==================== ebus_pi_requester_flat
### config.mk
export PLATFORM = sky130hd
export DESIGN_NAME = ebus_pi_requester_flat
export DESIGN_NICKNAME = d
export VERILOG_FILES = /design/src/rtl/ebus_pi_requester_pkg.sv /design/src/rtl/ebus_pi_requester_if.sv /design/src/rtl/ebus_pi_requester_slave_hs.sv /design/src/rtl/ebus_pi_requester.sv /design/src/flat_wrapper.sv
export SDC_FILE = /design/constraint.sdc
export NUM_CORES = 1
export LEC_CHECK = 0
export ABC_CLOCK_PERIOD_IN_PS = 6500
export CORE_MARGIN = 3
export CORE_UTILIZATION = 52
export DETAILED_ROUTE_END_ITERATION = 8
export PLACE_DENSITY_LB_ADDON = 0.3
export SETUP_SLACK_MARGIN = 0.1
export SLEW_MARGIN = 0
export SYNTH_ARGS = -nofsm -noshare
export SYNTH_HDL_FRONTEND = slang
export SYNTH_SLANG_ARGS = --single-unit
### constraint.sdc
create_clock -name clk_ebus_h -period 6.5 [get_ports clk_ebus_h]
set_clock_uncertainty 0.1 [all_clocks]
set_input_delay 1.3 -clock clk_ebus_h [delete_from_list [all_inputs] [get_ports clk_ebus_h]]
set_output_delay 1.3 -clock clk_ebus_h [all_outputs]
set_load 0.01 [all_outputs]
### src/rtl/ebus_pi_requester_pkg.sv
// EBUS device-side shared definitions: function codes, FSM states,
// CONO/CONI field positions (PDP-10 bit numbering, bit 0 = MSB) and helpers.
package ebus_pkg;

  localparam int EBUS_W = 36;

  typedef enum logic [2:0] {
    F_CONO      = 3'd0,
    F_CONI      = 3'd1,
    F_DATAO     = 3'd2,
    F_DATAI     = 3'd3,
    F_PI_SERVED = 3'd4,
    F_PI_ADR_IN = 3'd7
  } ebus_func_t;

  typedef enum logic [1:0] {
    IDLE  = 2'd0,
    SETUP = 2'd1,
    XFER  = 2'd2,
    REL   = 2'd3
  } ebus_state_t;

  // CONO write fields
  localparam int CONO_CLR_INSVC = 30;
  localparam int CONO_CLR_DONE  = 31;
  localparam int CONO_ENA       = 32;
  localparam int CONO_PIA_MSB   = 33;
  localparam int CONO_PIA_LSB   = 35;

  // CONI read fields
  localparam int CONI_INSVC   = 30;
  localparam int CONI_DONE    = 31;
  localparam int CONI_ENA     = 32;
  localparam int CONI_PIA_MSB = 33;
  localparam int CONI_PIA_LSB = 35;

  // Vector field for DATAO/DATAI/PI_ADR_IN
  localparam int VEC_MSB = 18;
  localparam int VEC_LSB = 35;

  // Codes 5 and 6 are reserved and never answered.
  function automatic logic is_known_func(input logic [2:0] f);
    return (f != 3'd5) && (f != 3'd6);
  endfunction

  // Functions for which the device drives the data lines.
  function automatic logic is_read_func(input logic [2:0] f);
    return (f == F_CONI) || (f == F_DATAI) || (f == F_PI_ADR_IN);
  endfunction

  // One-hot PI level request; level 0 means no request.
  function automatic logic [1:7] pi_onehot(input logic [2:0] lvl);
    logic [1:7] v;
    v = 7'b0000000;
    if (lvl != 3'd0) begin
      v[lvl] = 1'b1;
    end else begin
      v = 7'b0000000;
    end
    return v;
  endfunction

endpackage

### src/rtl/ebus_pi_requester_if.sv
// EBUS cycle signals between the PI board / APR (master) and a device (slave).
interface ebus_pi_requester_if;
  import ebus_pkg::*;

  logic [6:0]        ebus_cs_e_h;
  logic [2:0]        ebus_f_e_h;
  logic              ebus_demand_e_h;
  logic [0:EBUS_W-1] ebus_d_in_e_h;
  logic [0:EBUS_W-1] ebus_d_out_e_h;
  logic              ebus_d_oe_h;
  logic              ebus_xfer_e_h;
  logic [1:7]        ebus_pi_e_h;

  modport master (
    output ebus_cs_e_h, ebus_f_e_h, ebus_demand_e_h, ebus_d_in_e_h,
    input  ebus_d_out_e_h, ebus_d_oe_h, ebus_xfer_e_h, ebus_pi_e_h
  );

  modport slave (
    input  ebus_cs_e_h, ebus_f_e_h, ebus_demand_e_h, ebus_d_in_e_h,
    output ebus_d_out_e_h, ebus_d_oe_h, ebus_xfer_e_h, ebus_pi_e_h
  );

endinterface

### src/rtl/ebus_pi_requester_slave_hs.sv
// Generic EBUS slave demand/xfer handshake: IDLE -> SETUP (SETUP_CYC cycles)
// -> XFER (while demand) -> REL -> IDLE. Demand loss in SETUP aborts to REL.
// start/commit/drop are single-cycle strobes for the owning device.
module ebus_slave_hs
  import ebus_pkg::*;
#(
  parameter int SETUP_CYC = 2
) (
  input  logic clk,
  input  logic rst_n,
  input  logic sel,     // cycle addressed to this device (only honoured in IDLE)
  input  logic demand,
  input  logic rd,      // selected function drives data
  output logic xfer,
  output logic oe,
  output logic start,   // IDLE -> SETUP edge: latch function and write data
  output logic commit,  // SETUP -> XFER edge: apply write side effects
  output logic drop     // demand lost in SETUP/XFER: release the bus
);

  localparam logic [2:0] LAST_CNT = 3'(SETUP_CYC - 1);

  ebus_state_t state_r, state_nxt_s;
  logic [2:0]  cnt_r, cnt_nxt_s;
  logic        xfer_r, xfer_nxt_s;
  logic        oe_r, oe_nxt_s;

  // State, setup counter and registered bus outputs.
  always_ff @(posedge clk or negedge rst_n) begin
    if (!rst_n) begin
      state_r <= IDLE;
      cnt_r   <= 3'd0;
      xfer_r  <= 1'b0;
      oe_r    <= 1'b0;
    end else begin
      state_r <= state_nxt_s;
      cnt_r   <= cnt_nxt_s;
      xfer_r  <= xfer_nxt_s;
      oe_r    <= oe_nxt_s;
    end
  end

  // Next-state, next-output and strobe decode.
  always_comb begin
    state_nxt_s = state_r;
    cnt_nxt_s   = cnt_r;
    xfer_nxt_s  = 1'b0;
    oe_nxt_s    = oe_r;
    start       = 1'b0;
    commit      = 1'b0;
    drop        = 1'b0;
    case (state_r)
      IDLE: begin
        if (sel) begin
          state_nxt_s = SETUP;
          cnt_nxt_s   = 3'd0;
          oe_nxt_s    = rd;
          start       = 1'b1;
        end else begin
          oe_nxt_s = 1'b0;
        end
      end
      SETUP: begin
        if (!demand) begin
          state_nxt_s = REL;
          oe_nxt_s    = 1'b0;
          drop        = 1'b1;
        end else if (cnt_r == LAST_CNT) begin
          state_nxt_s = XFER;
          xfer_nxt_s  = 1'b1;
          commit      = 1'b1;
        end else begin
          cnt_nxt_s = cnt_r + 3'd1;
        end
      end
      XFER: begin
        if (!demand) begin
          state_nxt_s = REL;
          oe_nxt_s    = 1'b0;
          drop        = 1'b1;
        end else begin
          xfer_nxt_s = 1'b1;
        end
      end
      REL: begin
        state_nxt_s = IDLE;
        oe_nxt_s    = 1'b0;
      end
      default: begin
        state_nxt_s = IDLE;
        oe_nxt_s    = 1'b0;
      end
    endcase
  end

  assign xfer = xfer_r;
  assign oe   = oe_r;

endmodule

### src/rtl/ebus_pi_requester.sv
// EBUS PI requester: CONO/CONI control state, interrupt vector, PI level
// request and the read-data mux, on top of the generic slave handshake.
module ebus_pi_requester
  import ebus_pkg::*;
#(
  parameter logic [6:0]  CTL_NUM   = 7'o10,
  parameter logic [17:0] VEC_RESET = 18'o0,
  parameter int          SETUP_CYC = 2
) (
  input  logic                      clk_ebus_h,
  input  logic                      mr_reset_l,
  ebus_pi_requester_if.slave        ebus,
  input  logic                      dev_done_h,
  output logic                      dev_flag_h
);

  logic [2:0]            pia_r;
  logic                  ena_r;
  logic                  done_r;
  logic                  insvc_r;
  logic [17:0]           vector_r;
  ebus_func_t            func_r;
  logic [VEC_MSB:VEC_LSB] wd_r;
  logic [1:7]            pi_r;
  logic [0:EBUS_W-1]     d_out_r;
  logic [0:EBUS_W-1]     rd_data_s;

  logic sel_s, rd_s, req_active_s;
  logic xfer_s, oe_s, start_s, commit_s, drop_s;
  logic d_in_unused_s;

  // Only the low half of the data word carries write payload.
  assign d_in_unused_s = ^ebus.ebus_d_in_e_h[0:VEC_MSB-1];

  assign req_active_s = |pi_r;
  assign rd_s         = is_read_func(ebus.ebus_f_e_h);
  // PI_ADR_IN is only answered while this device is requesting.
  assign sel_s = ebus.ebus_demand_e_h && (ebus.ebus_cs_e_h == CTL_NUM) &&
                 is_known_func(ebus.ebus_f_e_h) &&
                 ((ebus.ebus_f_e_h != F_PI_ADR_IN) || req_active_s);

  ebus_slave_hs #(.SETUP_CYC(SETUP_CYC)) u_hs (
    .clk    (clk_ebus_h),
    .rst_n  (mr_reset_l),
    .sel    (sel_s),
    .demand (ebus.ebus_demand_e_h),
    .rd     (rd_s),
    .xfer   (xfer_s),
    .oe     (oe_s),
    .start  (start_s),
    .commit (commit_s),
    .drop   (drop_s)
  );

  // Read data for the function presented on the bus.
  always_comb begin
    rd_data_s = '0;
    case (ebus.ebus_f_e_h)
      F_CONI: begin
        rd_data_s[CONI_INSVC]                = insvc_r;
        rd_data_s[CONI_DONE]                 = done_r;
        rd_data_s[CONI_ENA]                  = ena_r;
        rd_data_s[CONI_PIA_MSB:CONI_PIA_LSB] = pia_r;
      end
      F_DATAI, F_PI_ADR_IN: begin
        rd_data_s[VEC_MSB:VEC_LSB] = vector_r;
      end
      default: begin
        rd_data_s = '0;
      end
    endcase
  end

  // Capture function code and write payload as the cycle enters SETUP.
  always_ff @(posedge clk_ebus_h or negedge mr_reset_l) begin
    if (!mr_reset_l) begin
      func_r <= F_CONO;
      wd_r   <= '0;
    end else if (start_s) begin
      func_r <= ebus_func_t'(ebus.ebus_f_e_h);
      wd_r   <= ebus.ebus_d_in_e_h[VEC_MSB:VEC_LSB];
    end
  end

  // Control/vector registers; writes take effect only once XFER is reached.
  always_ff @(posedge clk_ebus_h or negedge mr_reset_l) begin
    if (!mr_reset_l) begin
      pia_r    <= 3'd0;
      ena_r    <= 1'b0;
      insvc_r  <= 1'b0;
      vector_r <= VEC_RESET;
    end else if (commit_s) begin
      case (func_r)
        F_CONO: begin
          ena_r <= wd_r[CONO_ENA];
          pia_r <= wd_r[CONO_PIA_MSB:CONO_PIA_LSB];
          if (wd_r[CONO_CLR_INSVC]) begin
            insvc_r <= 1'b0;
          end
        end
        F_DATAO:     vector_r <= wd_r;
        F_PI_SERVED: insvc_r  <= 1'b1;
        default:     vector_r <= vector_r;
      endcase
    end
  end

  // DONE flag: a device event beats a simultaneous CONO clear.
  always_ff @(posedge clk_ebus_h or negedge mr_reset_l) begin
    if (!mr_reset_l) begin
      done_r <= 1'b0;
    end else if (dev_done_h) begin
      done_r <= 1'b1;
    end else if (commit_s && (func_r == F_CONO) && wd_r[CONO_CLR_DONE]) begin
      done_r <= 1'b0;
    end
  end

  // Registered PI level request.
  always_ff @(posedge clk_ebus_h or negedge mr_reset_l) begin
    if (!mr_reset_l) begin
      pi_r <= 7'b0000000;
    end else if (done_r && ena_r && !insvc_r) begin
      pi_r <= pi_onehot(pia_r);
    end else begin
      pi_r <= 7'b0000000;
    end
  end

  // Read data is loaded when the cycle starts and cleared when it is released.
  always_ff @(posedge clk_ebus_h or negedge mr_reset_l) begin
    if (!mr_reset_l) begin
      d_out_r <= '0;
    end else if (start_s) begin
      d_out_r <= rd_data_s;
    end else if (drop_s) begin
      d_out_r <= '0;
    end
  end

  assign ebus.ebus_d_out_e_h = d_out_r;
  assign ebus.ebus_d_oe_h    = oe_s;
  assign ebus.ebus_xfer_e_h  = xfer_s;
  assign ebus.ebus_pi_e_h    = pi_r;
  assign dev_flag_h          = done_r;

endmodule

### src/flat_wrapper.sv
// flat-port wrapper written by rule: the top's interface ports become plain ports
module ebus_pi_requester_flat import ebus_pkg::*;
#(
  parameter logic [6:0]  CTL_NUM   = 7'o10,
  parameter logic [17:0] VEC_RESET = 18'o0,
  parameter int          SETUP_CYC = 2
)
  (clk_ebus_h, mr_reset_l, dev_done_h, dev_flag_h, ebus_ebus_cs_e_h, ebus_ebus_f_e_h, ebus_ebus_demand_e_h, ebus_ebus_d_in_e_h, ebus_ebus_d_out_e_h, ebus_ebus_d_oe_h, ebus_ebus_xfer_e_h, ebus_ebus_pi_e_h);
  ebus_pi_requester_if ebus_i ();
  input  logic clk_ebus_h;
  input  logic mr_reset_l;
  input  logic dev_done_h;
  output logic dev_flag_h;
  input wire logic [$bits(ebus_i.ebus_cs_e_h)-1:0] ebus_ebus_cs_e_h;
  input wire logic [$bits(ebus_i.ebus_f_e_h)-1:0] ebus_ebus_f_e_h;
  input wire logic [$bits(ebus_i.ebus_demand_e_h)-1:0] ebus_ebus_demand_e_h;
  input wire logic [$bits(ebus_i.ebus_d_in_e_h)-1:0] ebus_ebus_d_in_e_h;
  output wire logic [$bits(ebus_i.ebus_d_out_e_h)-1:0] ebus_ebus_d_out_e_h;
  output wire logic [$bits(ebus_i.ebus_d_oe_h)-1:0] ebus_ebus_d_oe_h;
  output wire logic [$bits(ebus_i.ebus_xfer_e_h)-1:0] ebus_ebus_xfer_e_h;
  output wire logic [$bits(ebus_i.ebus_pi_e_h)-1:0] ebus_ebus_pi_e_h;
  assign ebus_i.ebus_cs_e_h = ebus_ebus_cs_e_h;
  assign ebus_i.ebus_f_e_h = ebus_ebus_f_e_h;
  assign ebus_i.ebus_demand_e_h = ebus_ebus_demand_e_h;
  assign ebus_i.ebus_d_in_e_h = ebus_ebus_d_in_e_h;
  assign ebus_ebus_d_out_e_h = ebus_i.ebus_d_out_e_h;
  assign ebus_ebus_d_oe_h = ebus_i.ebus_d_oe_h;
  assign ebus_ebus_xfer_e_h = ebus_i.ebus_xfer_e_h;
  assign ebus_ebus_pi_e_h = ebus_i.ebus_pi_e_h;
  ebus_pi_requester #(.CTL_NUM(CTL_NUM), .VEC_RESET(VEC_RESET), .SETUP_CYC(SETUP_CYC)) u_core (.clk_ebus_h(clk_ebus_h), .mr_reset_l(mr_reset_l), .ebus(ebus_i), .dev_done_h(dev_done_h), .dev_flag_h(dev_flag_h));
endmodule
Fig. 1: ebus_pi_requester_flat, cells colored by class
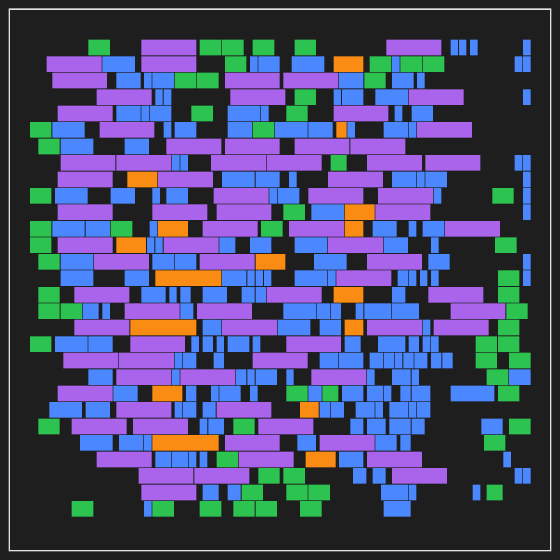
Purple shows flip-flops, cells 77, share of their area 45%. Green shows other buffers and delay cells, cells 61, share of their area 14%. Blue shows all other logic, cells 202, share of their area 35%. Orange shows clock drivers and dummy loads, cells 16, share of their area 5.7%.

Fig. 2: ebus_pi_requester_flat, signal metal coverage by tile
Scale bar: 20 µm. The die is cut into 18 by 18 equal tiles; dark blue is low, red is high, scaled to the fullest tile. Values are wire area over tile area, all layers added.
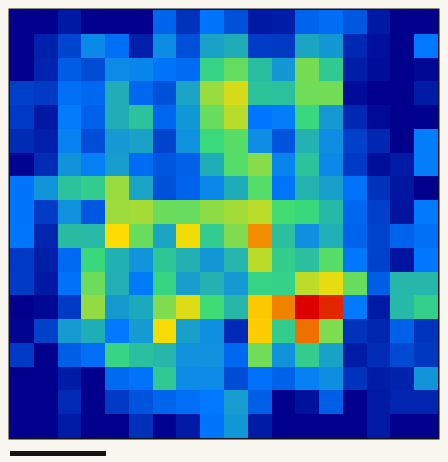
13% of the tiles are nearly empty. The mean over all tiles is 0.13. The fullest tile reaches 0.50. 14% of the tiles are over half the peak. The densest ninth of the die: center.

==> results.ini <==
[outcome]
outcome=complete, no violations

[detailed_routing]
wl_met3_um=341
totalWireLength_um=6664
drc=0
wl_met2_um=3268

[synth]
synth-seq-cells=77
yosys_cells=293
yosysTopAreaCell=dfrtp_1
mux_area_share_pct=21.57
common_cells=77 x dfrtp_1, 50 x nand2_1, 24 x mux2_2

[pwr]
clock_power_share_pct=37.5
maxPowerGroup=sequential cells

[min_path]
holdPathStages=1

[setup_path]
r2r_slack_ns=3.85

[global_routing]
grt_max_degree=78
grt_pass1_wl_um=10560
grt_usage_pct=17.71
grt_util_met1_pct=23.42

[finish]
area_growth_pct=22.02

[floorplan]
dieArea_um2=7951

[final_timing]
maxSlewHeadroom_pct=21.76


==================== mips_trace_buffer
Fig. 3: mips_trace_buffer, signal metal coverage by tile
Scale bar: 50 µm. The die is cut into 18 by 36 equal tiles; dark blue is low, red is high, scaled to the fullest tile. Values are wire area over tile area, all layers added.
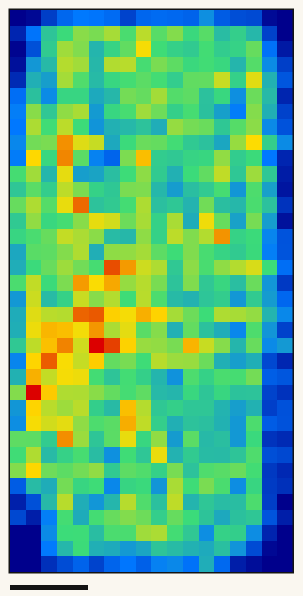
Fig. 4: mips_trace_buffer, congestion heat map
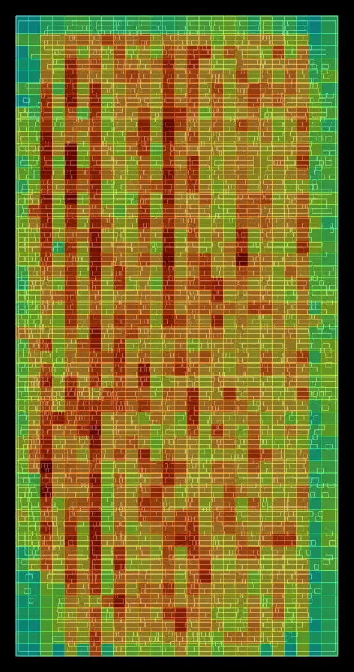
===== src/rtl/mips_trace_buffer_pkg.sv =====
// Shared encodings for the commit-trace unit: FSM states and capture modes.
package mips_trace_pkg;

  typedef enum logic [1:0] {
    ST_IDLE    = 2'd0,
    ST_ARMED   = 2'd1,
    ST_CAPTURE = 2'd2,
    ST_DONE    = 2'd3
  } trace_state_e;

  localparam logic MODE_STOP = 1'b0;
  localparam logic MODE_WRAP = 1'b1;

endpackage


===== src/rtl/mips_trace_buffer_ring.sv =====
// Ring buffer of trace entries: push/pop/overwrite with a saturating count.
// A push while full advances the read pointer too, which drops the oldest
// entry (overwrite) or, if a pop fires in the same cycle, replaces the popped one.
module trace_ring #(
  parameter int unsigned DEPTH = 16,
  parameter int unsigned W     = 64
) (
  input  logic                       clk,
  input  logic                       rst,
  input  logic                       clr_i,
  input  logic                       push_i,
  input  logic                       pop_i,
  input  logic [W-1:0]               wdata_i,
  output logic [W-1:0]               rdata_o,
  output logic [$clog2(DEPTH):0]     count_o,
  output logic                       full_o
);

  localparam int unsigned AW = $clog2(DEPTH);
  localparam int unsigned CW = AW + 1;

  logic [W-1:0]  mem_q [DEPTH];
  logic [AW-1:0] wptr_q, rptr_q;
  logic [CW-1:0] count_q, count_d;
  logic          empty, full, pop;

  assign empty   = (count_q == '0);
  assign full    = (count_q == CW'(DEPTH));
  assign pop     = pop_i && !empty;
  assign full_o  = full;
  assign count_o = count_q;
  assign rdata_o = empty ? '0 : mem_q[rptr_q];

  // Next occupancy: grows on a lone push into free space, shrinks on a lone pop.
  always_comb begin
    count_d = count_q;
    if (push_i && !pop && !full)
      count_d = count_q + CW'(1);
    else if (pop && !push_i)
      count_d = count_q - CW'(1);
  end

  // Pointer and count registers, cleared on reset or arm.
  always_ff @(posedge clk or negedge rst) begin
    if (!rst) begin
      wptr_q  <= '0;
      rptr_q  <= '0;
      count_q <= '0;
    end else if (clr_i) begin
      wptr_q  <= '0;
      rptr_q  <= '0;
      count_q <= '0;
    end else begin
      if (push_i)
        wptr_q <= wptr_q + AW'(1);
      if (pop || (push_i && full))
        rptr_q <= rptr_q + AW'(1);
      count_q <= count_d;
    end
  end

  // Entry storage; contents of empty slots are never observed.
  always_ff @(posedge clk) begin
    if (push_i && !clr_i)
      mem_q[wptr_q] <= wdata_i;
  end

endmodule


===== src/rtl/mips_trace_buffer.sv =====
// Commit-trace capture: arm/trigger FSM, hang watchdog and sticky flags
// around a (PC, IR) ring buffer drained through a valid/ready port.
module mips_trace_buffer
  import mips_trace_pkg::*;
#(
  parameter int unsigned PC_W       = 32,
  parameter int unsigned IR_W       = 32,
  parameter int unsigned DEPTH      = 16,
  parameter int unsigned HANG_LIMIT = 64
) (
  input  logic                     clk,
  input  logic                     rst,
  input  logic                     arm,
  input  logic                     mode,
  input  logic                     trig_en,
  input  logic [PC_W-1:0]          trig_pc,
  input  logic                     stop,
  input  logic                     commit,
  input  logic [PC_W-1:0]          pc,
  input  logic [IR_W-1:0]          ir,
  input  logic                     rd_ready,
  output logic                     rd_valid,
  output logic [PC_W-1:0]          rd_pc,
  output logic [IR_W-1:0]          rd_ir,
  output logic [$clog2(DEPTH):0]   count,
  output logic                     overflow,
  output logic                     hang,
  output logic [1:0]               state
);

  localparam int unsigned HW = $clog2(HANG_LIMIT + 1);

  trace_state_e    state_q;
  logic            mode_q, trig_en_q;
  logic [PC_W-1:0] trig_pc_q;
  logic [HW-1:0]   hcnt_q;
  logic            overflow_q, hang_q;

  logic            full, trig_hit, push, pop_fire;

  assign trig_hit = !trig_en_q || (pc == trig_pc_q);
  assign rd_valid = (count != '0);
  assign pop_fire = rd_ready && rd_valid;
  assign overflow = overflow_q;
  assign hang     = hang_q;
  assign state    = state_q;

  // Push decision: arm and stop both suppress a same-cycle commit.
  always_comb begin
    push = 1'b0;
    if (!arm && !stop && commit) begin
      case (state_q)
        ST_ARMED:   push = trig_hit;
        ST_CAPTURE: push = !full || (mode_q == MODE_WRAP);
        default:    push = 1'b0;
      endcase
    end
  end

  trace_ring #(
    .DEPTH (DEPTH),
    .W     (PC_W + IR_W)
  ) u_ring (
    .clk     (clk),
    .rst     (rst),
    .clr_i   (arm),
    .push_i  (push),
    .pop_i   (rd_ready && !arm),
    .wdata_i ({pc, ir}),
    .rdata_o ({rd_pc, rd_ir}),
    .count_o (count),
    .full_o  (full)
  );

  // Capture FSM with trigger latch, hang watchdog and sticky flags.
  always_ff @(posedge clk or negedge rst) begin
    if (!rst) begin
      state_q    <= ST_IDLE;
      mode_q     <= MODE_STOP;
      trig_en_q  <= 1'b0;
      trig_pc_q  <= '0;
      hcnt_q     <= '0;
      overflow_q <= 1'b0;
      hang_q     <= 1'b0;
    end else if (arm) begin
      state_q    <= ST_ARMED;
      mode_q     <= mode;
      trig_en_q  <= trig_en;
      trig_pc_q  <= trig_pc;
      hcnt_q     <= '0;
      overflow_q <= 1'b0;
      hang_q     <= 1'b0;
    end else begin
      case (state_q)
        ST_ARMED: begin
          if (stop)
            state_q <= ST_DONE;
          else if (commit && trig_hit) begin
            state_q <= ST_CAPTURE;
            hcnt_q  <= '0;
          end
        end
        ST_CAPTURE: begin
          if (stop)
            state_q <= ST_DONE;
          else if (commit) begin
            hcnt_q <= '0;
            if (full) begin
              if (mode_q == MODE_STOP) begin
                overflow_q <= 1'b1;
                state_q    <= ST_DONE;
              end else if (!pop_fire)
                overflow_q <= 1'b1;
            end
          end else if (hcnt_q == HW'(HANG_LIMIT - 1)) begin
            hang_q  <= 1'b1;
            state_q <= ST_DONE;
          end else
            hcnt_q <= hcnt_q + HW'(1);
        end
        default: ;
      endcase
    end
  end

endmodule

===== config.mk =====
export PLATFORM = sky130hd
export DESIGN_NAME = mips_trace_buffer
export DESIGN_NICKNAME = d
export VERILOG_FILES = /design/src/rtl/mips_trace_buffer_pkg.sv /design/src/rtl/mips_trace_buffer_ring.sv /design/src/rtl/mips_trace_buffer.sv
export SDC_FILE = /design/constraint.sdc
export NUM_CORES = 1
export LEC_CHECK = 0
export ABC_CLOCK_PERIOD_IN_PS = 17300
export CORE_ASPECT_RATIO = 2
export CORE_UTILIZATION = 65
export CTS_BUF_LIST = sky130_fd_sc_hd__clkbuf_2
export CTS_CLUSTER_DIAMETER = 60
export DETAILED_ROUTE_END_ITERATION = 16
export GPL_ROUTABILITY_DRIVEN = 0
export PLACE_DENSITY_LB_ADDON = 0.2
export SYNTH_ARGS = -nofsm -noshare
export SYNTH_HDL_FRONTEND = slang
export SYNTH_SLANG_ARGS = --single-unit

===== constraint.sdc =====
create_clock -name clk -period 17.3 [get_ports clk]
set_input_delay 1.73 -clock clk [delete_from_list [all_inputs] [get_ports clk]]
set_output_delay 1.73 -clock clk [all_outputs]
set_load 0.01 [all_outputs]

==> results.ini <==
[synth]
syn_area_um2=42080
edf_count=1024
synth-simple-area-share_pct=2.301
synth_adder_area_share_pct=0.4043
syn_inst=1797
yosysTopAreaCell=edfxtp_1
xor_share_pct=0.8117
ys_area_um2=42080

[placement]
numPortBuffers=177

[final_timing]
maxSlewHeadroom_pct=14.43
finalSetupViolCount=0
setup_ws_ns=9.709

[clock_network]
post_cts_resized=0
cts_htree_levels=4

[global_routing]
antenna_found_initial=3
grtUsageMet3_pct=4.980

[flow_run]
warnings=35

[setup_path]
critPathCaptureType=output port
max_stage_delay_ns=1.08

[pwr]
switchingPower_mw=1.590
share_comb_of_total_power_pct=24.3

[outcome]
outcome=complete, no violations

[detailed_routing]
wl_met1_um=31620
postRouteAntennaNets=0
wl_met3_um=6125

[min_path]
holdPathStages=1
hp-start=hcnt_q[6]

[finish]
largest_reg_flops=1024

About Fig. 3:
45% of the tiles are over half the peak. The fullest tile reaches 0.48. The mean over all tiles is 0.22. The emptiest ninth of the die: south-east.

About Fig. 4:
DR WL/cell: 29.15 µm
M2 GR Usage: 50.09%
gr busiest metal: met2
met1 Track Usage GR: 35.26%


==================== buzzer_player
Fig. 5: buzzer_player, local utilization
Scale bar: 50 µm. The die is cut into 15 by 15 equal tiles; dark blue is low, red is high, 0 to 100% covered.
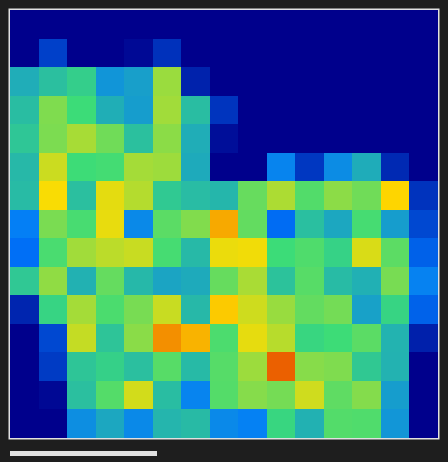
Fig. 6: buzzer_player, signal metal coverage by tile
Scale bar: 50 µm. The die is cut into 29 by 29 equal tiles; dark blue is low, red is high, scaled to the fullest tile. Values are wire area over tile area, all layers added.
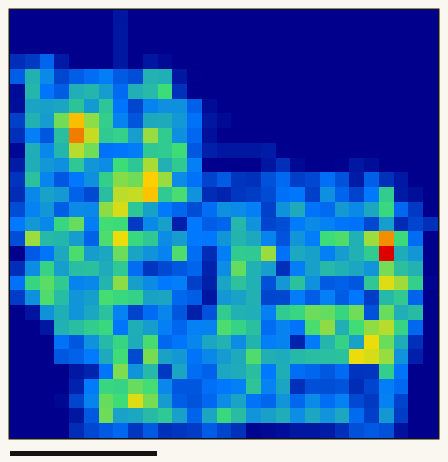
Fig. 7: buzzer_player, cell sizes after repair
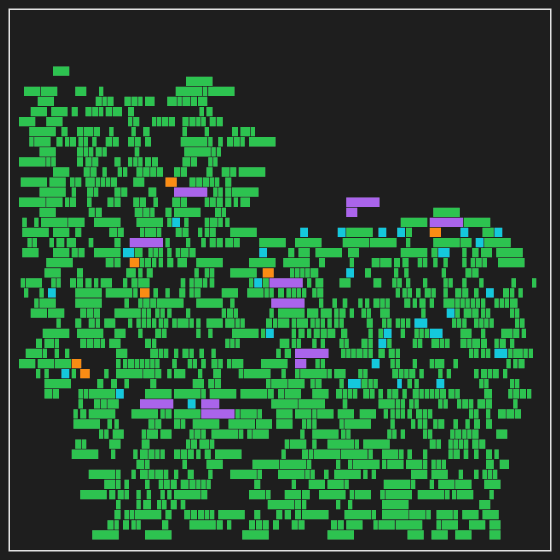
==> config.mk <==
export PLATFORM = sky130hd
export DESIGN_NAME = buzzer_player
export DESIGN_NICKNAME = d
export VERILOG_FILES = /design/src/rtl/buzzer_pkg.sv /design/src/rtl/buzzer_tone_gen.sv /design/src/rtl/buzzer_player.sv
export SDC_FILE = /design/constraint.sdc
export NUM_CORES = 1
export LEC_CHECK = 0
export ABC_AREA = 1
export ABC_CLOCK_PERIOD_IN_PS = 7900
export CAP_MARGIN = 20
export CORE_MARGIN = 2
export CORE_UTILIZATION = 35
export DETAILED_ROUTE_END_ITERATION = 16
export DONT_BUFFER_PORTS = 1
export REMOVE_ABC_BUFFERS = 1
export SLEW_MARGIN = 20
export SYNTH_ARGS = -nofsm -noshare
export SYNTH_HDL_FRONTEND = slang
export SYNTH_SLANG_ARGS = --single-unit
==> constraint.sdc <==
create_clock -name clk -period 7.9 [get_ports clk]
set_input_delay 0.79 -clock clk [delete_from_list [all_inputs] [get_ports clk]]
set_output_delay 0.79 -clock clk [all_outputs]
set_load 0.1 [all_outputs]
==> src/rtl/buzzer_pkg.sv <==
// buzzer_pkg: shared definitions for the buzzer player.
//   state_e   : playback FSM states
//   DUR_*     : duration field (beats) position in a ROM word
//   TONE_*    : half-period code field position in a ROM word
//   END_MARK  : duration value marking end of track
package buzzer_pkg;

  typedef enum logic [1:0] {
    ST_IDLE  = 2'd0,
    ST_FETCH = 2'd1,
    ST_LATCH = 2'd2,
    ST_PLAY  = 2'd3
  } state_e;

  localparam int DUR_MSB  = 11;
  localparam int DUR_LSB  = 8;
  localparam int TONE_MSB = 7;
  localparam int TONE_LSB = 0;

  localparam logic [DUR_MSB-DUR_LSB:0] END_MARK = '0;

endpackage

==> src/rtl/buzzer_tone_gen.sv <==
// buzzer_tone_gen: square-wave divider for one note.
//   clk    : clock
//   rst    : synchronous active-high reset
//   enable : high while a note is sounding; low clears the divider
//   code   : half-period code, half period = code * PRESCALE cycles (0 = rest)
//   wave   : square wave, starts low when enable rises, forced low when disabled
module buzzer_tone_gen
  import buzzer_pkg::*;
#(
  parameter int PRESCALE = 500
) (
  input  logic       clk,
  input  logic       rst,
  input  logic       enable,
  input  logic [7:0] code,
  output logic       wave
);

  localparam int HP_W = $clog2(255 * PRESCALE + 1);

  logic [HP_W-1:0] cnt_q;
  logic [HP_W-1:0] half;
  logic            wave_q;

  assign half = HP_W'(code) * HP_W'(PRESCALE);

  always_ff @(posedge clk) begin
    if (rst || !enable || (code == 8'd0)) begin
      cnt_q  <= '0;
      wave_q <= 1'b0;
    end else if (cnt_q == half - HP_W'(1)) begin
      cnt_q  <= '0;
      wave_q <= ~wave_q;
    end else begin
      cnt_q  <= cnt_q + HP_W'(1);
    end
  end

  // Gate so the piezo goes quiet the same cycle the note ends.
  assign wave = wave_q & enable;

endmodule

==> src/rtl/buzzer_player.sv <==
// buzzer_player: plays a note list from a synchronous ROM onto a piezo.
//   clk         : clock, all logic on posedge
//   rst         : synchronous active-high reset
//   start       : pulse, begin playback at address 0 (ignored while busy)
//   stop        : pulse, abort playback (wins over start)
//   rom_en      : ROM read enable (FETCH only)
//   rom_addr    : ROM read address
//   rom_data    : ROM word, valid the cycle after rom_en
//   buzzer      : square-wave drive
//   busy        : high whenever not IDLE
//   note_strobe : one-cycle pulse when a note starts
// Word: [11:8] beats (0 = end of track), [7:0] half-period code (0 = rest).
// Config macro BUZZER_PLAYER_LOOP_EN: end of track restarts at address 0
// instead of returning to IDLE.
module buzzer_player
  import buzzer_pkg::*;
#(
  parameter int ADDR_WIDTH    = 16,
  parameter int DATA_WIDTH    = 12,
  parameter int BEAT_CYCLES   = 12_500_000,
  parameter int TONE_PRESCALE = 500
) (
  input  logic                  clk,
  input  logic                  rst,
  input  logic                  start,
  input  logic                  stop,
  output logic                  rom_en,
  output logic [ADDR_WIDTH-1:0] rom_addr,
  input  logic [DATA_WIDTH-1:0] rom_data,
  output logic                  buzzer,
  output logic                  busy,
  output logic                  note_strobe
);

  localparam int TIMER_W = $clog2(15 * BEAT_CYCLES + 1);

  state_e                state_q, state_d;
  logic [ADDR_WIDTH-1:0] addr_q, addr_d;
  logic [TIMER_W-1:0]    timer_q, timer_d;
  logic [7:0]            tone_q, tone_d;

  logic [DUR_MSB-DUR_LSB:0]   dur;
  logic [TONE_MSB-TONE_LSB:0] code;

  assign dur  = rom_data[DUR_MSB:DUR_LSB];
  assign code = rom_data[TONE_MSB:TONE_LSB];

  if (DATA_WIDTH > 12) begin : g_hi
    logic unused_hi;
    assign unused_hi = ^rom_data[DATA_WIDTH-1:12];
  end

  always_comb begin
    state_d = state_q;
    addr_d  = addr_q;
    timer_d = timer_q;
    tone_d  = tone_q;
    if (stop) begin
      state_d = ST_IDLE;
      timer_d = '0;
    end else begin
      case (state_q)
        ST_IDLE: begin
          if (start) begin
            state_d = ST_FETCH;
            addr_d  = '0;
          end
        end
        ST_FETCH: state_d = ST_LATCH;
        ST_LATCH: begin
          if (dur == END_MARK) begin
`ifdef BUZZER_PLAYER_LOOP_EN
            addr_d  = '0;
            state_d = ST_FETCH;
`else
            state_d = ST_IDLE;
`endif
          end else begin
            state_d = ST_PLAY;
            tone_d  = code;
            timer_d = TIMER_W'(dur) * TIMER_W'(BEAT_CYCLES);
          end
        end
        ST_PLAY: begin
          // Loaded with beats*BEAT_CYCLES; ending at 1 gives exactly that
          // many PLAY cycles.
          if (timer_q <= TIMER_W'(1)) begin
            timer_d = '0;
            addr_d  = addr_q + ADDR_WIDTH'(1);
            state_d = ST_FETCH;
          end else begin
            timer_d = timer_q - TIMER_W'(1);
          end
        end
        default: state_d = ST_IDLE;
      endcase
    end
  end

  always_ff @(posedge clk) begin
    if (rst) begin
      state_q <= ST_IDLE;
      addr_q  <= '0;
      timer_q <= '0;
      tone_q  <= '0;
    end else begin
      state_q <= state_d;
      addr_q  <= addr_d;
      timer_q <= timer_d;
      tone_q  <= tone_d;
    end
  end

  buzzer_tone_gen #(
    .PRESCALE (TONE_PRESCALE)
  ) u_tone (
    .clk    (clk),
    .rst    (rst),
    .enable (state_q == ST_PLAY),
    .code   (tone_q),
    .wave   (buzzer)
  );

  assign rom_en      = (state_q == ST_FETCH);
  assign rom_addr    = addr_q;
  assign busy        = (state_q != ST_IDLE);
  assign note_strobe = (state_q == ST_LATCH) && (dur != END_MARK);

endmodule
==> results.ini <==
[finish]
lay_top_count=nand2_1
final-comb-area_um2=4855
fin_cells=1330

[pwr]
share_comb_of_total_power_pct=35.3
comb-power_mw=0.424
p_sw_share_pct=38.47
p_int_mw=0.7392

[global_routing]
grt_pass1_vias=6210
top_usage_layer=met2
grtUsageMet3_pct=3.386
grt_util_met1_pct=21.35
grt_max_degree=43

[clock_network]
cts_htree_levels=3
root_buffer=clkbuf_16

[synth]
yosysWarnings=0
syn_inst=1063
top_cell=nand2_1
common_cells=229 x nand2_1, 175 x inv_1, 104 x nor2_1
ys_seq_share_pct=20.51

[setup_path]
cp_max_fo=16

[flow_run]
warnings=41

[min_path]
hold_class=flop to flop

[outcome]
outcome=complete, no violations

[final_timing]
period_minus_slack_ns=5.086
tns_ns=0

[detailed_routing]
initialDrtViolationCount=419

Notes on Fig. 5 above:
2.7% of the tiles are over 75% full. The emptiest ninth of the die: north-east. The mean over all tiles is 34%. 28% of the tiles are nearly empty. The fullest tile reaches 89%.

Notes on Fig. 6 above:
The densest ninth of the die: west. The fullest tile reaches 0.58. 31% of the tiles are nearly empty. The mean over all tiles is 0.12. 8.2% of the tiles are over half the peak.

Notes on Fig. 7 above:
Cyan shows drive 2, cells 29, share 2.7%. Purple shows drive 6 and up, cells 12, share 1.1%. Green shows drive 1 or less, cells 1017, share 95%. Orange shows drive 3 to 4, cells 7, share 0.66%.


==================== ysyx_22040365_opfetch
[config.mk]
export PLATFORM = sky130hd
export DESIGN_NAME = ysyx_22040365_opfetch
export DESIGN_NICKNAME = d
export VERILOG_FILES = /design/src/rtl/ysyx_22040365_pkg.sv /design/src/rtl/ysyx_22040365_opfetch_bypass.sv /design/src/rtl/ysyx_22040365_opfetch.sv
export SDC_FILE = /design/constraint.sdc
export NUM_CORES = 1
export LEC_CHECK = 0
export CORE_ASPECT_RATIO = 0.5
export CORE_MARGIN = 1.5
export CORE_UTILIZATION = 43
export CTS_BUF_LIST = sky130_fd_sc_hd__clkbuf_8
export DETAILED_ROUTE_END_ITERATION = 10
export MAX_ROUTING_LAYER = met4
export PLACE_DENSITY_LB_ADDON = 0.05
export SLEW_MARGIN = 0
export SYNTH_ARGS = -nofsm -noshare
export SYNTH_HDL_FRONTEND = slang
export SYNTH_HIERARCHICAL = 1
export SYNTH_SLANG_ARGS = --single-unit
[constraint.sdc]
create_clock -name clk -period 2.9 [get_ports clk]
set_clock_uncertainty 0.05 [all_clocks]
set_input_delay 0.87 -clock clk [delete_from_list [all_inputs] [get_ports clk]]
set_output_delay 0.87 -clock clk [all_outputs]
set_load 0.005 [all_outputs]
[src/rtl/ysyx_22040365_pkg.sv]
// Shared types and constants for the ysyx_22040365 operand-fetch slice.
package ysyx_22040365_pkg;

   localparam int unsigned DefaultAddrWidth = 5;
   localparam int unsigned DefaultDataWidth = 64;
   localparam int unsigned ZeroReg          = 0;

   typedef enum logic [1:0] {
      StIdle,
      StRd1,
      StRd2,
      StHold
   } opfetch_state_e;

endpackage

[src/rtl/ysyx_22040365_opfetch_bypass.sv]
// Selects write-back data over register-file data when the write-back hits the index
// being read this cycle; x0 never bypasses.
module ysyx_22040365_opfetch_bypass
   import ysyx_22040365_pkg::*;
#(
   parameter int unsigned ADDR_WIDTH = DefaultAddrWidth,
   parameter int unsigned DATA_WIDTH = DefaultDataWidth
) (
   input  logic                  wb_wen,
   input  logic [ADDR_WIDTH-1:0] wb_waddr,
   input  logic [DATA_WIDTH-1:0] wb_wdata,
   input  logic [ADDR_WIDTH-1:0] rf_raddr,
   input  logic [DATA_WIDTH-1:0] rf_rdata,
   output logic [DATA_WIDTH-1:0] rd_data
);

   logic hit;

   assign hit     = wb_wen && (wb_waddr == rf_raddr) && (rf_raddr != ADDR_WIDTH'(ZeroReg));
   assign rd_data = hit ? wb_wdata : rf_rdata;

endmodule

[src/rtl/ysyx_22040365_opfetch.sv]
// Operand-fetch sequencer: reads rs1 then rs2 over one register-file port and holds both
// operands for execute. Define YSYX_22040365_WB_BYPASS_EN to forward same-cycle write-backs.
module ysyx_22040365_opfetch
   import ysyx_22040365_pkg::*;
#(
   parameter int unsigned ADDR_WIDTH = DefaultAddrWidth,
   parameter int unsigned DATA_WIDTH = DefaultDataWidth
) (
   input  logic                  clk,
   input  logic                  rst,
   input  logic                  req_valid,
   output logic                  req_ready,
   input  logic [ADDR_WIDTH-1:0] req_rs1,
   input  logic [ADDR_WIDTH-1:0] req_rs2,
   input  logic                  req_use_rs1,
   input  logic                  req_use_rs2,
   output logic                  rf_ren,
   output logic [ADDR_WIDTH-1:0] rf_raddr,
   input  logic [DATA_WIDTH-1:0] rf_rdata,
   input  logic                  wb_wen,
   input  logic [ADDR_WIDTH-1:0] wb_waddr,
   input  logic [DATA_WIDTH-1:0] wb_wdata,
   output logic                  op_valid,
   input  logic                  op_ready,
   output logic [DATA_WIDTH-1:0] op_src1,
   output logic [DATA_WIDTH-1:0] op_src2
);

   opfetch_state_e        state_q;
   logic [ADDR_WIDTH-1:0] rs1_q;
   logic [ADDR_WIDTH-1:0] rs2_q;
   logic                  need2_q;
   logic [DATA_WIDTH-1:0] src1_q;
   logic [DATA_WIDTH-1:0] src2_q;
   logic [DATA_WIDTH-1:0] rd_data;
   logic                  need1_in;
   logic                  need2_in;

   assign need1_in = req_use_rs1 && (req_rs1 != ADDR_WIDTH'(ZeroReg));
   assign need2_in = req_use_rs2 && (req_rs2 != ADDR_WIDTH'(ZeroReg));

`ifdef YSYX_22040365_WB_BYPASS_EN
   ysyx_22040365_opfetch_bypass #(
      .ADDR_WIDTH(ADDR_WIDTH),
      .DATA_WIDTH(DATA_WIDTH)
   ) u_bypass (
      .wb_wen  (wb_wen),
      .wb_waddr(wb_waddr),
      .wb_wdata(wb_wdata),
      .rf_raddr(rf_raddr),
      .rf_rdata(rf_rdata),
      .rd_data (rd_data)
   );
`else
   // Same-cycle write-back hazards are left to the hazard unit.
   logic unused_wb;
   assign unused_wb = ^{wb_wen, wb_waddr, wb_wdata};
   assign rd_data   = rf_rdata;
`endif

   always_ff @(posedge clk) begin
      if (rst) begin
         state_q <= StIdle;
         rs1_q   <= '0;
         rs2_q   <= '0;
         need2_q <= 1'b0;
         src1_q  <= '0;
         src2_q  <= '0;
      end else begin
         unique case (state_q)
            StIdle: begin
               if (req_valid) begin
                  rs1_q   <= req_rs1;
                  rs2_q   <= req_rs2;
                  need2_q <= need2_in;
                  // Operands not fetched below must read as zero.
                  src1_q  <= '0;
                  src2_q  <= '0;
                  state_q <= need1_in ? StRd1 : (need2_in ? StRd2 : StHold);
               end
            end
            StRd1: begin
               src1_q  <= rd_data;
               state_q <= need2_q ? StRd2 : StHold;
            end
            StRd2: begin
               src2_q  <= rd_data;
               state_q <= StHold;
            end
            StHold: begin
               if (op_ready) state_q <= StIdle;
            end
            default: state_q <= StIdle;
         endcase
      end
   end

   always_comb begin
      req_ready = 1'b0;
      op_valid  = 1'b0;
      rf_ren    = 1'b0;
      rf_raddr  = '0;
      if (!rst) begin
         unique case (state_q)
            StIdle: req_ready = 1'b1;
            StRd1: begin
               rf_ren   = 1'b1;
               rf_raddr = rs1_q;
            end
            StRd2: begin
               rf_ren   = 1'b1;
               rf_raddr = rs2_q;
            end
            StHold: op_valid = 1'b1;
            default: ;
         endcase
      end
   end

   assign op_src1 = src1_q;
   assign op_src2 = src2_q;

endmodule

Fig. 8: ysyx_22040365_opfetch, signal metal coverage by tile
Scale bar: 50 µm. The die is cut into 32 by 16 equal tiles; dark blue is low, red is high, scaled to the fullest tile. Values are wire area over tile area, all layers added.
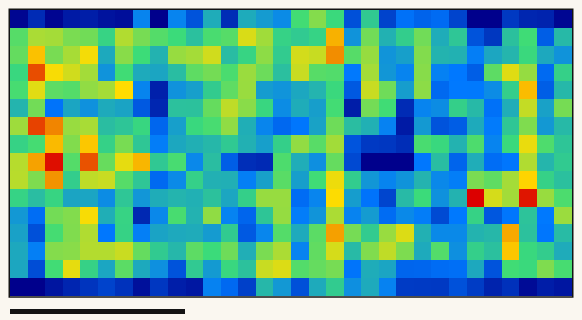
The fullest tile reaches 0.43. 2.1% of the tiles are nearly empty. The mean over all tiles is 0.18. 34% of the tiles are over half the peak.

==> results.ini <==
[outcome]
outcome=complete, no violations

[finish]
n_antenna_cell=0
logic_gate_count=325
clock_buffers=17
area_share_clock_buf_inv_pct=5.084

[synth]
postSynth.asyncResetShare_pct=0
floorplan.nets=672
syn_inst=518
synth-simple-area-share_pct=12.43
topCellsByArea=dfxtp_1 53%, a22oi_2 14%, a22oi_1 10%, nor2_1 9.5%, buf_6 3.4%
syn_area_um2=5314
top_logic_kind=AND-OR/OR-AND gates

[floorplan]
die_x_um=160.2

[clock_network]
clock_latency_ns=0.41
clk_pin_slew_ns=0.08
cts_htree_levels=4

[setup_path]
crit_buf_inv=2
crit_type=flop to output port

[placement]
placed_area_um2=7540

[pwr]
finalPower_mw=7.010
power_density_nw_per_um2=876.4
p_sw_share_pct=35.09

Fig. 9: ysyx_22040365_opfetch, cell sizes after repair
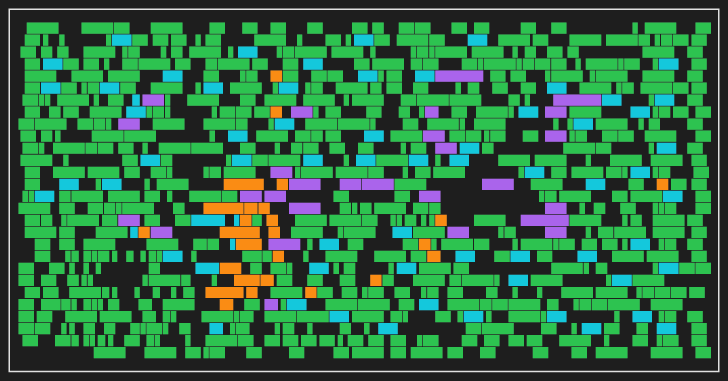
Purple shows drive 6 and up, cells 27, share 3.7%. Cyan shows drive 2, cells 67, share 9.2%. Green shows drive 1 or less, cells 612, share 84%. Orange shows drive 3 to 4, cells 26, share 3.6%.


==================== mem_access_stage
Fig. 10: mem_access_stage, cells colored by class
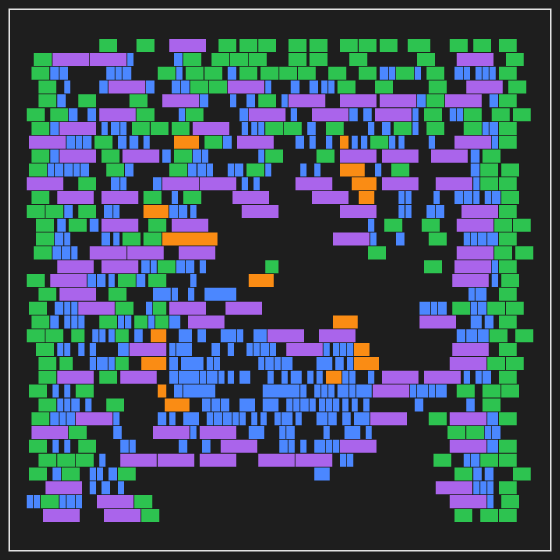
Fig. 11: mem_access_stage, local utilization
Scale bar: 20 µm. The die is cut into 11 by 11 equal tiles; dark blue is low, red is high, 0 to 100% covered.
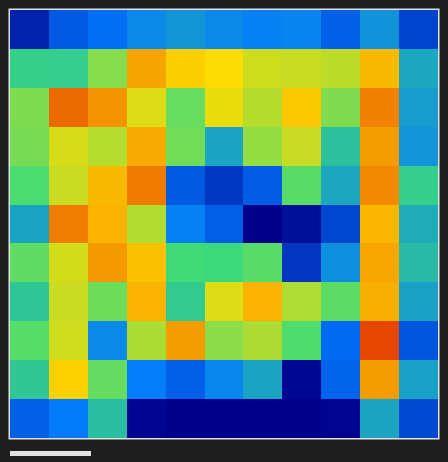
Fig. 12: mem_access_stage, congestion heat map
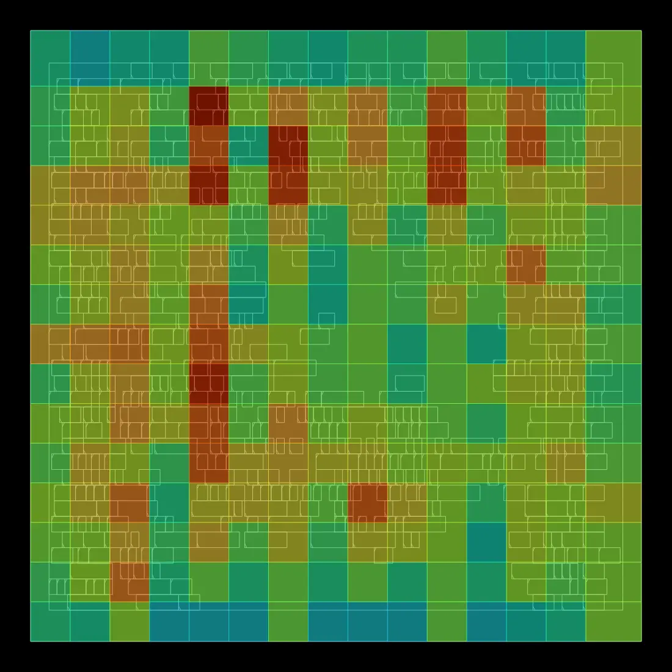
===== src/rtl/mem_access_stage.sv =====
// Memory-access pipeline stage: word load/store over a req/ready handshake,
// stall generation while memory is busy, timeout abort, and MEM/WB registers.
module mem_access_stage #(
    parameter int unsigned TIMEOUT_CYCLES = 255,
    parameter logic [31:0] ERR_DATA       = 32'hDEAD_BEEF
) (
    input  logic        clk,
    input  logic        reset,
    input  logic        regWriteM,
    input  logic        memToRegM,
    input  logic        memWriteM,
    input  logic [31:0] aluOutM,
    input  logic [31:0] writeDataM,
    input  logic [4:0]  writeRegM,
    output logic        dmem_req,
    output logic        dmem_we,
    output logic [31:0] dmem_addr,
    output logic [31:0] dmem_wdata,
    input  logic [31:0] dmem_rdata,
    input  logic        dmem_ready,
    output logic        stallM,
    output logic        memErr,
    output logic        regWriteW,
    output logic        memToRegW,
    output logic [31:0] readDataW,
    output logic [31:0] aluOutW,
    output logic [4:0]  writeRegW
);

    localparam int unsigned CNT_W = 16;

    typedef enum logic {
        S_IDLE = 1'b0,
        S_WAIT = 1'b1
    } state_e;

    state_e             state_q, state_d;
    logic [CNT_W-1:0]   cnt_q, cnt_d;
    logic               err_q, err_d;

    logic               access;
    logic               is_load;
    logic               done_rdy;
    logic               done_tmo;

    logic               rw_q;
    logic               mtr_q;
    logic [31:0]        rd_q;
    logic [31:0]        alu_q;
    logic [4:0]         wr_q;

    // A store wins when both load and store flags are set.
    assign access  = memToRegM | memWriteM;
    assign is_load = memToRegM & ~memWriteM;

    // Handshake outputs track the EX/MEM inputs; a reset cycle drops the request.
    assign dmem_req   = access & ~reset;
    assign dmem_we    = memWriteM;
    assign dmem_addr  = {aluOutM[31:2], 2'b00};
    assign dmem_wdata = writeDataM;

    // Hold upstream while the access has not completed this cycle.
    assign stallM = access & ~(done_rdy | done_tmo) & ~reset;

    // Next-state logic: wait counting and timeout abort.
    always_comb begin
        state_d  = state_q;
        cnt_d    = cnt_q;
        err_d    = err_q;
        done_rdy = 1'b0;
        done_tmo = 1'b0;
        case (state_q)
            S_IDLE: begin
                if (access) begin
                    if (dmem_ready) begin
                        done_rdy = 1'b1;
                    end else begin
                        state_d = S_WAIT;
                        cnt_d   = CNT_W'(1);
                    end
                end
            end
            S_WAIT: begin
                if (!access) begin
                    // Upstream withdrew the access; nothing left to wait for.
                    state_d = S_IDLE;
                    cnt_d   = '0;
                end else if (dmem_ready) begin
                    done_rdy = 1'b1;
                    state_d  = S_IDLE;
                    cnt_d    = '0;
                end else if (cnt_q == CNT_W'(TIMEOUT_CYCLES)) begin
                    done_tmo = 1'b1;
                    err_d    = 1'b1;
                    state_d  = S_IDLE;
                    cnt_d    = '0;
                end else begin
                    cnt_d = cnt_q + CNT_W'(1);
                end
            end
            default: begin
                state_d = S_IDLE;
                cnt_d   = '0;
            end
        endcase
    end

    // State, wait counter and sticky error flag.
    always_ff @(posedge clk) begin
        if (reset) begin
            state_q <= S_IDLE;
            cnt_q   <= '0;
            err_q   <= 1'b0;
        end else begin
            state_q <= state_d;
            cnt_q   <= cnt_d;
            err_q   <= err_d;
        end
    end

    // MEM/WB pipeline register; a stall inserts a bubble and holds data fields.
    always_ff @(posedge clk) begin
        if (reset) begin
            rw_q  <= 1'b0;
            mtr_q <= 1'b0;
            rd_q  <= '0;
            alu_q <= '0;
            wr_q  <= '0;
        end else begin
            if (stallM) begin
                rw_q  <= 1'b0;
                mtr_q <= 1'b0;
            end else begin
                rw_q  <= regWriteM;
                mtr_q <= memToRegM;
                alu_q <= aluOutM;
                wr_q  <= writeRegM;
            end
            if (done_rdy && is_load) begin
                rd_q <= dmem_rdata;
            end else if (done_tmo && is_load) begin
                rd_q <= ERR_DATA;
            end
        end
    end

    assign memErr    = err_q;
    assign regWriteW = rw_q;
    assign memToRegW = mtr_q;
    assign readDataW = rd_q;
    assign aluOutW   = alu_q;
    assign writeRegW = wr_q;

endmodule


===== config.mk =====
export PLATFORM = sky130hd
export DESIGN_NAME = mem_access_stage
export DESIGN_NICKNAME = d
export VERILOG_FILES = /design/src/rtl/mem_access_stage.sv
export SDC_FILE = /design/constraint.sdc
export NUM_CORES = 1
export LEC_CHECK = 0
export ABC_AREA = 1
export CAP_MARGIN = 20
export CORE_MARGIN = 3
export CORE_UTILIZATION = 40
export CTS_CLUSTER_SIZE = 8
export DETAILED_ROUTE_END_ITERATION = 12
export GPL_ROUTABILITY_DRIVEN = 0
export PLACE_DENSITY_LB_ADDON = 0.3
export SKIP_CTS_REPAIR_TIMING = 1
export SYNTH_ARGS = -nofsm -noshare
export SYNTH_HDL_FRONTEND = slang
export SYNTH_SLANG_ARGS = --single-unit

===== constraint.sdc =====
create_clock -name clk -period 3.8 [get_ports clk]
set_input_delay 1.14 -clock clk [delete_from_list [all_inputs] [get_ports clk]]
set_output_delay 1.14 -clock clk [all_outputs]
set_load 0.005 [all_outputs]

==> results.ini <==
[synth]
syn_area_per_cell_um2=7.811
ys_area_um2=4023
synth-simple-area-share_pct=24.29
synth_cell_types=27
yosysTopAreaCellShare_pct=44.29

[global_routing]
grt_util_met1_pct=19.97
grt_overflow=0
grt_pass1_vias=3373

[floorplan]
io_pins=246

[min_path]
hold_class=flop to flop

[finish]
fillers=865
final-comb-area_um2=1426
layout.nonclk_buf_share_pct=33.12

[clock_network]
cts_htree_levels=3
cts_buffer_depth=2

[placement]
placed_area_um2=5398

[outcome]
outcome=complete, no violations

[pwr]
ir_worst_vdd_mv=0.2100
p_leak_nw=2.325
power_density_nw_per_um2=353.6
maxPowerGroup=sequential cells

[setup_path]
crit_path_start_kind=primary input

[flow_run]
warnings=26

## Picture notes: Fig. 10
Purple shows flip-flops, cells 89, share of their area 33%. Orange shows clock drivers and dummy loads, cells 16, share of their area 3.7%. Blue shows all other logic, cells 340, share of their area 29%. Green shows other buffers and delay cells, cells 187, share of their area 34%.

## Picture notes: Fig. 11
The densest ninth of the die: west. 6.6% of the tiles are nearly empty. The fullest tile reaches 92%. The mean over all tiles is 48%.

## Picture notes: Fig. 12
gr busiest metal: met2
M2 GR Usage: 29.50%
DR WL/cell: 13.62 µm


==================== dbg_trace_tx
Fig. 13: dbg_trace_tx, cell sizes after repair
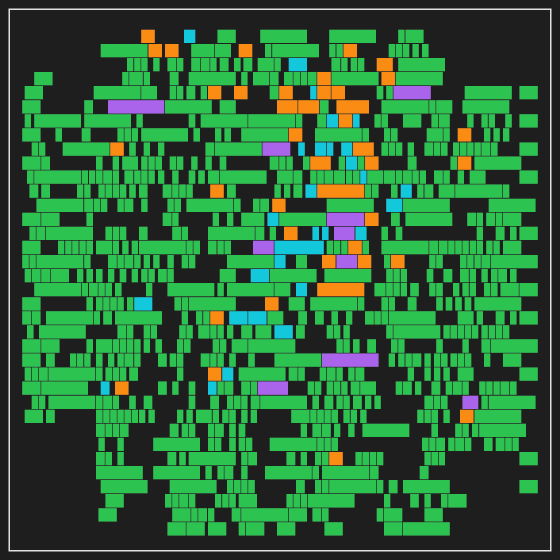
<file path="src/rtl/dbg_trace_tx.sv">
// dbg_trace_tx: frames snapshots of the six debug outputs into a 9-byte valid/ready byte stream
// clk/rst: clock and async active-low reset
// output_en + pc_out..mem_data_out: sample request and the debug values it captures
// tx_data/tx_valid/tx_ready: byte stream SYNC, SEQ, six payload bytes, CSUM
// frame_start/busy/drop_count: SYNC flag, frame in flight, saturating missed-request count
module dbg_trace_tx #(
  parameter logic [7:0] SYNC_BYTE = 8'hA5,
  parameter int DROP_W = 8
) (
  input  logic              clk,
  input  logic              rst,
  input  logic              output_en,
  input  logic [7:0]        pc_out,
  input  logic [7:0]        instr_out,
  input  logic [7:0]        alu_out,
  input  logic [7:0]        reg_x1,
  input  logic [7:0]        reg_x2,
  input  logic [7:0]        mem_data_out,
  output logic [7:0]        tx_data,
  output logic              tx_valid,
  input  logic              tx_ready,
  output logic              frame_start,
  output logic              busy,
  output logic [DROP_W-1:0] drop_count
);
  typedef enum logic [2:0] {IDLE, SYNC, SEQ, PAYLOAD, CSUM} state_t;
  state_t state;
  logic [2:0] idx;
  logic [7:0] seq;
  logic [7:0] snap [6];
  logic [7:0] csum;
  logic hs, last, cap;
  assign hs = tx_valid & tx_ready;
  assign last = (state == CSUM) & hs;
  // a request on the closing CSUM handshake chains straight into the next frame
  assign cap = output_en & ((state == IDLE) | last);
  assign csum = seq ^ snap[0] ^ snap[1] ^ snap[2] ^ snap[3] ^ snap[4] ^ snap[5];
  always_ff @(posedge clk or negedge rst) begin
    if (!rst) begin
      state <= IDLE;
      idx <= '0;
      seq <= '0;
      tx_data <= '0;
      tx_valid <= 1'b0;
      frame_start <= 1'b0;
      busy <= 1'b0;
      drop_count <= '0;
      for (int i = 0; i < 6; i++) snap[i] <= '0;
    end else begin
      if (output_en && state != IDLE && !last && drop_count != '1)
        drop_count <= drop_count + DROP_W'(1);
      if (last) seq <= seq + 8'd1;
      if (cap) begin
        snap[0] <= pc_out;
        snap[1] <= instr_out;
        snap[2] <= alu_out;
        snap[3] <= reg_x1;
        snap[4] <= reg_x2;
        snap[5] <= mem_data_out;
        state <= SYNC;
        tx_data <= SYNC_BYTE;
        tx_valid <= 1'b1;
        frame_start <= 1'b1;
        busy <= 1'b1;
      end else if (hs) begin
        frame_start <= 1'b0;
        case (state)
          SYNC: begin
            state <= SEQ;
            tx_data <= seq;
          end
          SEQ: begin
            state <= PAYLOAD;
            idx <= '0;
            tx_data <= snap[0];
          end
          PAYLOAD: begin
            state <= (idx == 3'd5) ? CSUM : PAYLOAD;
            idx <= (idx == 3'd5) ? idx : idx + 3'd1;
            tx_data <= (idx == 3'd5) ? csum : snap[idx + 3'd1];
          end
          default: begin
            state <= IDLE;
            tx_data <= '0;
            tx_valid <= 1'b0;
            busy <= 1'b0;
          end
        endcase
      end
    end
  end
endmodule

</file>
<file path="config.mk">
export PLATFORM = sky130hd
export DESIGN_NAME = dbg_trace_tx
export DESIGN_NICKNAME = d
export VERILOG_FILES = /design/src/rtl/dbg_trace_tx.sv
export SDC_FILE = /design/constraint.sdc
export NUM_CORES = 1
export LEC_CHECK = 0
export ABC_AREA = 1
export CORE_MARGIN = 2
export CORE_UTILIZATION = 50
export CTS_BUF_LIST = sky130_fd_sc_hd__clkbuf_4
export DETAILED_ROUTE_END_ITERATION = 16
export DONT_BUFFER_PORTS = 1
export PLACE_DENSITY = 0.69
export REMOVE_ABC_BUFFERS = 1
export SYNTH_ARGS = -nofsm -noshare
export SYNTH_HDL_FRONTEND = slang
export SYNTH_SLANG_ARGS = --single-unit
</file>
<file path="constraint.sdc">
create_clock -name clk -period 1.65 [get_ports clk]
set_input_delay 0.33 -clock clk [delete_from_list [all_inputs] [get_ports clk]]
set_output_delay 0.33 -clock clk [all_outputs]
set_load 0.02 [all_outputs]
</file>
==> results.ini <==
[outcome]
outcome=finished, violations left
violations=negative hold slack

[global_routing]
top_usage_layer=met2

[synth]
synth_cell_types=29
synth-simple-area-share_pct=37.34

[floorplan]
dieArea_um2=10900
core_area_um2=9774

[finish]
largest-register=snap
drive_gt1_share_pct=9.611
buffers=76

[final_timing]
hold_violations=80
slew_viol_final=0
timing.hold.ws_ns=-0.4685

[detailed_routing]
highest_layer=met4

[clock_network]
cts_tree=done

[setup_path]
r2r_slack_ns=0.03
critical_path_arrival_ns=1.99

About Fig. 13:
Cyan shows drive 2, cells 29, share 3.5%. Green shows drive 1 or less, cells 743, share 90%. Purple shows drive 6 and up, cells 10, share 1.2%. Orange shows drive 3 to 4, cells 40, share 4.9%.


==================== axi_lite_sram_bridge_flat
Fig. 14: axi_lite_sram_bridge_flat, cells colored by class
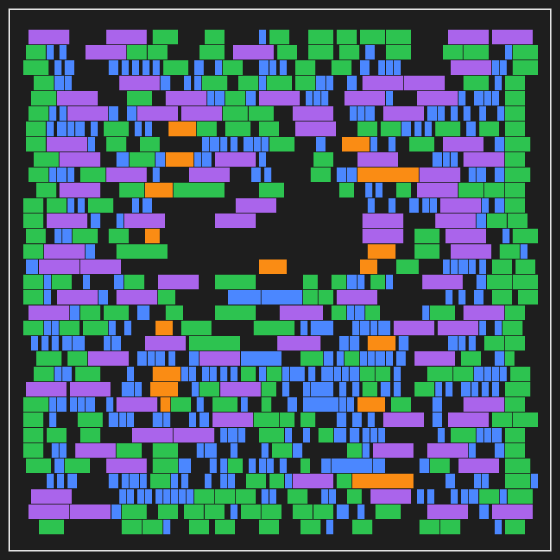
Fig. 15: axi_lite_sram_bridge_flat, congestion heat map
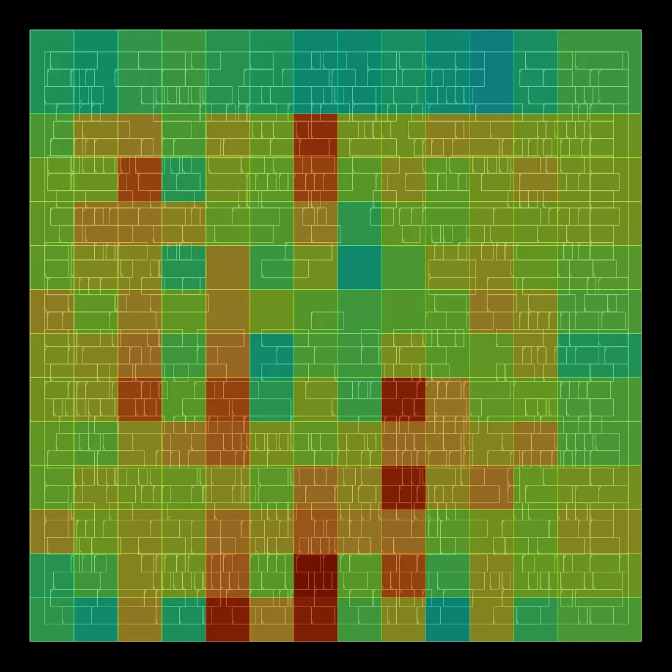
$ cat src/rtl/axi_lite_sram_bridge_if.sv
// AXI4-Lite channel bundle between an interconnect master and the SRAM bridge.
// The master modport drives requests; the slave modport drives readies and responses.
interface axi_lite_sram_bridge_if #(
  parameter int ADDR_WIDTH = 12
);
  logic [ADDR_WIDTH-1:0] awaddr;
  logic                  awvalid;
  logic                  awready;
  logic [31:0]           wdata;
  logic [3:0]            wstrb;
  logic                  wvalid;
  logic                  wready;
  logic [1:0]            bresp;
  logic                  bvalid;
  logic                  bready;
  logic [ADDR_WIDTH-1:0] araddr;
  logic                  arvalid;
  logic                  arready;
  logic [31:0]           rdata;
  logic [1:0]            rresp;
  logic                  rvalid;
  logic                  rready;

  modport master (
    output awaddr, awvalid, wdata, wstrb, wvalid, bready, araddr, arvalid, rready,
    input  awready, wready, bresp, bvalid, arready, rdata, rresp, rvalid
  );

  modport slave (
    input  awaddr, awvalid, wdata, wstrb, wvalid, bready, araddr, arvalid, rready,
    output awready, wready, bresp, bvalid, arready, rdata, rresp, rvalid
  );
endinterface

$ cat src/rtl/axi_lite_sram_bridge.sv
// AXI4-Lite slave serializing reads/writes onto a 1024x32 single-port SRAM (active-low we).
// Define SRAM_BRIDGE_RMW_EN to merge partial-strobe writes via read-modify-write; otherwise they get SLVERR.
module axi_lite_sram_bridge #(
  parameter int ADDR_WIDTH = 12
) (
  input  logic                     clk,
  input  logic                     rst,
  axi_lite_sram_bridge_if.slave    axi,
  output logic [9:0]               sram_addr,
  output logic [31:0]              sram_din,
  output logic                     sram_we,
  input  logic [31:0]              sram_dout
);
  localparam logic [1:0] RESP_OKAY   = 2'b00;
  localparam logic [1:0] RESP_SLVERR = 2'b10;

  typedef enum logic [2:0] {
    IDLE, RD_SRAM, RD_CAP, RD_RESP,
`ifdef SRAM_BRIDGE_RMW_EN
    RMW_RD, RMW_MRG,
`endif
    WR_SRAM, WR_RESP
  } state_t;

  state_t      state_reg;
  logic        last_wr_reg;
  logic [9:0]  sram_addr_reg;
  logic [31:0] sram_din_reg;
  logic        sram_we_reg;
  logic [31:0] rdata_reg;
  logic [1:0]  rresp_reg;
  logic        rvalid_reg;
  logic [1:0]  bresp_reg;
  logic        bvalid_reg;

  logic        idle_ok;
  logic        wr_req;
  logic        grant_rd;
  logic        grant_wr;
  logic [9:0]  rd_idx;
  logic [9:0]  wr_idx;
  logic        unused_addr_bits;

  assign rd_idx           = axi.araddr[ADDR_WIDTH-1:2];
  assign wr_idx           = axi.awaddr[ADDR_WIDTH-1:2];
  assign unused_addr_bits = ^{axi.araddr[1:0], axi.awaddr[1:0]};

  // Fair arbitration: when both request types are pending, serve the one not served last.
  assign idle_ok  = (state_reg == IDLE) && !rst;
  assign wr_req   = axi.awvalid && axi.wvalid;
  assign grant_rd = idle_ok && axi.arvalid && (!wr_req || last_wr_reg);
  assign grant_wr = idle_ok && wr_req && (!axi.arvalid || !last_wr_reg);

  assign axi.arready = grant_rd;
  assign axi.awready = grant_wr;
  assign axi.wready  = grant_wr;
  assign axi.rdata   = rdata_reg;
  assign axi.rresp   = rresp_reg;
  assign axi.rvalid  = rvalid_reg;
  assign axi.bresp   = bresp_reg;
  assign axi.bvalid  = bvalid_reg;
  assign sram_addr   = sram_addr_reg;
  assign sram_din    = sram_din_reg;
  assign sram_we     = sram_we_reg;

`ifdef SRAM_BRIDGE_RMW_EN
  logic [31:0] wdata_reg;
  logic [3:0]  wstrb_reg;
  logic [31:0] merged;

  for (genvar gi = 0; gi < 4; gi++) begin : g_merge
    assign merged[8*gi +: 8] = wstrb_reg[gi] ? wdata_reg[8*gi +: 8] : sram_dout[8*gi +: 8];
  end
`endif

  always_ff @(posedge clk) begin
    if (rst) begin
      state_reg     <= IDLE;
      last_wr_reg   <= 1'b1;
      sram_addr_reg <= '0;
      sram_din_reg  <= '0;
      sram_we_reg   <= 1'b1;
      rdata_reg     <= '0;
      rresp_reg     <= RESP_OKAY;
      rvalid_reg    <= 1'b0;
      bresp_reg     <= RESP_OKAY;
      bvalid_reg    <= 1'b0;
`ifdef SRAM_BRIDGE_RMW_EN
      wdata_reg     <= '0;
      wstrb_reg     <= '0;
`endif
    end else begin
      case (state_reg)
        IDLE: begin
          if (grant_rd) begin
            last_wr_reg   <= 1'b0;
            sram_addr_reg <= rd_idx;
            sram_we_reg   <= 1'b1;
            state_reg     <= RD_SRAM;
          end else if (grant_wr) begin
            last_wr_reg <= 1'b1;
            if (axi.wstrb == 4'hF) begin
              sram_addr_reg <= wr_idx;
              sram_din_reg  <= axi.wdata;
              sram_we_reg   <= 1'b0;
              state_reg     <= WR_SRAM;
            end else if (axi.wstrb == 4'h0) begin
              bresp_reg  <= RESP_OKAY;
              bvalid_reg <= 1'b1;
              state_reg  <= WR_RESP;
            end else begin
`ifdef SRAM_BRIDGE_RMW_EN
              sram_addr_reg <= wr_idx;
              sram_we_reg   <= 1'b1;
              wdata_reg     <= axi.wdata;
              wstrb_reg     <= axi.wstrb;
              state_reg     <= RMW_RD;
`else
              bresp_reg  <= RESP_SLVERR;
              bvalid_reg <= 1'b1;
              state_reg  <= WR_RESP;
`endif
            end
          end
        end
        // SRAM samples the address here; its data is valid one cycle later.
        RD_SRAM: state_reg <= RD_CAP;
        RD_CAP: begin
          rdata_reg  <= sram_dout;
          rresp_reg  <= RESP_OKAY;
          rvalid_reg <= 1'b1;
          state_reg  <= RD_RESP;
        end
        RD_RESP: begin
          if (axi.rready) begin
            rvalid_reg <= 1'b0;
            state_reg  <= IDLE;
          end
        end
`ifdef SRAM_BRIDGE_RMW_EN
        RMW_RD: state_reg <= RMW_MRG;
        RMW_MRG: begin
          sram_din_reg <= merged;
          sram_we_reg  <= 1'b0;
          state_reg    <= WR_SRAM;
        end
`endif
        WR_SRAM: begin
          sram_we_reg <= 1'b1;
          bresp_reg   <= RESP_OKAY;
          bvalid_reg  <= 1'b1;
          state_reg   <= WR_RESP;
        end
        WR_RESP: begin
          if (axi.bready) begin
            bvalid_reg <= 1'b0;
            state_reg  <= IDLE;
          end
        end
        default: state_reg <= IDLE;
      endcase
    end
  end
endmodule

$ cat src/flat_wrapper.sv
// flat-port wrapper written by rule: the top's interface ports become plain ports
module axi_lite_sram_bridge_flat 
#(
  parameter int ADDR_WIDTH = 12
)
  (clk, rst, sram_addr, sram_din, sram_we, sram_dout, axi_awaddr, axi_awvalid, axi_wdata, axi_wstrb, axi_wvalid, axi_bready, axi_araddr, axi_arvalid, axi_rready, axi_awready, axi_wready, axi_bresp, axi_bvalid, axi_arready, axi_rdata, axi_rresp, axi_rvalid);
  axi_lite_sram_bridge_if #(.ADDR_WIDTH(ADDR_WIDTH)) axi_i ();
  input  logic clk;
  input  logic rst;
  output logic [9:0] sram_addr;
  output logic [31:0] sram_din;
  output logic sram_we;
  input  logic [31:0] sram_dout;
  input wire logic [$bits(axi_i.awaddr)-1:0] axi_awaddr;
  input wire logic [$bits(axi_i.awvalid)-1:0] axi_awvalid;
  input wire logic [$bits(axi_i.wdata)-1:0] axi_wdata;
  input wire logic [$bits(axi_i.wstrb)-1:0] axi_wstrb;
  input wire logic [$bits(axi_i.wvalid)-1:0] axi_wvalid;
  input wire logic [$bits(axi_i.bready)-1:0] axi_bready;
  input wire logic [$bits(axi_i.araddr)-1:0] axi_araddr;
  input wire logic [$bits(axi_i.arvalid)-1:0] axi_arvalid;
  input wire logic [$bits(axi_i.rready)-1:0] axi_rready;
  output wire logic [$bits(axi_i.awready)-1:0] axi_awready;
  output wire logic [$bits(axi_i.wready)-1:0] axi_wready;
  output wire logic [$bits(axi_i.bresp)-1:0] axi_bresp;
  output wire logic [$bits(axi_i.bvalid)-1:0] axi_bvalid;
  output wire logic [$bits(axi_i.arready)-1:0] axi_arready;
  output wire logic [$bits(axi_i.rdata)-1:0] axi_rdata;
  output wire logic [$bits(axi_i.rresp)-1:0] axi_rresp;
  output wire logic [$bits(axi_i.rvalid)-1:0] axi_rvalid;
  assign axi_i.awaddr = axi_awaddr;
  assign axi_i.awvalid = axi_awvalid;
  assign axi_i.wdata = axi_wdata;
  assign axi_i.wstrb = axi_wstrb;
  assign axi_i.wvalid = axi_wvalid;
  assign axi_i.bready = axi_bready;
  assign axi_i.araddr = axi_araddr;
  assign axi_i.arvalid = axi_arvalid;
  assign axi_i.rready = axi_rready;
  assign axi_awready = axi_i.awready;
  assign axi_wready = axi_i.wready;
  assign axi_bresp = axi_i.bresp;
  assign axi_bvalid = axi_i.bvalid;
  assign axi_arready = axi_i.arready;
  assign axi_rdata = axi_i.rdata;
  assign axi_rresp = axi_i.rresp;
  assign axi_rvalid = axi_i.rvalid;
  axi_lite_sram_bridge #(.ADDR_WIDTH(ADDR_WIDTH)) u_core (.clk(clk), .rst(rst), .axi(axi_i), .sram_addr(sram_addr), .sram_din(sram_din), .sram_we(sram_we), .sram_dout(sram_dout));
endmodule
$ cat config.mk
export PLATFORM = sky130hd
export DESIGN_NAME = axi_lite_sram_bridge_flat
export DESIGN_NICKNAME = d
export VERILOG_FILES = /design/src/rtl/axi_lite_sram_bridge_if.sv /design/src/rtl/axi_lite_sram_bridge.sv /design/src/flat_wrapper.sv
export SDC_FILE = /design/constraint.sdc
export NUM_CORES = 1
export LEC_CHECK = 0
export ABC_AREA = 1
export CAP_MARGIN = 10
export CORE_MARGIN = 2
export CORE_UTILIZATION = 38
export DETAILED_ROUTE_END_ITERATION = 16
export PLACE_DENSITY_LB_ADDON = 0.3
export SLEW_MARGIN = 20
export SYNTH_ARGS = -nofsm -noshare
export SYNTH_HDL_FRONTEND = slang
export SYNTH_SLANG_ARGS = --single-unit
$ cat constraint.sdc
create_clock -name clk -period 1.65 [get_ports clk]
set_clock_uncertainty 0.15 [all_clocks]
set_input_delay 0.165 -clock clk [delete_from_list [all_inputs] [get_ports clk]]
set_output_delay 0.165 -clock clk [all_outputs]
set_load 0.02 [all_outputs]
==> results.ini <==
[outcome]
outcome=complete, no violations

[final_timing]
maxSlewHeadroom_pct=54.45
finalCritPeriodShare_pct=98.60

[clock_network]
clock_latency_ns=0.34
cts.sinks=82
cts_buffer_depth=2
cts_setup_buffers=0

[global_routing]
grt_max_degree=79

[finish]
area_growth_pct=78.10
seq_share_pct=28.75

[setup_path]
ff2ff_path_depth=9

[synth]
mux_area_share_pct=0
top_logic_kind=simple AND/OR/NAND/NOR gates
topCellsByArea=dfxtp_1 51%, nor2_1 18%, o21ai_0 6.5%, o21ai_1 5.6%, nand2_1 5.6%
yosysTopAreaCellShare_pct=51.13

[detailed_routing]
wl_met3_um=850
wl_met1_um=4166

[pwr]
p_int_mw=3.926

[placement]
placed_area_um2=5184

## Picture notes: Fig. 14
Purple shows flip-flops, cells 82, share of their area 29%. Green shows other buffers and delay cells, cells 208, share of their area 40%. Orange shows clock drivers and dummy loads, cells 16, share of their area 4.1%. Blue shows all other logic, cells 327, share of their area 26%.

## Picture notes: Fig. 15
GRT Overall Usage: 20.44%
gr busiest metal: met2


==================== if_id_stage
`src/rtl/cpu_pkg.sv`:
```
// Shared CPU front-end definitions: datapath widths, the bubble encoding and
// the fetch step used by the PC and IF/ID logic.
package cpu_pkg;

  localparam int ADDR_W  = 32;
  localparam int INSTR_W = 32;

  localparam logic [INSTR_W-1:0] NOP_INSTR     = 32'h0000_0000;
  localparam logic [ADDR_W-1:0]  PC_STEP       = 32'd4;
  localparam logic [ADDR_W-1:0]  PC_ALIGN_MASK = 32'hFFFF_FFFC;

  // Force an address onto a word boundary so the fetch PC never goes misaligned.
  function automatic logic [ADDR_W-1:0] align_word(input logic [ADDR_W-1:0] addr);
    return addr & PC_ALIGN_MASK;
  endfunction

endpackage

```
`src/rtl/pc_reg.sv`:
```
// Program counter register with its next-PC selection.
// Selection order: taken redirect, then hold (PCWrite low), then PC+4
// (32-bit modulo, so 32'hFFFF_FFFC advances to 0).
module pc_reg
  import cpu_pkg::*;
#(
  parameter logic [ADDR_W-1:0] RESET_PC = 32'h0000_0000
) (
  input  logic              clk,
  input  logic              rst_n,
  input  logic              pc_write,
  input  logic              redirect,
  input  logic [ADDR_W-1:0] redirect_target,
  output logic [ADDR_W-1:0] pc
);

  logic [ADDR_W-1:0] next_pc;

  // Next-PC mux: a redirect wins over a hold so a flushed stall cannot pin the PC.
  always_comb begin
    next_pc = pc + PC_STEP;
    if (redirect) begin
      next_pc = align_word(redirect_target);
    end else if (!pc_write) begin
      next_pc = pc;
    end
  end

  // PC state register.
  // NOTE: state is written with <= so every flop samples pre-edge values;
  // the asynchronous reset appears in the sensitivity list so it acts at once.
  always_ff @(posedge clk or negedge rst_n) begin
    if (!rst_n) begin
      pc <= RESET_PC;
    end else begin
      pc <= next_pc;
    end
  end

endmodule

```
`src/rtl/if_id_stage.sv`:
```
// Instruction fetch stage and IF/ID pipeline register.
// Holds the IF/ID register, a consecutive-stall watchdog (sticky stall_err)
// and, when IF_ID_PERF_CNT_EN is defined, saturating stall/flush event counters
// exposed as stall_cnt and flush_cnt.
module if_id_stage
  import cpu_pkg::*;
#(
  parameter logic [ADDR_W-1:0] RESET_PC    = 32'h0000_0000,
  parameter int unsigned       STALL_LIMIT = 15
) (
  input  logic               clk,
  input  logic               rst_n,
  input  logic               PCWrite,
  input  logic               IF_ID_Write,
  input  logic               IF_Flush,
  input  logic               branch_or_jump_taken,
  input  logic [ADDR_W-1:0]  branch_target,
  input  logic [INSTR_W-1:0] instr_in,
  output logic [ADDR_W-1:0]  pc_out,
  output logic [ADDR_W-1:0]  IF_ID_pc_plus4,
  output logic [INSTR_W-1:0] IF_ID_instr,
  output logic               IF_ID_valid,
`ifdef IF_ID_PERF_CNT_EN
  output logic               stall_err,
  output logic [15:0]        stall_cnt,
  output logic [15:0]        flush_cnt
`else
  output logic               stall_err
`endif
);

  // Counter must be able to hold STALL_LIMIT+1, where it saturates.
  localparam int unsigned ERR_LEVEL = STALL_LIMIT + 1;
  localparam int          RUN_W     = $clog2(ERR_LEVEL + 1);
  localparam logic [RUN_W-1:0] RUN_SAT  = RUN_W'(ERR_LEVEL);
  localparam logic [RUN_W-1:0] RUN_LAST = RUN_W'(STALL_LIMIT);

  logic [ADDR_W-1:0] fetch_pc_plus4;
  logic [RUN_W-1:0]  stall_run;
  logic              stall_event;

  pc_reg #(
    .RESET_PC (RESET_PC)
  ) u_pc_reg (
    .clk             (clk),
    .rst_n           (rst_n),
    .pc_write        (PCWrite),
    .redirect        (branch_or_jump_taken),
    .redirect_target (branch_target),
    .pc              (pc_out)
  );

  assign fetch_pc_plus4 = pc_out + PC_STEP;
  // A redirect resolves the stall, so it does not count toward the watchdog.
  assign stall_event    = !PCWrite && !branch_or_jump_taken;

  // IF/ID register: flush beats hold, hold beats load.
  always_ff @(posedge clk or negedge rst_n) begin
    if (!rst_n) begin
      IF_ID_instr    <= NOP_INSTR;
      IF_ID_pc_plus4 <= '0;
      IF_ID_valid    <= 1'b0;
    end else if (IF_Flush) begin
      IF_ID_instr    <= NOP_INSTR;
      IF_ID_pc_plus4 <= '0;
      IF_ID_valid    <= 1'b0;
    end else if (IF_ID_Write) begin
      IF_ID_instr    <= instr_in;
      IF_ID_pc_plus4 <= fetch_pc_plus4;
      IF_ID_valid    <= 1'b1;
    end
  end

  // Consecutive-stall watchdog; stall_err latches on reaching STALL_LIMIT+1.
  always_ff @(posedge clk or negedge rst_n) begin
    if (!rst_n) begin
      stall_run <= '0;
      stall_err <= 1'b0;
    end else if (stall_event) begin
      if (stall_run != RUN_SAT) begin
        stall_run <= stall_run + RUN_W'(1);
      end
      if (stall_run == RUN_LAST) begin
        stall_err <= 1'b1;
      end
    end else begin
      stall_run <= '0;
    end
  end

`ifdef IF_ID_PERF_CNT_EN
  // Saturating event counters: every PCWrite=0 edge and every flush edge.
  always_ff @(posedge clk or negedge rst_n) begin
    if (!rst_n) begin
      stall_cnt <= '0;
      flush_cnt <= '0;
    end else begin
      if (!PCWrite && stall_cnt != 16'hFFFF) begin
        stall_cnt <= stall_cnt + 16'd1;
      end
      if (IF_Flush && flush_cnt != 16'hFFFF) begin
        flush_cnt <= flush_cnt + 16'd1;
      end
    end
  end
`endif

endmodule

```
`config.mk`:
```
export PLATFORM = sky130hd
export DESIGN_NAME = if_id_stage
export DESIGN_NICKNAME = d
export VERILOG_FILES = /design/src/rtl/cpu_pkg.sv /design/src/rtl/pc_reg.sv /design/src/rtl/if_id_stage.sv
export SDC_FILE = /design/constraint.sdc
export NUM_CORES = 1
export LEC_CHECK = 0
export ABC_CLOCK_PERIOD_IN_PS = 3000
export CORE_ASPECT_RATIO = 0.8
export CORE_MARGIN = 5
export CORE_UTILIZATION = 46
export CTS_CLUSTER_SIZE = 8
export DETAILED_ROUTE_END_ITERATION = 16
export GPL_TIMING_DRIVEN = 0
export PLACE_DENSITY = 0.8
export SLEW_MARGIN = 20
export SYNTH_ARGS = -nofsm -noshare
export SYNTH_HDL_FRONTEND = slang
export SYNTH_SLANG_ARGS = --single-unit
```
`constraint.sdc`:
```
create_clock -name clk -period 3 [get_ports clk]
set_clock_uncertainty 0.1 [all_clocks]
set_input_delay 0.45 -clock clk [delete_from_list [all_inputs] [get_ports clk]]
set_output_delay 0.45 -clock clk [all_outputs]
set_load 0.01 [all_outputs]
```
Fig. 16: if_id_stage, cells colored by class
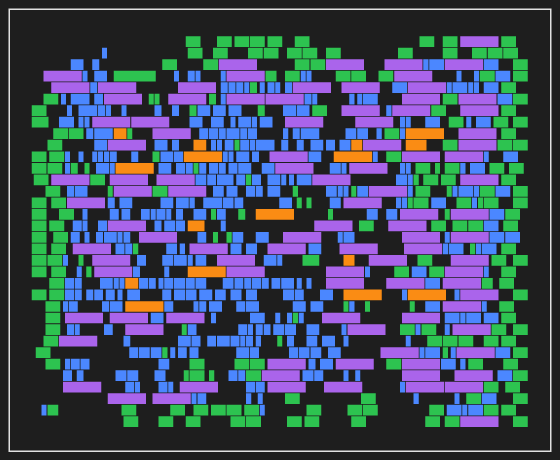
Green shows other buffers and delay cells, cells 211, share of their area 26%. Purple shows flip-flops, cells 100, share of their area 36%. Blue shows all other logic, cells 383, share of their area 34%. Orange shows clock drivers and dummy loads, cells 16, share of their area 4.1%.

==> results.ini <==
[setup_path]
cp_num_cells=6
max_stage_delay_ns=0.54
critical_path_arrival_ns=2.97
crit_family=buffers and inverters

[placement]
placed_area_um2=6917
post-place-ws_ns=-0.1441

[finish]
clock_buffers=10
seq_area_um2=2502
fin_util_pct=66.54
final-comb-area_um2=2346
layout.nonclk_buf_share_pct=25.83
fillers=870
seq_share_pct=34.67
area_share_clock_buf_inv_pct=4.039
fin_cells=854

[synth]
yosys_cells=529
synth_cell_types=42
postSynth.asyncResetShare_pct=100.0

[floorplan]
n_tap_cell=144
io_pins=168

[final_timing]
finalCritPeriodShare_pct=95.91
fmax_ghz=0.3475

[detailed_routing]
highest_layer=met4
wl_met2_um=7214
initialDrtViolationCount=549

[pwr]
p_seq_share_pct=45.4
seq_cell_power_mw=1.55

[outcome]
outcome=complete, no violations

[clock_network]
clock_latency_ns=0.34

Fig. 17: if_id_stage, congestion heat map
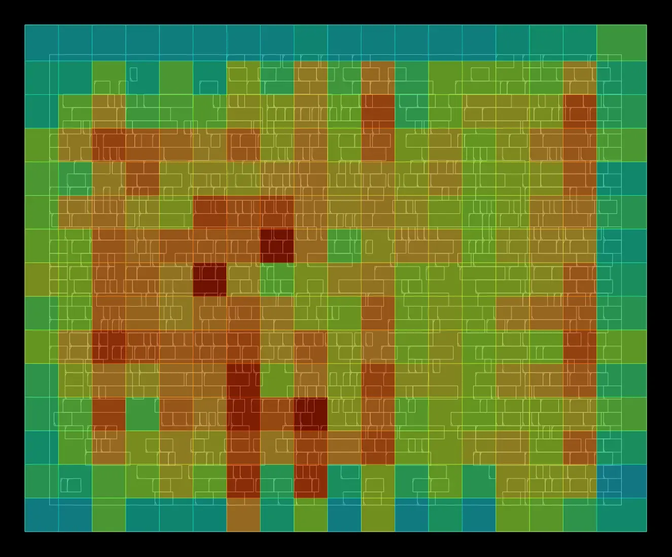
met1 Track Usage GR: 34.47%
M2 GR Usage: 37.15%
met3 global-route usage: 5.852%


==================== master_cmd_sequencer
Fig. 18: master_cmd_sequencer, congestion heat map
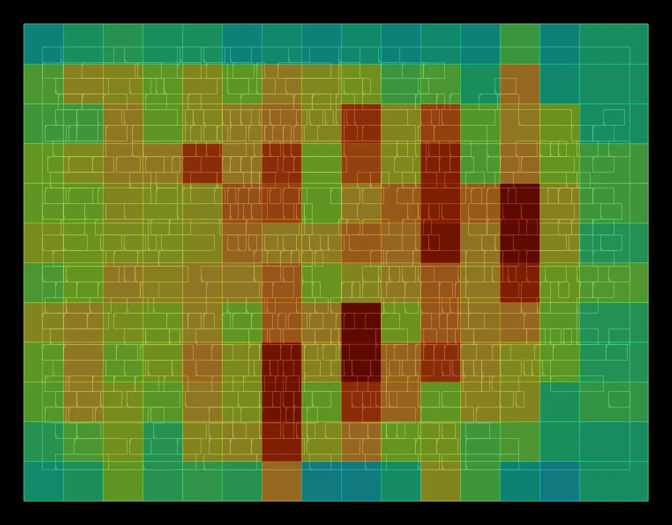
`config.mk`:
```
export PLATFORM = sky130hd
export DESIGN_NAME = master_cmd_sequencer
export DESIGN_NICKNAME = d
export VERILOG_FILES = /design/src/rtl/master_cmd_sequencer.sv
export SDC_FILE = /design/constraint.sdc
export NUM_CORES = 1
export LEC_CHECK = 0
export CAP_MARGIN = 20
export CORE_ASPECT_RATIO = 0.75
export CORE_MARGIN = 3
export CORE_UTILIZATION = 51
export CTS_BUF_LIST = sky130_fd_sc_hd__clkbuf_2
export DETAILED_ROUTE_END_ITERATION = 16
export PLACE_DENSITY = 0.84
export REMOVE_ABC_BUFFERS = 1
export SYNTH_ARGS = -nofsm -noshare
export SYNTH_HDL_FRONTEND = slang
export SYNTH_SLANG_ARGS = --single-unit
```
`constraint.sdc`:
```
create_clock -name clk -period 3.6 [get_ports clk]
set_input_delay 0.36 -clock clk [delete_from_list [all_inputs] [get_ports clk]]
set_output_delay 0.36 -clock clk [all_outputs]
set_load 0.02 [all_outputs]
```
`src/rtl/master_cmd_sequencer.sv`:
```
// Per-master command sequencer: turns a read/write request edge into a burst of
// single-beat valid/ready issues on one serial-bus master port, one beat outstanding.
module master_cmd_sequencer #(
    parameter int SLAVE_LEN = 2,
    parameter int SLAVE_NUM = 3,
    parameter int ADDR_LEN  = 12,
    parameter int DATA_LEN  = 8,
    parameter int BURST_LEN = 12,
    parameter int TIMEOUT   = 1023
) (
    input  logic                 clk,
    input  logic                 reset,
    input  logic                 read,
    input  logic                 write,
    input  logic [SLAVE_LEN-1:0] slave,
    input  logic [ADDR_LEN:0]    address,
    input  logic [DATA_LEN-1:0]  data,
    input  logic [BURST_LEN:0]   burst_num,
    output logic                 cmd_valid,
    input  logic                 cmd_ready,
    output logic                 cmd_rw,
    output logic [SLAVE_LEN-1:0] cmd_slave,
    output logic [ADDR_LEN:0]    cmd_addr,
    output logic [DATA_LEN-1:0]  cmd_wdata,
    input  logic                 resp_valid,
    input  logic [DATA_LEN-1:0]  resp_rdata,
    output logic                 busy,
    output logic                 done,
    output logic                 error,
    output logic [DATA_LEN-1:0]  last_rdata,
    output logic [BURST_LEN:0]   beats_done
);

    localparam int TIMER_W = (TIMEOUT < 2) ? 1 : $clog2(TIMEOUT + 1);
    localparam logic [SLAVE_LEN:0] SLAVE_MAX = (SLAVE_LEN + 1)'(SLAVE_NUM);

    typedef enum logic [1:0] {IDLE, ISSUE, WAIT_RESP, FINISH} state_t;

    state_t               state;
    state_t               state_next;
    logic                 read_prev;
    logic                 write_prev;
    logic                 read_edge;
    logic                 write_edge;
    logic                 request;
    logic                 slave_ok;
    logic                 last_beat;
    logic                 timer_expired;
    logic [BURST_LEN:0]   beats;
    logic [TIMER_W-1:0]   timer;

    assign read_edge     = read & ~read_prev;
    assign write_edge    = write & ~write_prev;
    assign request       = read_edge | write_edge;
    assign slave_ok      = (slave != '0) && ({1'b0, slave} <= SLAVE_MAX);
    assign last_beat     = (beats_done + (BURST_LEN + 1)'(1)) == beats;
    assign timer_expired = timer == TIMER_W'(TIMEOUT - 1);

    always_ff @(posedge clk or posedge reset) begin
        if (reset) begin
            state <= IDLE;
        end else begin
            state <= state_next;
        end
    end

    always_comb begin
        state_next = state;
        case (state)
            IDLE:      if (request && slave_ok) state_next = ISSUE;
            ISSUE:     if (cmd_ready) state_next = WAIT_RESP;
            WAIT_RESP: begin
                if (resp_valid) begin
                    state_next = last_beat ? FINISH : ISSUE;
                end else if (timer_expired) begin
                    state_next = IDLE;
                end
            end
            FINISH:    state_next = IDLE;
            default:   state_next = IDLE;
        endcase
    end

    always_comb begin
        cmd_valid = (state == ISSUE);
        busy      = (state == ISSUE) || (state == WAIT_RESP);
        done      = (state == FINISH);
    end

    // Edge registers track continuously so a level held across a burst never re-triggers.
    always_ff @(posedge clk or posedge reset) begin
        if (reset) begin
            read_prev  <= 1'b0;
            write_prev <= 1'b0;
            cmd_rw     <= 1'b0;
            cmd_slave  <= '0;
            cmd_addr   <= '0;
            cmd_wdata  <= '0;
            beats      <= '0;
            beats_done <= '0;
            last_rdata <= '0;
            timer      <= '0;
            error      <= 1'b0;
        end else begin
            read_prev  <= read;
            write_prev <= write;
            error      <= 1'b0;
            case (state)
                IDLE: begin
                    if (request) begin
                        cmd_rw     <= read_edge;
                        cmd_slave  <= slave;
                        cmd_addr   <= address;
                        cmd_wdata  <= data;
                        beats      <= (burst_num == '0) ? (BURST_LEN + 1)'(1) : burst_num;
                        beats_done <= '0;
                        if (!slave_ok) error <= 1'b1;
                    end
                end
                ISSUE: begin
                    if (cmd_ready) timer <= '0;
                end
                WAIT_RESP: begin
                    if (resp_valid) begin
                        beats_done <= beats_done + (BURST_LEN + 1)'(1);
                        if (cmd_rw) last_rdata <= resp_rdata;
                        if (!last_beat) cmd_addr <= cmd_addr + (ADDR_LEN + 1)'(1);
                    end else if (timer_expired) begin
                        error <= 1'b1;
                    end else begin
                        timer <= timer + TIMER_W'(1);
                    end
                end
                default: ;
            endcase
        end
    end

endmodule

```
==> results.ini <==
[outcome]
outcome=complete, no violations

[final_timing]
finalSetupViolCount=0
tns_ns=0
hold_violations=0
timing.hold.ws_ns=0.2412

[placement]
placed_cells_incl_taps=593

[synth]
mux_area_share_pct=9.147
top_cell=dfrtp_1
ys_area_um2=4021
synth_cell_types=54
top_logic_kind=simple AND/OR/NAND/NOR gates

[floorplan]
n_tap_cell=101

[finish]
area_growth_pct=28.87
top_regs=beats (13), beats_done (13), cmd_addr (13)

[clock_network]
clock_latency_ns=0.52

Notes on Fig. 18 above:
M2 GR Usage: 34.10%
GRT Overall Usage: 23.50%
Core Util, Final: 69.10%


==================== color_vote_classifier
$ cat src/rtl/color_pkg.sv
// Shared encodings for the colour vote classifier: frame classes, RESULT bit
// positions, screen geometry and the background colour.
package color_pkg;

  typedef enum logic [1:0] {
    CLS_NULL = 2'd0,
    CLS_RED  = 2'd1,
    CLS_BLUE = 2'd2
  } frame_cls_e;

  localparam int RES_RED  = 3;
  localparam int RES_BLUE = 4;
  localparam int RES_NULL = 5;

  localparam int SCREEN_WIDTH  = 176;
  localparam int SCREEN_HEIGHT = 144;

  localparam logic [7:0] WHITE = 8'hFF;

  // Map a class onto the Arduino-facing RESULT layout; bits [2:0] stay zero.
  function automatic logic [5:0] class_onehot(input frame_cls_e cls);
    logic [5:0] res;
    res = '0;
    case (cls)
      CLS_RED:  res[RES_RED]  = 1'b1;
      CLS_BLUE: res[RES_BLUE] = 1'b1;
      default:  res[RES_NULL] = 1'b1;
    endcase
    return res;
  endfunction

endpackage

$ cat src/rtl/pixel_color_classify.sv
// Combinational RGB332 pixel classifier: white is background, red wins over blue.
module pixel_color_classify
  import color_pkg::*;
#(
  parameter logic [2:0] R_MIN = 3'd1,
  parameter logic [1:0] B_MIN = 2'd1
) (
  input  logic [7:0] pixel,
  output logic       is_red,
  output logic       is_blue
);

  logic not_white;

  assign not_white = (pixel != WHITE);
  assign is_red    = not_white && (pixel[7:5] >= R_MIN);
  assign is_blue   = not_white && !is_red && (pixel[1:0] >= B_MIN);

endmodule

$ cat src/rtl/color_vote_classifier.sv
// Per-frame red/blue pixel counting inside an ROI, frame decision on the vsync
// falling edge, and a majority vote over VOTE_FRAMES frames driving RESULT.
module color_vote_classifier
  import color_pkg::*;
#(
  parameter int CNT_W       = 16,
  parameter int R_MIN       = 1,
  parameter int B_MIN       = 1,
  parameter int CNT_MIN     = 5000,
  parameter int VOTE_FRAMES = 10,
  parameter int X_MIN       = 0,
  parameter int X_MAX       = SCREEN_WIDTH - 1,
  parameter int Y_MIN       = 0,
  parameter int Y_MAX       = SCREEN_HEIGHT - 1
) (
  input  logic       CLK,
  input  logic       RESET,
  input  logic [7:0] PIXEL_IN,
  input  logic       PIXEL_VALID,
  input  logic [9:0] VGA_PIXEL_X,
  input  logic [9:0] VGA_PIXEL_Y,
  input  logic       VGA_VSYNC_NEG,
  output logic [5:0] RESULT,
  output logic       RESULT_VALID,
  output logic [1:0] FRAME_CLASS
);

  if (VOTE_FRAMES < 1 || VOTE_FRAMES > 255) begin : g_bad_vote_frames
    $error("VOTE_FRAMES must be in 1..255");
  end
  if (X_MIN > X_MAX || Y_MIN > Y_MAX) begin : g_bad_roi
    $error("ROI minimum exceeds maximum");
  end
  if (64'(CNT_MIN) >= (64'd1 << CNT_W)) begin : g_bad_cnt_min
    $error("CNT_MIN does not fit in CNT_W bits");
  end

  localparam int VW = $clog2(VOTE_FRAMES + 1);

  // state            | meaning
  // IDLE_AFTER_RESET | first cycle out of reset, nothing voted yet
  // COUNTING         | accumulating pixels and frame votes
  // VOTE_CLOSE       | window just closed, RESULT_VALID high for this cycle
  localparam logic [1:0] IDLE_AFTER_RESET = 2'd0;
  localparam logic [1:0] COUNTING         = 2'd1;
  localparam logic [1:0] VOTE_CLOSE       = 2'd2;

  localparam logic [CNT_W-1:0] CNT_MAX   = '1;
  localparam logic [CNT_W-1:0] CNT_MIN_L = CNT_W'(CNT_MIN);
  localparam logic [VW-1:0]    VF_L      = VW'(VOTE_FRAMES);
  localparam logic [9:0]       X_MIN_L   = 10'(X_MIN);
  localparam logic [9:0]       Y_MIN_L   = 10'(Y_MIN);
  localparam logic [9:0]       X_SPAN    = 10'(X_MAX - X_MIN);
  localparam logic [9:0]       Y_SPAN    = 10'(Y_MAX - Y_MIN);

  logic is_red, is_blue;

  pixel_color_classify #(
    .R_MIN(3'(R_MIN)),
    .B_MIN(2'(B_MIN))
  ) u_classify (
    .pixel  (PIXEL_IN),
    .is_red (is_red),
    .is_blue(is_blue)
  );

  // Offset-and-compare gives an inclusive range check in one unsigned compare.
  logic [9:0] dx, dy;
  logic       in_roi, qual_red, qual_blue;

  assign dx        = VGA_PIXEL_X - X_MIN_L;
  assign dy        = VGA_PIXEL_Y - Y_MIN_L;
  assign in_roi    = (dx <= X_SPAN) && (dy <= Y_SPAN);
  assign qual_red  = PIXEL_VALID && in_roi && is_red;
  assign qual_blue = PIXEL_VALID && in_roi && is_blue;

  logic vsync_q, boundary;
  assign boundary = vsync_q && !VGA_VSYNC_NEG;

  logic [CNT_W-1:0] cnt_red, cnt_blue;
  frame_cls_e       frame_cls_d, frame_class_q;

  always_comb begin
    frame_cls_d = CLS_NULL;
    if (cnt_red > cnt_blue && cnt_red >= CNT_MIN_L) begin
      frame_cls_d = CLS_RED;
    end else if (cnt_blue > cnt_red && cnt_blue >= CNT_MIN_L) begin
      frame_cls_d = CLS_BLUE;
    end
  end

  logic [VW-1:0] vote_red, vote_blue, vote_null, frame_idx;
  logic [VW-1:0] vr_n, vb_n, vn_n, frame_idx_n;
  logic          window_close;
  frame_cls_e    vote_cls_d;

  assign vr_n         = vote_red  + VW'(frame_cls_d == CLS_RED);
  assign vb_n         = vote_blue + VW'(frame_cls_d == CLS_BLUE);
  assign vn_n         = vote_null + VW'(frame_cls_d == CLS_NULL);
  assign frame_idx_n  = frame_idx + VW'(1);
  assign window_close = boundary && (frame_idx_n == VF_L);

  always_comb begin
    vote_cls_d = CLS_NULL;
    if (vr_n > vb_n && vr_n >= vn_n) begin
      vote_cls_d = CLS_RED;
    end else if (vb_n > vr_n && vb_n > vn_n) begin
      vote_cls_d = CLS_BLUE;
    end
  end

  logic [1:0] state_q, state_d;

  always_comb begin
    state_d = COUNTING;
    case (state_q)
      IDLE_AFTER_RESET,
      COUNTING,
      VOTE_CLOSE: state_d = window_close ? VOTE_CLOSE : COUNTING;
      default:    state_d = COUNTING;
    endcase
  end

  logic [5:0] result_q;

  always_ff @(posedge CLK or posedge RESET) begin
    if (RESET) begin
      vsync_q       <= 1'b1;
      cnt_red       <= '0;
      cnt_blue      <= '0;
      frame_class_q <= CLS_NULL;
      vote_red      <= '0;
      vote_blue     <= '0;
      vote_null     <= '0;
      frame_idx     <= '0;
      result_q      <= class_onehot(CLS_NULL);
      state_q       <= IDLE_AFTER_RESET;
    end else begin
      vsync_q <= VGA_VSYNC_NEG;
      state_q <= state_d;
      if (boundary) begin
        // The pixel arriving on the boundary cycle belongs to the new frame.
        cnt_red       <= CNT_W'(qual_red);
        cnt_blue      <= CNT_W'(qual_blue);
        frame_class_q <= frame_cls_d;
        if (window_close) begin
          vote_red  <= '0;
          vote_blue <= '0;
          vote_null <= '0;
          frame_idx <= '0;
          result_q  <= class_onehot(vote_cls_d);
        end else begin
          vote_red  <= vr_n;
          vote_blue <= vb_n;
          vote_null <= vn_n;
          frame_idx <= frame_idx_n;
        end
      end else begin
        if (qual_red && cnt_red != CNT_MAX) begin
          cnt_red <= cnt_red + CNT_W'(1);
        end
        if (qual_blue && cnt_blue != CNT_MAX) begin
          cnt_blue <= cnt_blue + CNT_W'(1);
        end
      end
    end
  end

  assign RESULT       = result_q;
  assign RESULT_VALID = (state_q == VOTE_CLOSE);
  assign FRAME_CLASS  = frame_class_q;

endmodule

$ cat config.mk
export PLATFORM = sky130hd
export DESIGN_NAME = color_vote_classifier
export DESIGN_NICKNAME = d
export VERILOG_FILES = /design/src/rtl/color_pkg.sv /design/src/rtl/pixel_color_classify.sv /design/src/rtl/color_vote_classifier.sv
export SDC_FILE = /design/constraint.sdc
export NUM_CORES = 1
export LEC_CHECK = 0
export CORE_AREA = 4 4 163 102
export DETAILED_ROUTE_END_ITERATION = 8
export DIE_AREA = 0 0 167 106
export DONT_BUFFER_PORTS = 1
export RECOVER_POWER = 25
export SLEW_MARGIN = 0
export SYNTH_ARGS = -nofsm -noshare
export SYNTH_HDL_FRONTEND = slang
export SYNTH_HIERARCHICAL = 1
export SYNTH_SLANG_ARGS = --single-unit
$ cat constraint.sdc
create_clock -name CLK -period 3.4 [get_ports CLK]
set_input_delay 0.68 -clock CLK [delete_from_list [all_inputs] [get_ports CLK]]
set_output_delay 0.68 -clock CLK [all_outputs]
set_load 0.05 [all_outputs]
Fig. 19: color_vote_classifier, cell sizes after repair
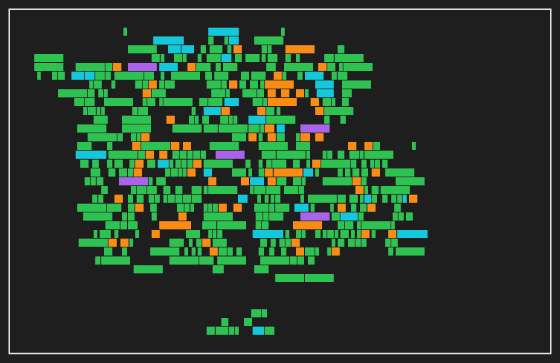
Green shows drive 1 or less, cells 364, share 79%. Purple shows drive 6 and up, cells 5, share 1.1%. Orange shows drive 3 to 4, cells 65, share 14%. Cyan shows drive 2, cells 29, share 6.3%.

Fig. 20: color_vote_classifier, congestion heat map
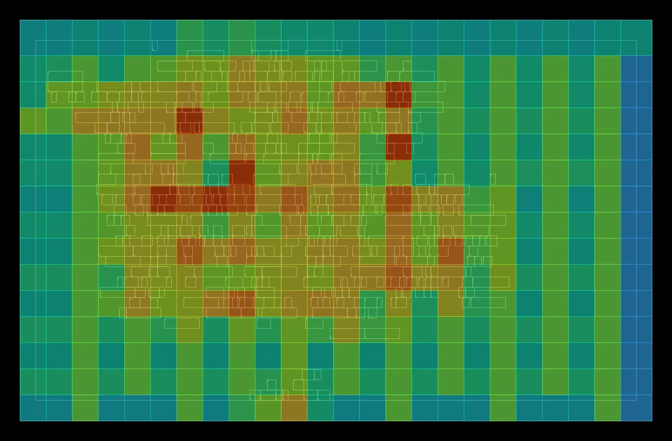
met3 global-route usage: 2.044%
Core Util, Final: 30.50%
GRT Overall Usage: 10.73%
M2 GR Usage: 15.91%
DR WL/cell: 14.18 µm

Fig. 21: color_vote_classifier, signal metal coverage by tile
Scale bar: 50 µm. The die is cut into 33 by 21 equal tiles; dark blue is low, red is high, scaled to the fullest tile. Values are wire area over tile area, all layers added.
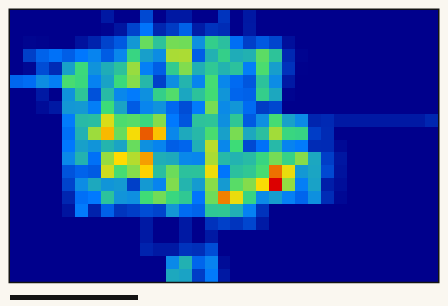
The mean over all tiles is 0.081. The fullest tile reaches 0.52. 8.8% of the tiles are over half the peak. The emptiest ninth of the die: north-east.

==> results.ini <==
[pwr]
ir_worst_vdd_mv=0.2368
finalPower_mw=1.706
power_density_nw_per_um2=370.2
p_leak_nw=1.985
pg_clk_mw=0.540

[finish]
lay_top_count=buf_4
ff_count=56
design_area_um2=4608
seq_area_um2=1408

[detailed_routing]
wl_met3_um=281

[synth]
syn_inst=411
synth-main-ff-cell=dfrtp_1
yosysTopAreaCell=dfrtp_1
synth-compound-area-share_pct=16.85

[outcome]
violations=negative setup slack
outcome=finished, violations left

[setup_path]
critical_path_arrival_ns=3.78
r2r-end=RESULT[4]
cp-endpoint=RESULT[4]
cp_num_cells=13
critPathCaptureType=flop
cp-startpoint=cnt_blue[4]

[final_timing]
finalSetupViolCount=3
setup_ws_ns=-0.1886
fmax_ghz=0.2787

[clock_network]
cts_tree=done

[min_path]
hold_class=primary input to flop

[placement]
dpl.hpwl_um=7119


==================== instr_encoder
$ cat src/rtl/isa_pkg.sv
// ============================================================================
// Module      : isa_pkg
// Description : Operation enum, MIPS opcode/funct tables, encoder FSM states
//               and word-packing helpers shared with the control unit.
// Revision    : 1.0 - initial release
// ============================================================================
`default_nettype none

package isa_pkg;

    typedef enum logic [4:0] {
        ADD  = 5'd0,
        SUB  = 5'd1,
        AND  = 5'd2,
        OR   = 5'd3,
        SLT  = 5'd4,
        XOR  = 5'd5,
        NOR  = 5'd6,
        SLL  = 5'd7,
        SRL  = 5'd8,
        JR   = 5'd9,
        ADDI = 5'd10,
        ORI  = 5'd11,
        XORI = 5'd12,
        ANDI = 5'd13,
        SLTI = 5'd14,
        LW   = 5'd15,
        SW   = 5'd16,
        BEQ  = 5'd17,
        BNE  = 5'd18,
        J    = 5'd19,
        JAL  = 5'd20,
        NOP  = 5'd21,
        BLTZ = 5'd22,
        BGEZ = 5'd23,
        SGT  = 5'd24
    } op_e;

    localparam logic [5:0] OPC_RTYPE = 6'h00;
    localparam logic [5:0] OPC_ADDI  = 6'h08;
    localparam logic [5:0] OPC_ANDI  = 6'h0C;
    localparam logic [5:0] OPC_ORI   = 6'h0D;
    localparam logic [5:0] OPC_XORI  = 6'h0E;
    localparam logic [5:0] OPC_SLTI  = 6'h0A;
    localparam logic [5:0] OPC_LW    = 6'h23;
    localparam logic [5:0] OPC_SW    = 6'h2B;
    localparam logic [5:0] OPC_BEQ   = 6'h04;
    localparam logic [5:0] OPC_BNE   = 6'h05;
    localparam logic [5:0] OPC_J     = 6'h02;
    localparam logic [5:0] OPC_JAL   = 6'h03;

    localparam logic [5:0] FN_ADD = 6'h20;
    localparam logic [5:0] FN_SUB = 6'h22;
    localparam logic [5:0] FN_AND = 6'h24;
    localparam logic [5:0] FN_OR  = 6'h25;
    localparam logic [5:0] FN_XOR = 6'h26;
    localparam logic [5:0] FN_NOR = 6'h27;
    localparam logic [5:0] FN_SLT = 6'h2A;
    localparam logic [5:0] FN_SLL = 6'h00;
    localparam logic [5:0] FN_SRL = 6'h02;
    localparam logic [5:0] FN_JR  = 6'h08;

    typedef enum logic [1:0] {
        S_IDLE  = 2'd0,
        S_OUT   = 2'd1,
        S_PAIR1 = 2'd2
    } state_e;

    function automatic logic [31:0] enc_r(input logic [4:0] rs, input logic [4:0] rt,
                                          input logic [4:0] rd, input logic [4:0] sh,
                                          input logic [5:0] fn);
        return {OPC_RTYPE, rs, rt, rd, sh, fn};
    endfunction

    function automatic logic [31:0] enc_i(input logic [5:0] opc, input logic [4:0] rs,
                                          input logic [4:0] rt, input logic [15:0] imm);
        return {opc, rs, rt, imm};
    endfunction

    function automatic logic [31:0] enc_j(input logic [5:0] opc, input logic [25:0] tgt);
        return {opc, tgt};
    endfunction

endpackage

`default_nettype wire

$ cat src/rtl/instr_field_pack.sv
// ============================================================================
// Module      : instr_field_pack
// Description : Combinational descriptor-to-word packer. Pseudo-op expansion
//               (bltz/bgez/sgt) is built only when PSEUDO_EXPAND_EN is defined.
// Revision    : 1.0 - initial release
// ============================================================================
`default_nettype none

module instr_field_pack
    import isa_pkg::*;
#(
    parameter int AT_REG = 1
) (
    input  logic [4:0]  op_i,
    input  logic [4:0]  rs_i,
    input  logic [4:0]  rt_i,
    input  logic [4:0]  rd_i,
    input  logic [4:0]  shamt_i,
    input  logic [15:0] imm_i,
    input  logic [25:0] target_i,
    output logic [31:0] word0_o,
    output logic [31:0] word1_o,
    output logic        two_word_o,
    output logic        illegal_o
);

`ifdef PSEUDO_EXPAND_EN
    localparam logic [4:0] AT = 5'(AT_REG);
`endif

    always_comb begin
        word0_o    = '0;
        word1_o    = '0;
        two_word_o = 1'b0;
        illegal_o  = 1'b0;
        // shamt only reaches the word for shifts; shifts and jr zero their unused register fields
        case (op_i)
            ADD:  word0_o = enc_r(rs_i, rt_i, rd_i, 5'd0, FN_ADD);
            SUB:  word0_o = enc_r(rs_i, rt_i, rd_i, 5'd0, FN_SUB);
            AND:  word0_o = enc_r(rs_i, rt_i, rd_i, 5'd0, FN_AND);
            OR:   word0_o = enc_r(rs_i, rt_i, rd_i, 5'd0, FN_OR);
            SLT:  word0_o = enc_r(rs_i, rt_i, rd_i, 5'd0, FN_SLT);
            XOR:  word0_o = enc_r(rs_i, rt_i, rd_i, 5'd0, FN_XOR);
            NOR:  word0_o = enc_r(rs_i, rt_i, rd_i, 5'd0, FN_NOR);
            SLL:  word0_o = enc_r(5'd0, rt_i, rd_i, shamt_i, FN_SLL);
            SRL:  word0_o = enc_r(5'd0, rt_i, rd_i, shamt_i, FN_SRL);
            JR:   word0_o = enc_r(rs_i, 5'd0, 5'd0, 5'd0, FN_JR);
            ADDI: word0_o = enc_i(OPC_ADDI, rs_i, rt_i, imm_i);
            ORI:  word0_o = enc_i(OPC_ORI,  rs_i, rt_i, imm_i);
            XORI: word0_o = enc_i(OPC_XORI, rs_i, rt_i, imm_i);
            ANDI: word0_o = enc_i(OPC_ANDI, rs_i, rt_i, imm_i);
            SLTI: word0_o = enc_i(OPC_SLTI, rs_i, rt_i, imm_i);
            LW:   word0_o = enc_i(OPC_LW,   rs_i, rt_i, imm_i);
            SW:   word0_o = enc_i(OPC_SW,   rs_i, rt_i, imm_i);
            BEQ:  word0_o = enc_i(OPC_BEQ,  rs_i, rt_i, imm_i);
            BNE:  word0_o = enc_i(OPC_BNE,  rs_i, rt_i, imm_i);
            J:    word0_o = enc_j(OPC_J,   target_i);
            JAL:  word0_o = enc_j(OPC_JAL, target_i);
            NOP:  word0_o = 32'h0000_0000;
`ifdef PSEUDO_EXPAND_EN
            BLTZ: begin
                word0_o    = enc_r(rs_i, 5'd0, AT, 5'd0, FN_SLT);
                word1_o    = enc_i(OPC_BNE, AT, 5'd0, imm_i);
                two_word_o = 1'b1;
            end
            BGEZ: begin
                word0_o    = enc_r(rs_i, 5'd0, AT, 5'd0, FN_SLT);
                word1_o    = enc_i(OPC_BEQ, AT, 5'd0, imm_i);
                two_word_o = 1'b1;
            end
            SGT:  word0_o = enc_r(rt_i, rs_i, rd_i, 5'd0, FN_SLT);
`endif
            default: illegal_o = 1'b1;
        endcase
    end

endmodule

`default_nettype wire

$ cat src/rtl/instr_encoder.sv
// ============================================================================
// Module      : instr_encoder
// Description : Handshaked descriptor-to-MIPS-word encoder with address stamp
//               and illegal-op reporting. PSEUDO_EXPAND_EN builds two-word ops.
// Revision    : 1.0 - initial release
// ============================================================================
`default_nettype none

module instr_encoder
    import isa_pkg::*;
#(
    parameter int ADDR_W = 8,
    parameter int AT_REG = 1
) (
    input  logic              clk,
    input  logic              rst_n,
    input  logic              in_valid,
    output logic              in_ready,
    input  logic [4:0]        in_op,
    input  logic [4:0]        in_rs,
    input  logic [4:0]        in_rt,
    input  logic [4:0]        in_rd,
    input  logic [4:0]        in_shamt,
    input  logic [15:0]       in_imm,
    input  logic [25:0]       in_target,
    output logic              out_valid,
    input  logic              out_ready,
    output logic [31:0]       out_word,
    output logic [ADDR_W-1:0] out_addr,
    input  logic              addr_clr,
    output logic              err,
    output logic [7:0]        err_count
);

    logic [31:0] pk_word0;
    logic [31:0] pk_word1;
    logic        pk_two;
    logic        pk_illegal;

    instr_field_pack #(
        .AT_REG(AT_REG)
    ) u_pack (
        .op_i       (in_op),
        .rs_i       (in_rs),
        .rt_i       (in_rt),
        .rd_i       (in_rd),
        .shamt_i    (in_shamt),
        .imm_i      (in_imm),
        .target_i   (in_target),
        .word0_o    (pk_word0),
        .word1_o    (pk_word1),
        .two_word_o (pk_two),
        .illegal_o  (pk_illegal)
    );

    state_e             state_q, state_d;
    logic [31:0]        word_q, word_d;
    logic [ADDR_W-1:0]  addr_q;
    logic               err_q;
    logic [7:0]         errcnt_q;
    logic               accept;
    logic               load;
    logic               out_hs;

`ifdef PSEUDO_EXPAND_EN
    logic [31:0]        word1_q, word1_d;
`else
    logic               unused_pair;
    assign unused_pair = &{1'b0, pk_word1, pk_two};
`endif

    assign in_ready  = (state_q == S_IDLE) || ((state_q == S_OUT) && out_ready);
    assign accept    = in_valid && in_ready;
    assign load      = accept && !pk_illegal;
    assign out_valid = (state_q != S_IDLE);
    assign out_hs    = out_valid && out_ready;

    assign out_word  = word_q;
    assign out_addr  = addr_q;
    assign err       = err_q;
    assign err_count = errcnt_q;

    always_comb begin
        state_d = state_q;
        word_d  = word_q;
`ifdef PSEUDO_EXPAND_EN
        word1_d = word1_q;
`endif
        case (state_q)
            // in_ready covers both idle and a draining S_OUT, so one path loads either
            S_IDLE, S_OUT: begin
                if (in_ready) begin
                    if (load) begin
                        word_d  = pk_word0;
                        state_d = S_OUT;
`ifdef PSEUDO_EXPAND_EN
                        if (pk_two) begin
                            word1_d = pk_word1;
                            state_d = S_PAIR1;
                        end
`endif
                    end else begin
                        state_d = S_IDLE;
                    end
                end
            end
`ifdef PSEUDO_EXPAND_EN
            S_PAIR1: begin
                if (out_ready) begin
                    word_d  = word1_q;
                    state_d = S_OUT;
                end
            end
`endif
            default: state_d = S_IDLE;
        endcase
    end

    always_ff @(posedge clk) begin
        if (!rst_n) begin
            state_q  <= S_IDLE;
            word_q   <= '0;
            addr_q   <= '0;
            err_q    <= 1'b0;
            errcnt_q <= '0;
`ifdef PSEUDO_EXPAND_EN
            word1_q  <= '0;
`endif
        end else begin
            state_q <= state_d;
            word_q  <= word_d;
`ifdef PSEUDO_EXPAND_EN
            word1_q <= word1_d;
`endif
            if (addr_clr) begin
                addr_q <= '0;
            end else if (out_hs) begin
                addr_q <= addr_q + ADDR_W'(1);
            end
            err_q <= accept && pk_illegal;
            if (accept && pk_illegal && (errcnt_q != 8'hFF)) begin
                errcnt_q <= errcnt_q + 8'd1;
            end
        end
    end

endmodule

`default_nettype wire

$ cat config.mk
export PLATFORM = sky130hd
export DESIGN_NAME = instr_encoder
export DESIGN_NICKNAME = d
export VERILOG_FILES = /design/src/rtl/isa_pkg.sv /design/src/rtl/instr_field_pack.sv /design/src/rtl/instr_encoder.sv
export SDC_FILE = /design/constraint.sdc
export NUM_CORES = 1
export LEC_CHECK = 0
export CAP_MARGIN = 20
export CORE_MARGIN = 3
export CORE_UTILIZATION = 40
export CTS_BUF_LIST = sky130_fd_sc_hd__clkbuf_16
export CTS_CLUSTER_DIAMETER = 80
export DETAILED_ROUTE_END_ITERATION = 8
export MAX_ROUTING_LAYER = met4
export PLACE_DENSITY = 0.78
export SLEW_MARGIN = 0
export SYNTH_ARGS = -nofsm -noshare
export SYNTH_HDL_FRONTEND = slang
export SYNTH_HIERARCHICAL = 1
export SYNTH_SLANG_ARGS = --single-unit
export TNS_END_PERCENT = 20
$ cat constraint.sdc
create_clock -name clk -period 1.6 [get_ports clk]
set_input_delay 0.24 -clock clk [delete_from_list [all_inputs] [get_ports clk]]
set_output_delay 0.24 -clock clk [all_outputs]
set_load 0.05 [all_outputs]
Fig. 22: instr_encoder, cells colored by class
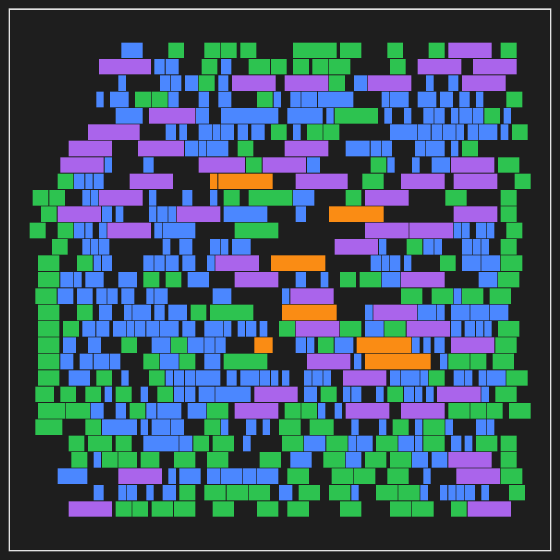
Orange shows clock drivers and dummy loads, cells 8, share of their area 3.8%. Green shows other buffers and delay cells, cells 166, share of their area 35%. Purple shows flip-flops, cells 50, share of their area 23%. Blue shows all other logic, cells 282, share of their area 38%.

Fig. 23: instr_encoder, local utilization
Scale bar: 20 µm. The die is cut into 9 by 9 equal tiles; dark blue is low, red is high, 0 to 100% covered.
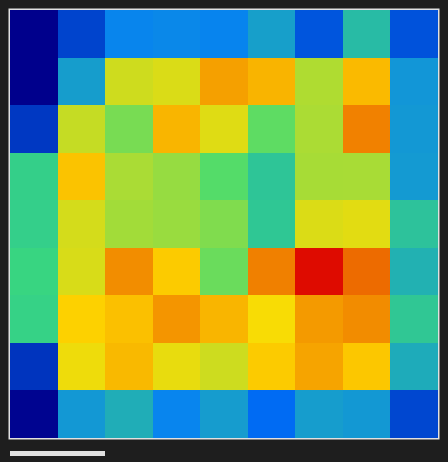
26% of the tiles are over 75% full. The fullest tile reaches 99%. 3.7% of the tiles are nearly empty.

==> results.ini <==
[synth]
syn_inst=359
yosysWarnings=6

[setup_path]
cp_max_fo=8
critPathCaptureType=flop
cp_cell_sequence=dlygate4sd2_1, buf_4, or3_1, a21oi_4, a22oi_1, nand2_1, nand2_1, a21oi_2

[global_routing]
grt_max_degree=41
grt_usage_pct=21.19

[placement]
dpl.hpwl_um=6527

[clock_network]
cts_tree=done
clock_latency_ns=0.28

[floorplan]
die_h_um=89.65

[finish]
layout.nonclk_buf_share_pct=33.75
buffers=166
clock_buffers=5
final-comb-area_um2=1644

[final_timing]
tns_ns=0

[flow_run]
warnings=27

[detailed_routing]
drc=0

[outcome]
outcome=complete, no violations



## Gallery

Congestion heat map.
picture 1
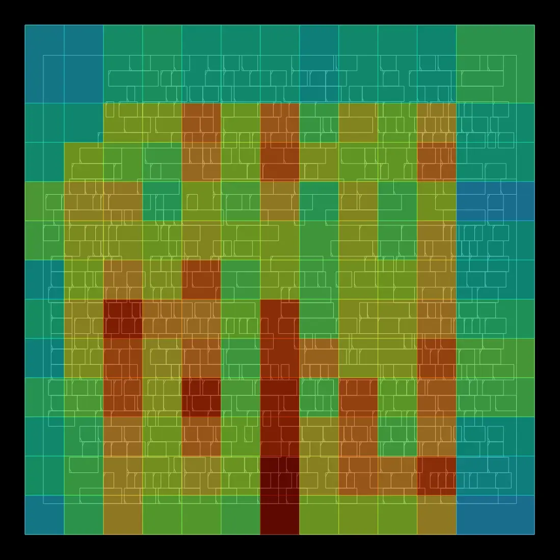
picture 2
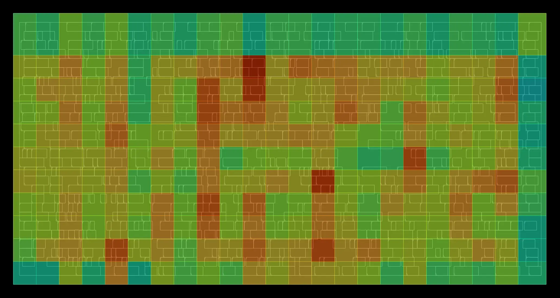
picture 3
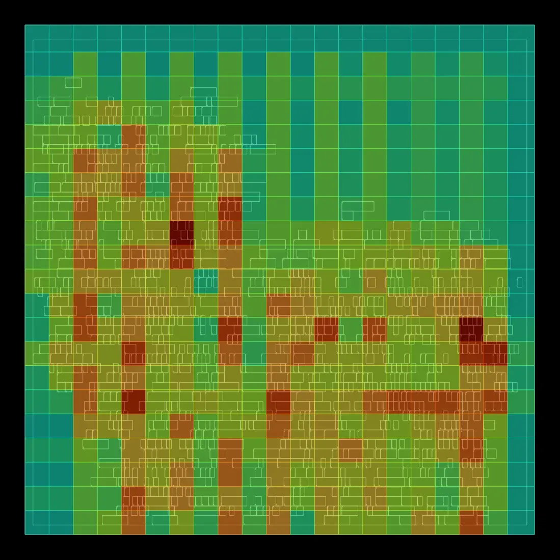
picture 4
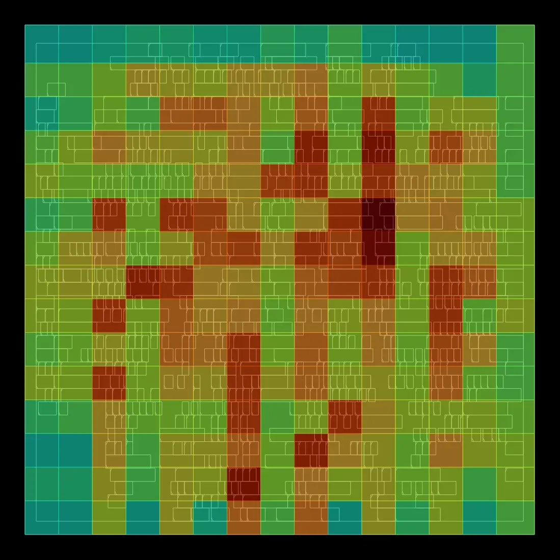
picture 5
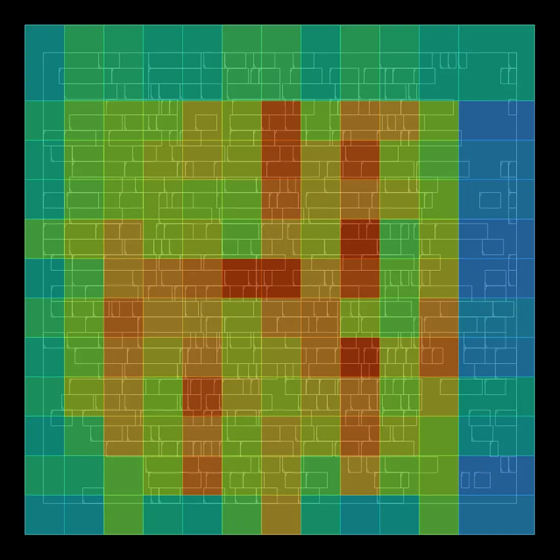
For ebus_pi_requester_flat, see picture 5.
For dbg_trace_tx, see picture 4.
For instr_encoder, see picture 1.
For buzzer_player, see picture 3.
For ysyx_22040365_opfetch, see picture 2.
- lowest utilization: picture 3


==> notes/layouts.md <==
Pictures saved along the way, in no particular order.

Local utilization.
image #1
Scale bar: 50 µm. The die is cut into 13 by 10 equal tiles; dark blue is low, red is high, 0 to 100% covered.
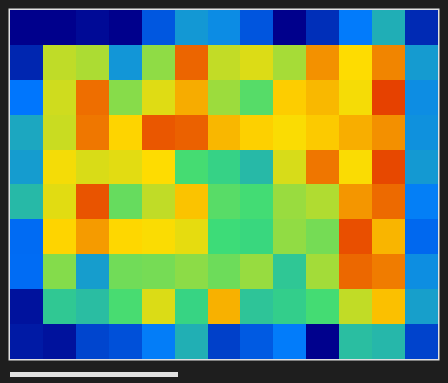
image #2
Scale bar: 50 µm. The die is cut into 17 by 11 equal tiles; dark blue is low, red is high, 0 to 100% covered.
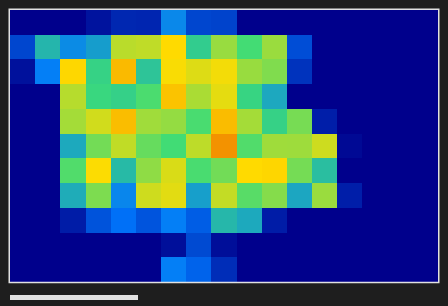
image #3
Scale bar: 20 µm. The die is cut into 11 by 8 equal tiles; dark blue is low, red is high, 0 to 100% covered.
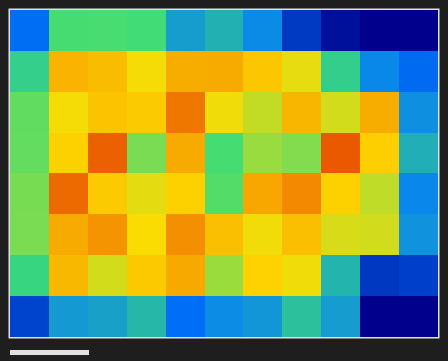
image #4
Scale bar: 20 µm. The die is cut into 10 by 10 equal tiles; dark blue is low, red is high, 0 to 100% covered.
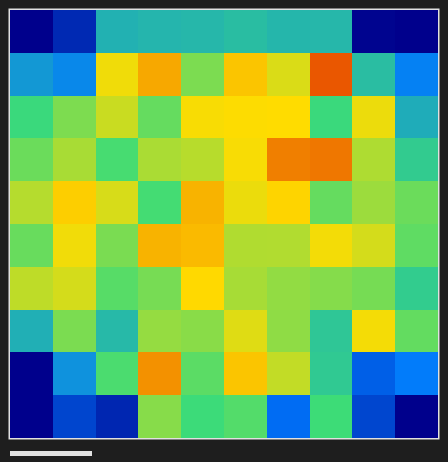
image #5
Scale bar: 50 µm. The die is cut into 16 by 8 equal tiles; dark blue is low, red is high, 0 to 100% covered.
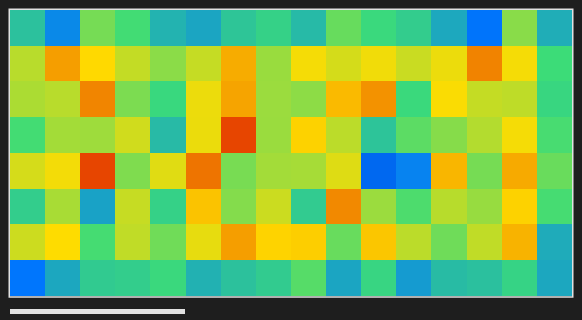
image #6
Scale bar: 20 µm. The die is cut into 10 by 10 equal tiles; dark blue is low, red is high, 0 to 100% covered.
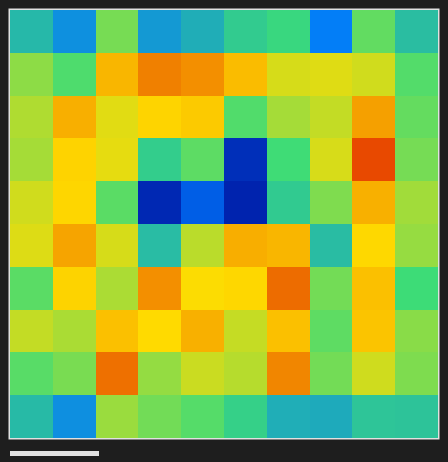
For color_vote_classifier, see image #2.
For dbg_trace_tx, see image #4.
For ysyx_22040365_opfetch, see image #5.
For master_cmd_sequencer, see image #3.
For axi_lite_sram_bridge_flat, see image #6.
For if_id_stage, see image #1.
- lowest utilization: image #2
- largest die: image #2

Key to image #3:
34% of the tiles are over 75% full. The fullest tile reaches 90%. The mean over all tiles is 56%.

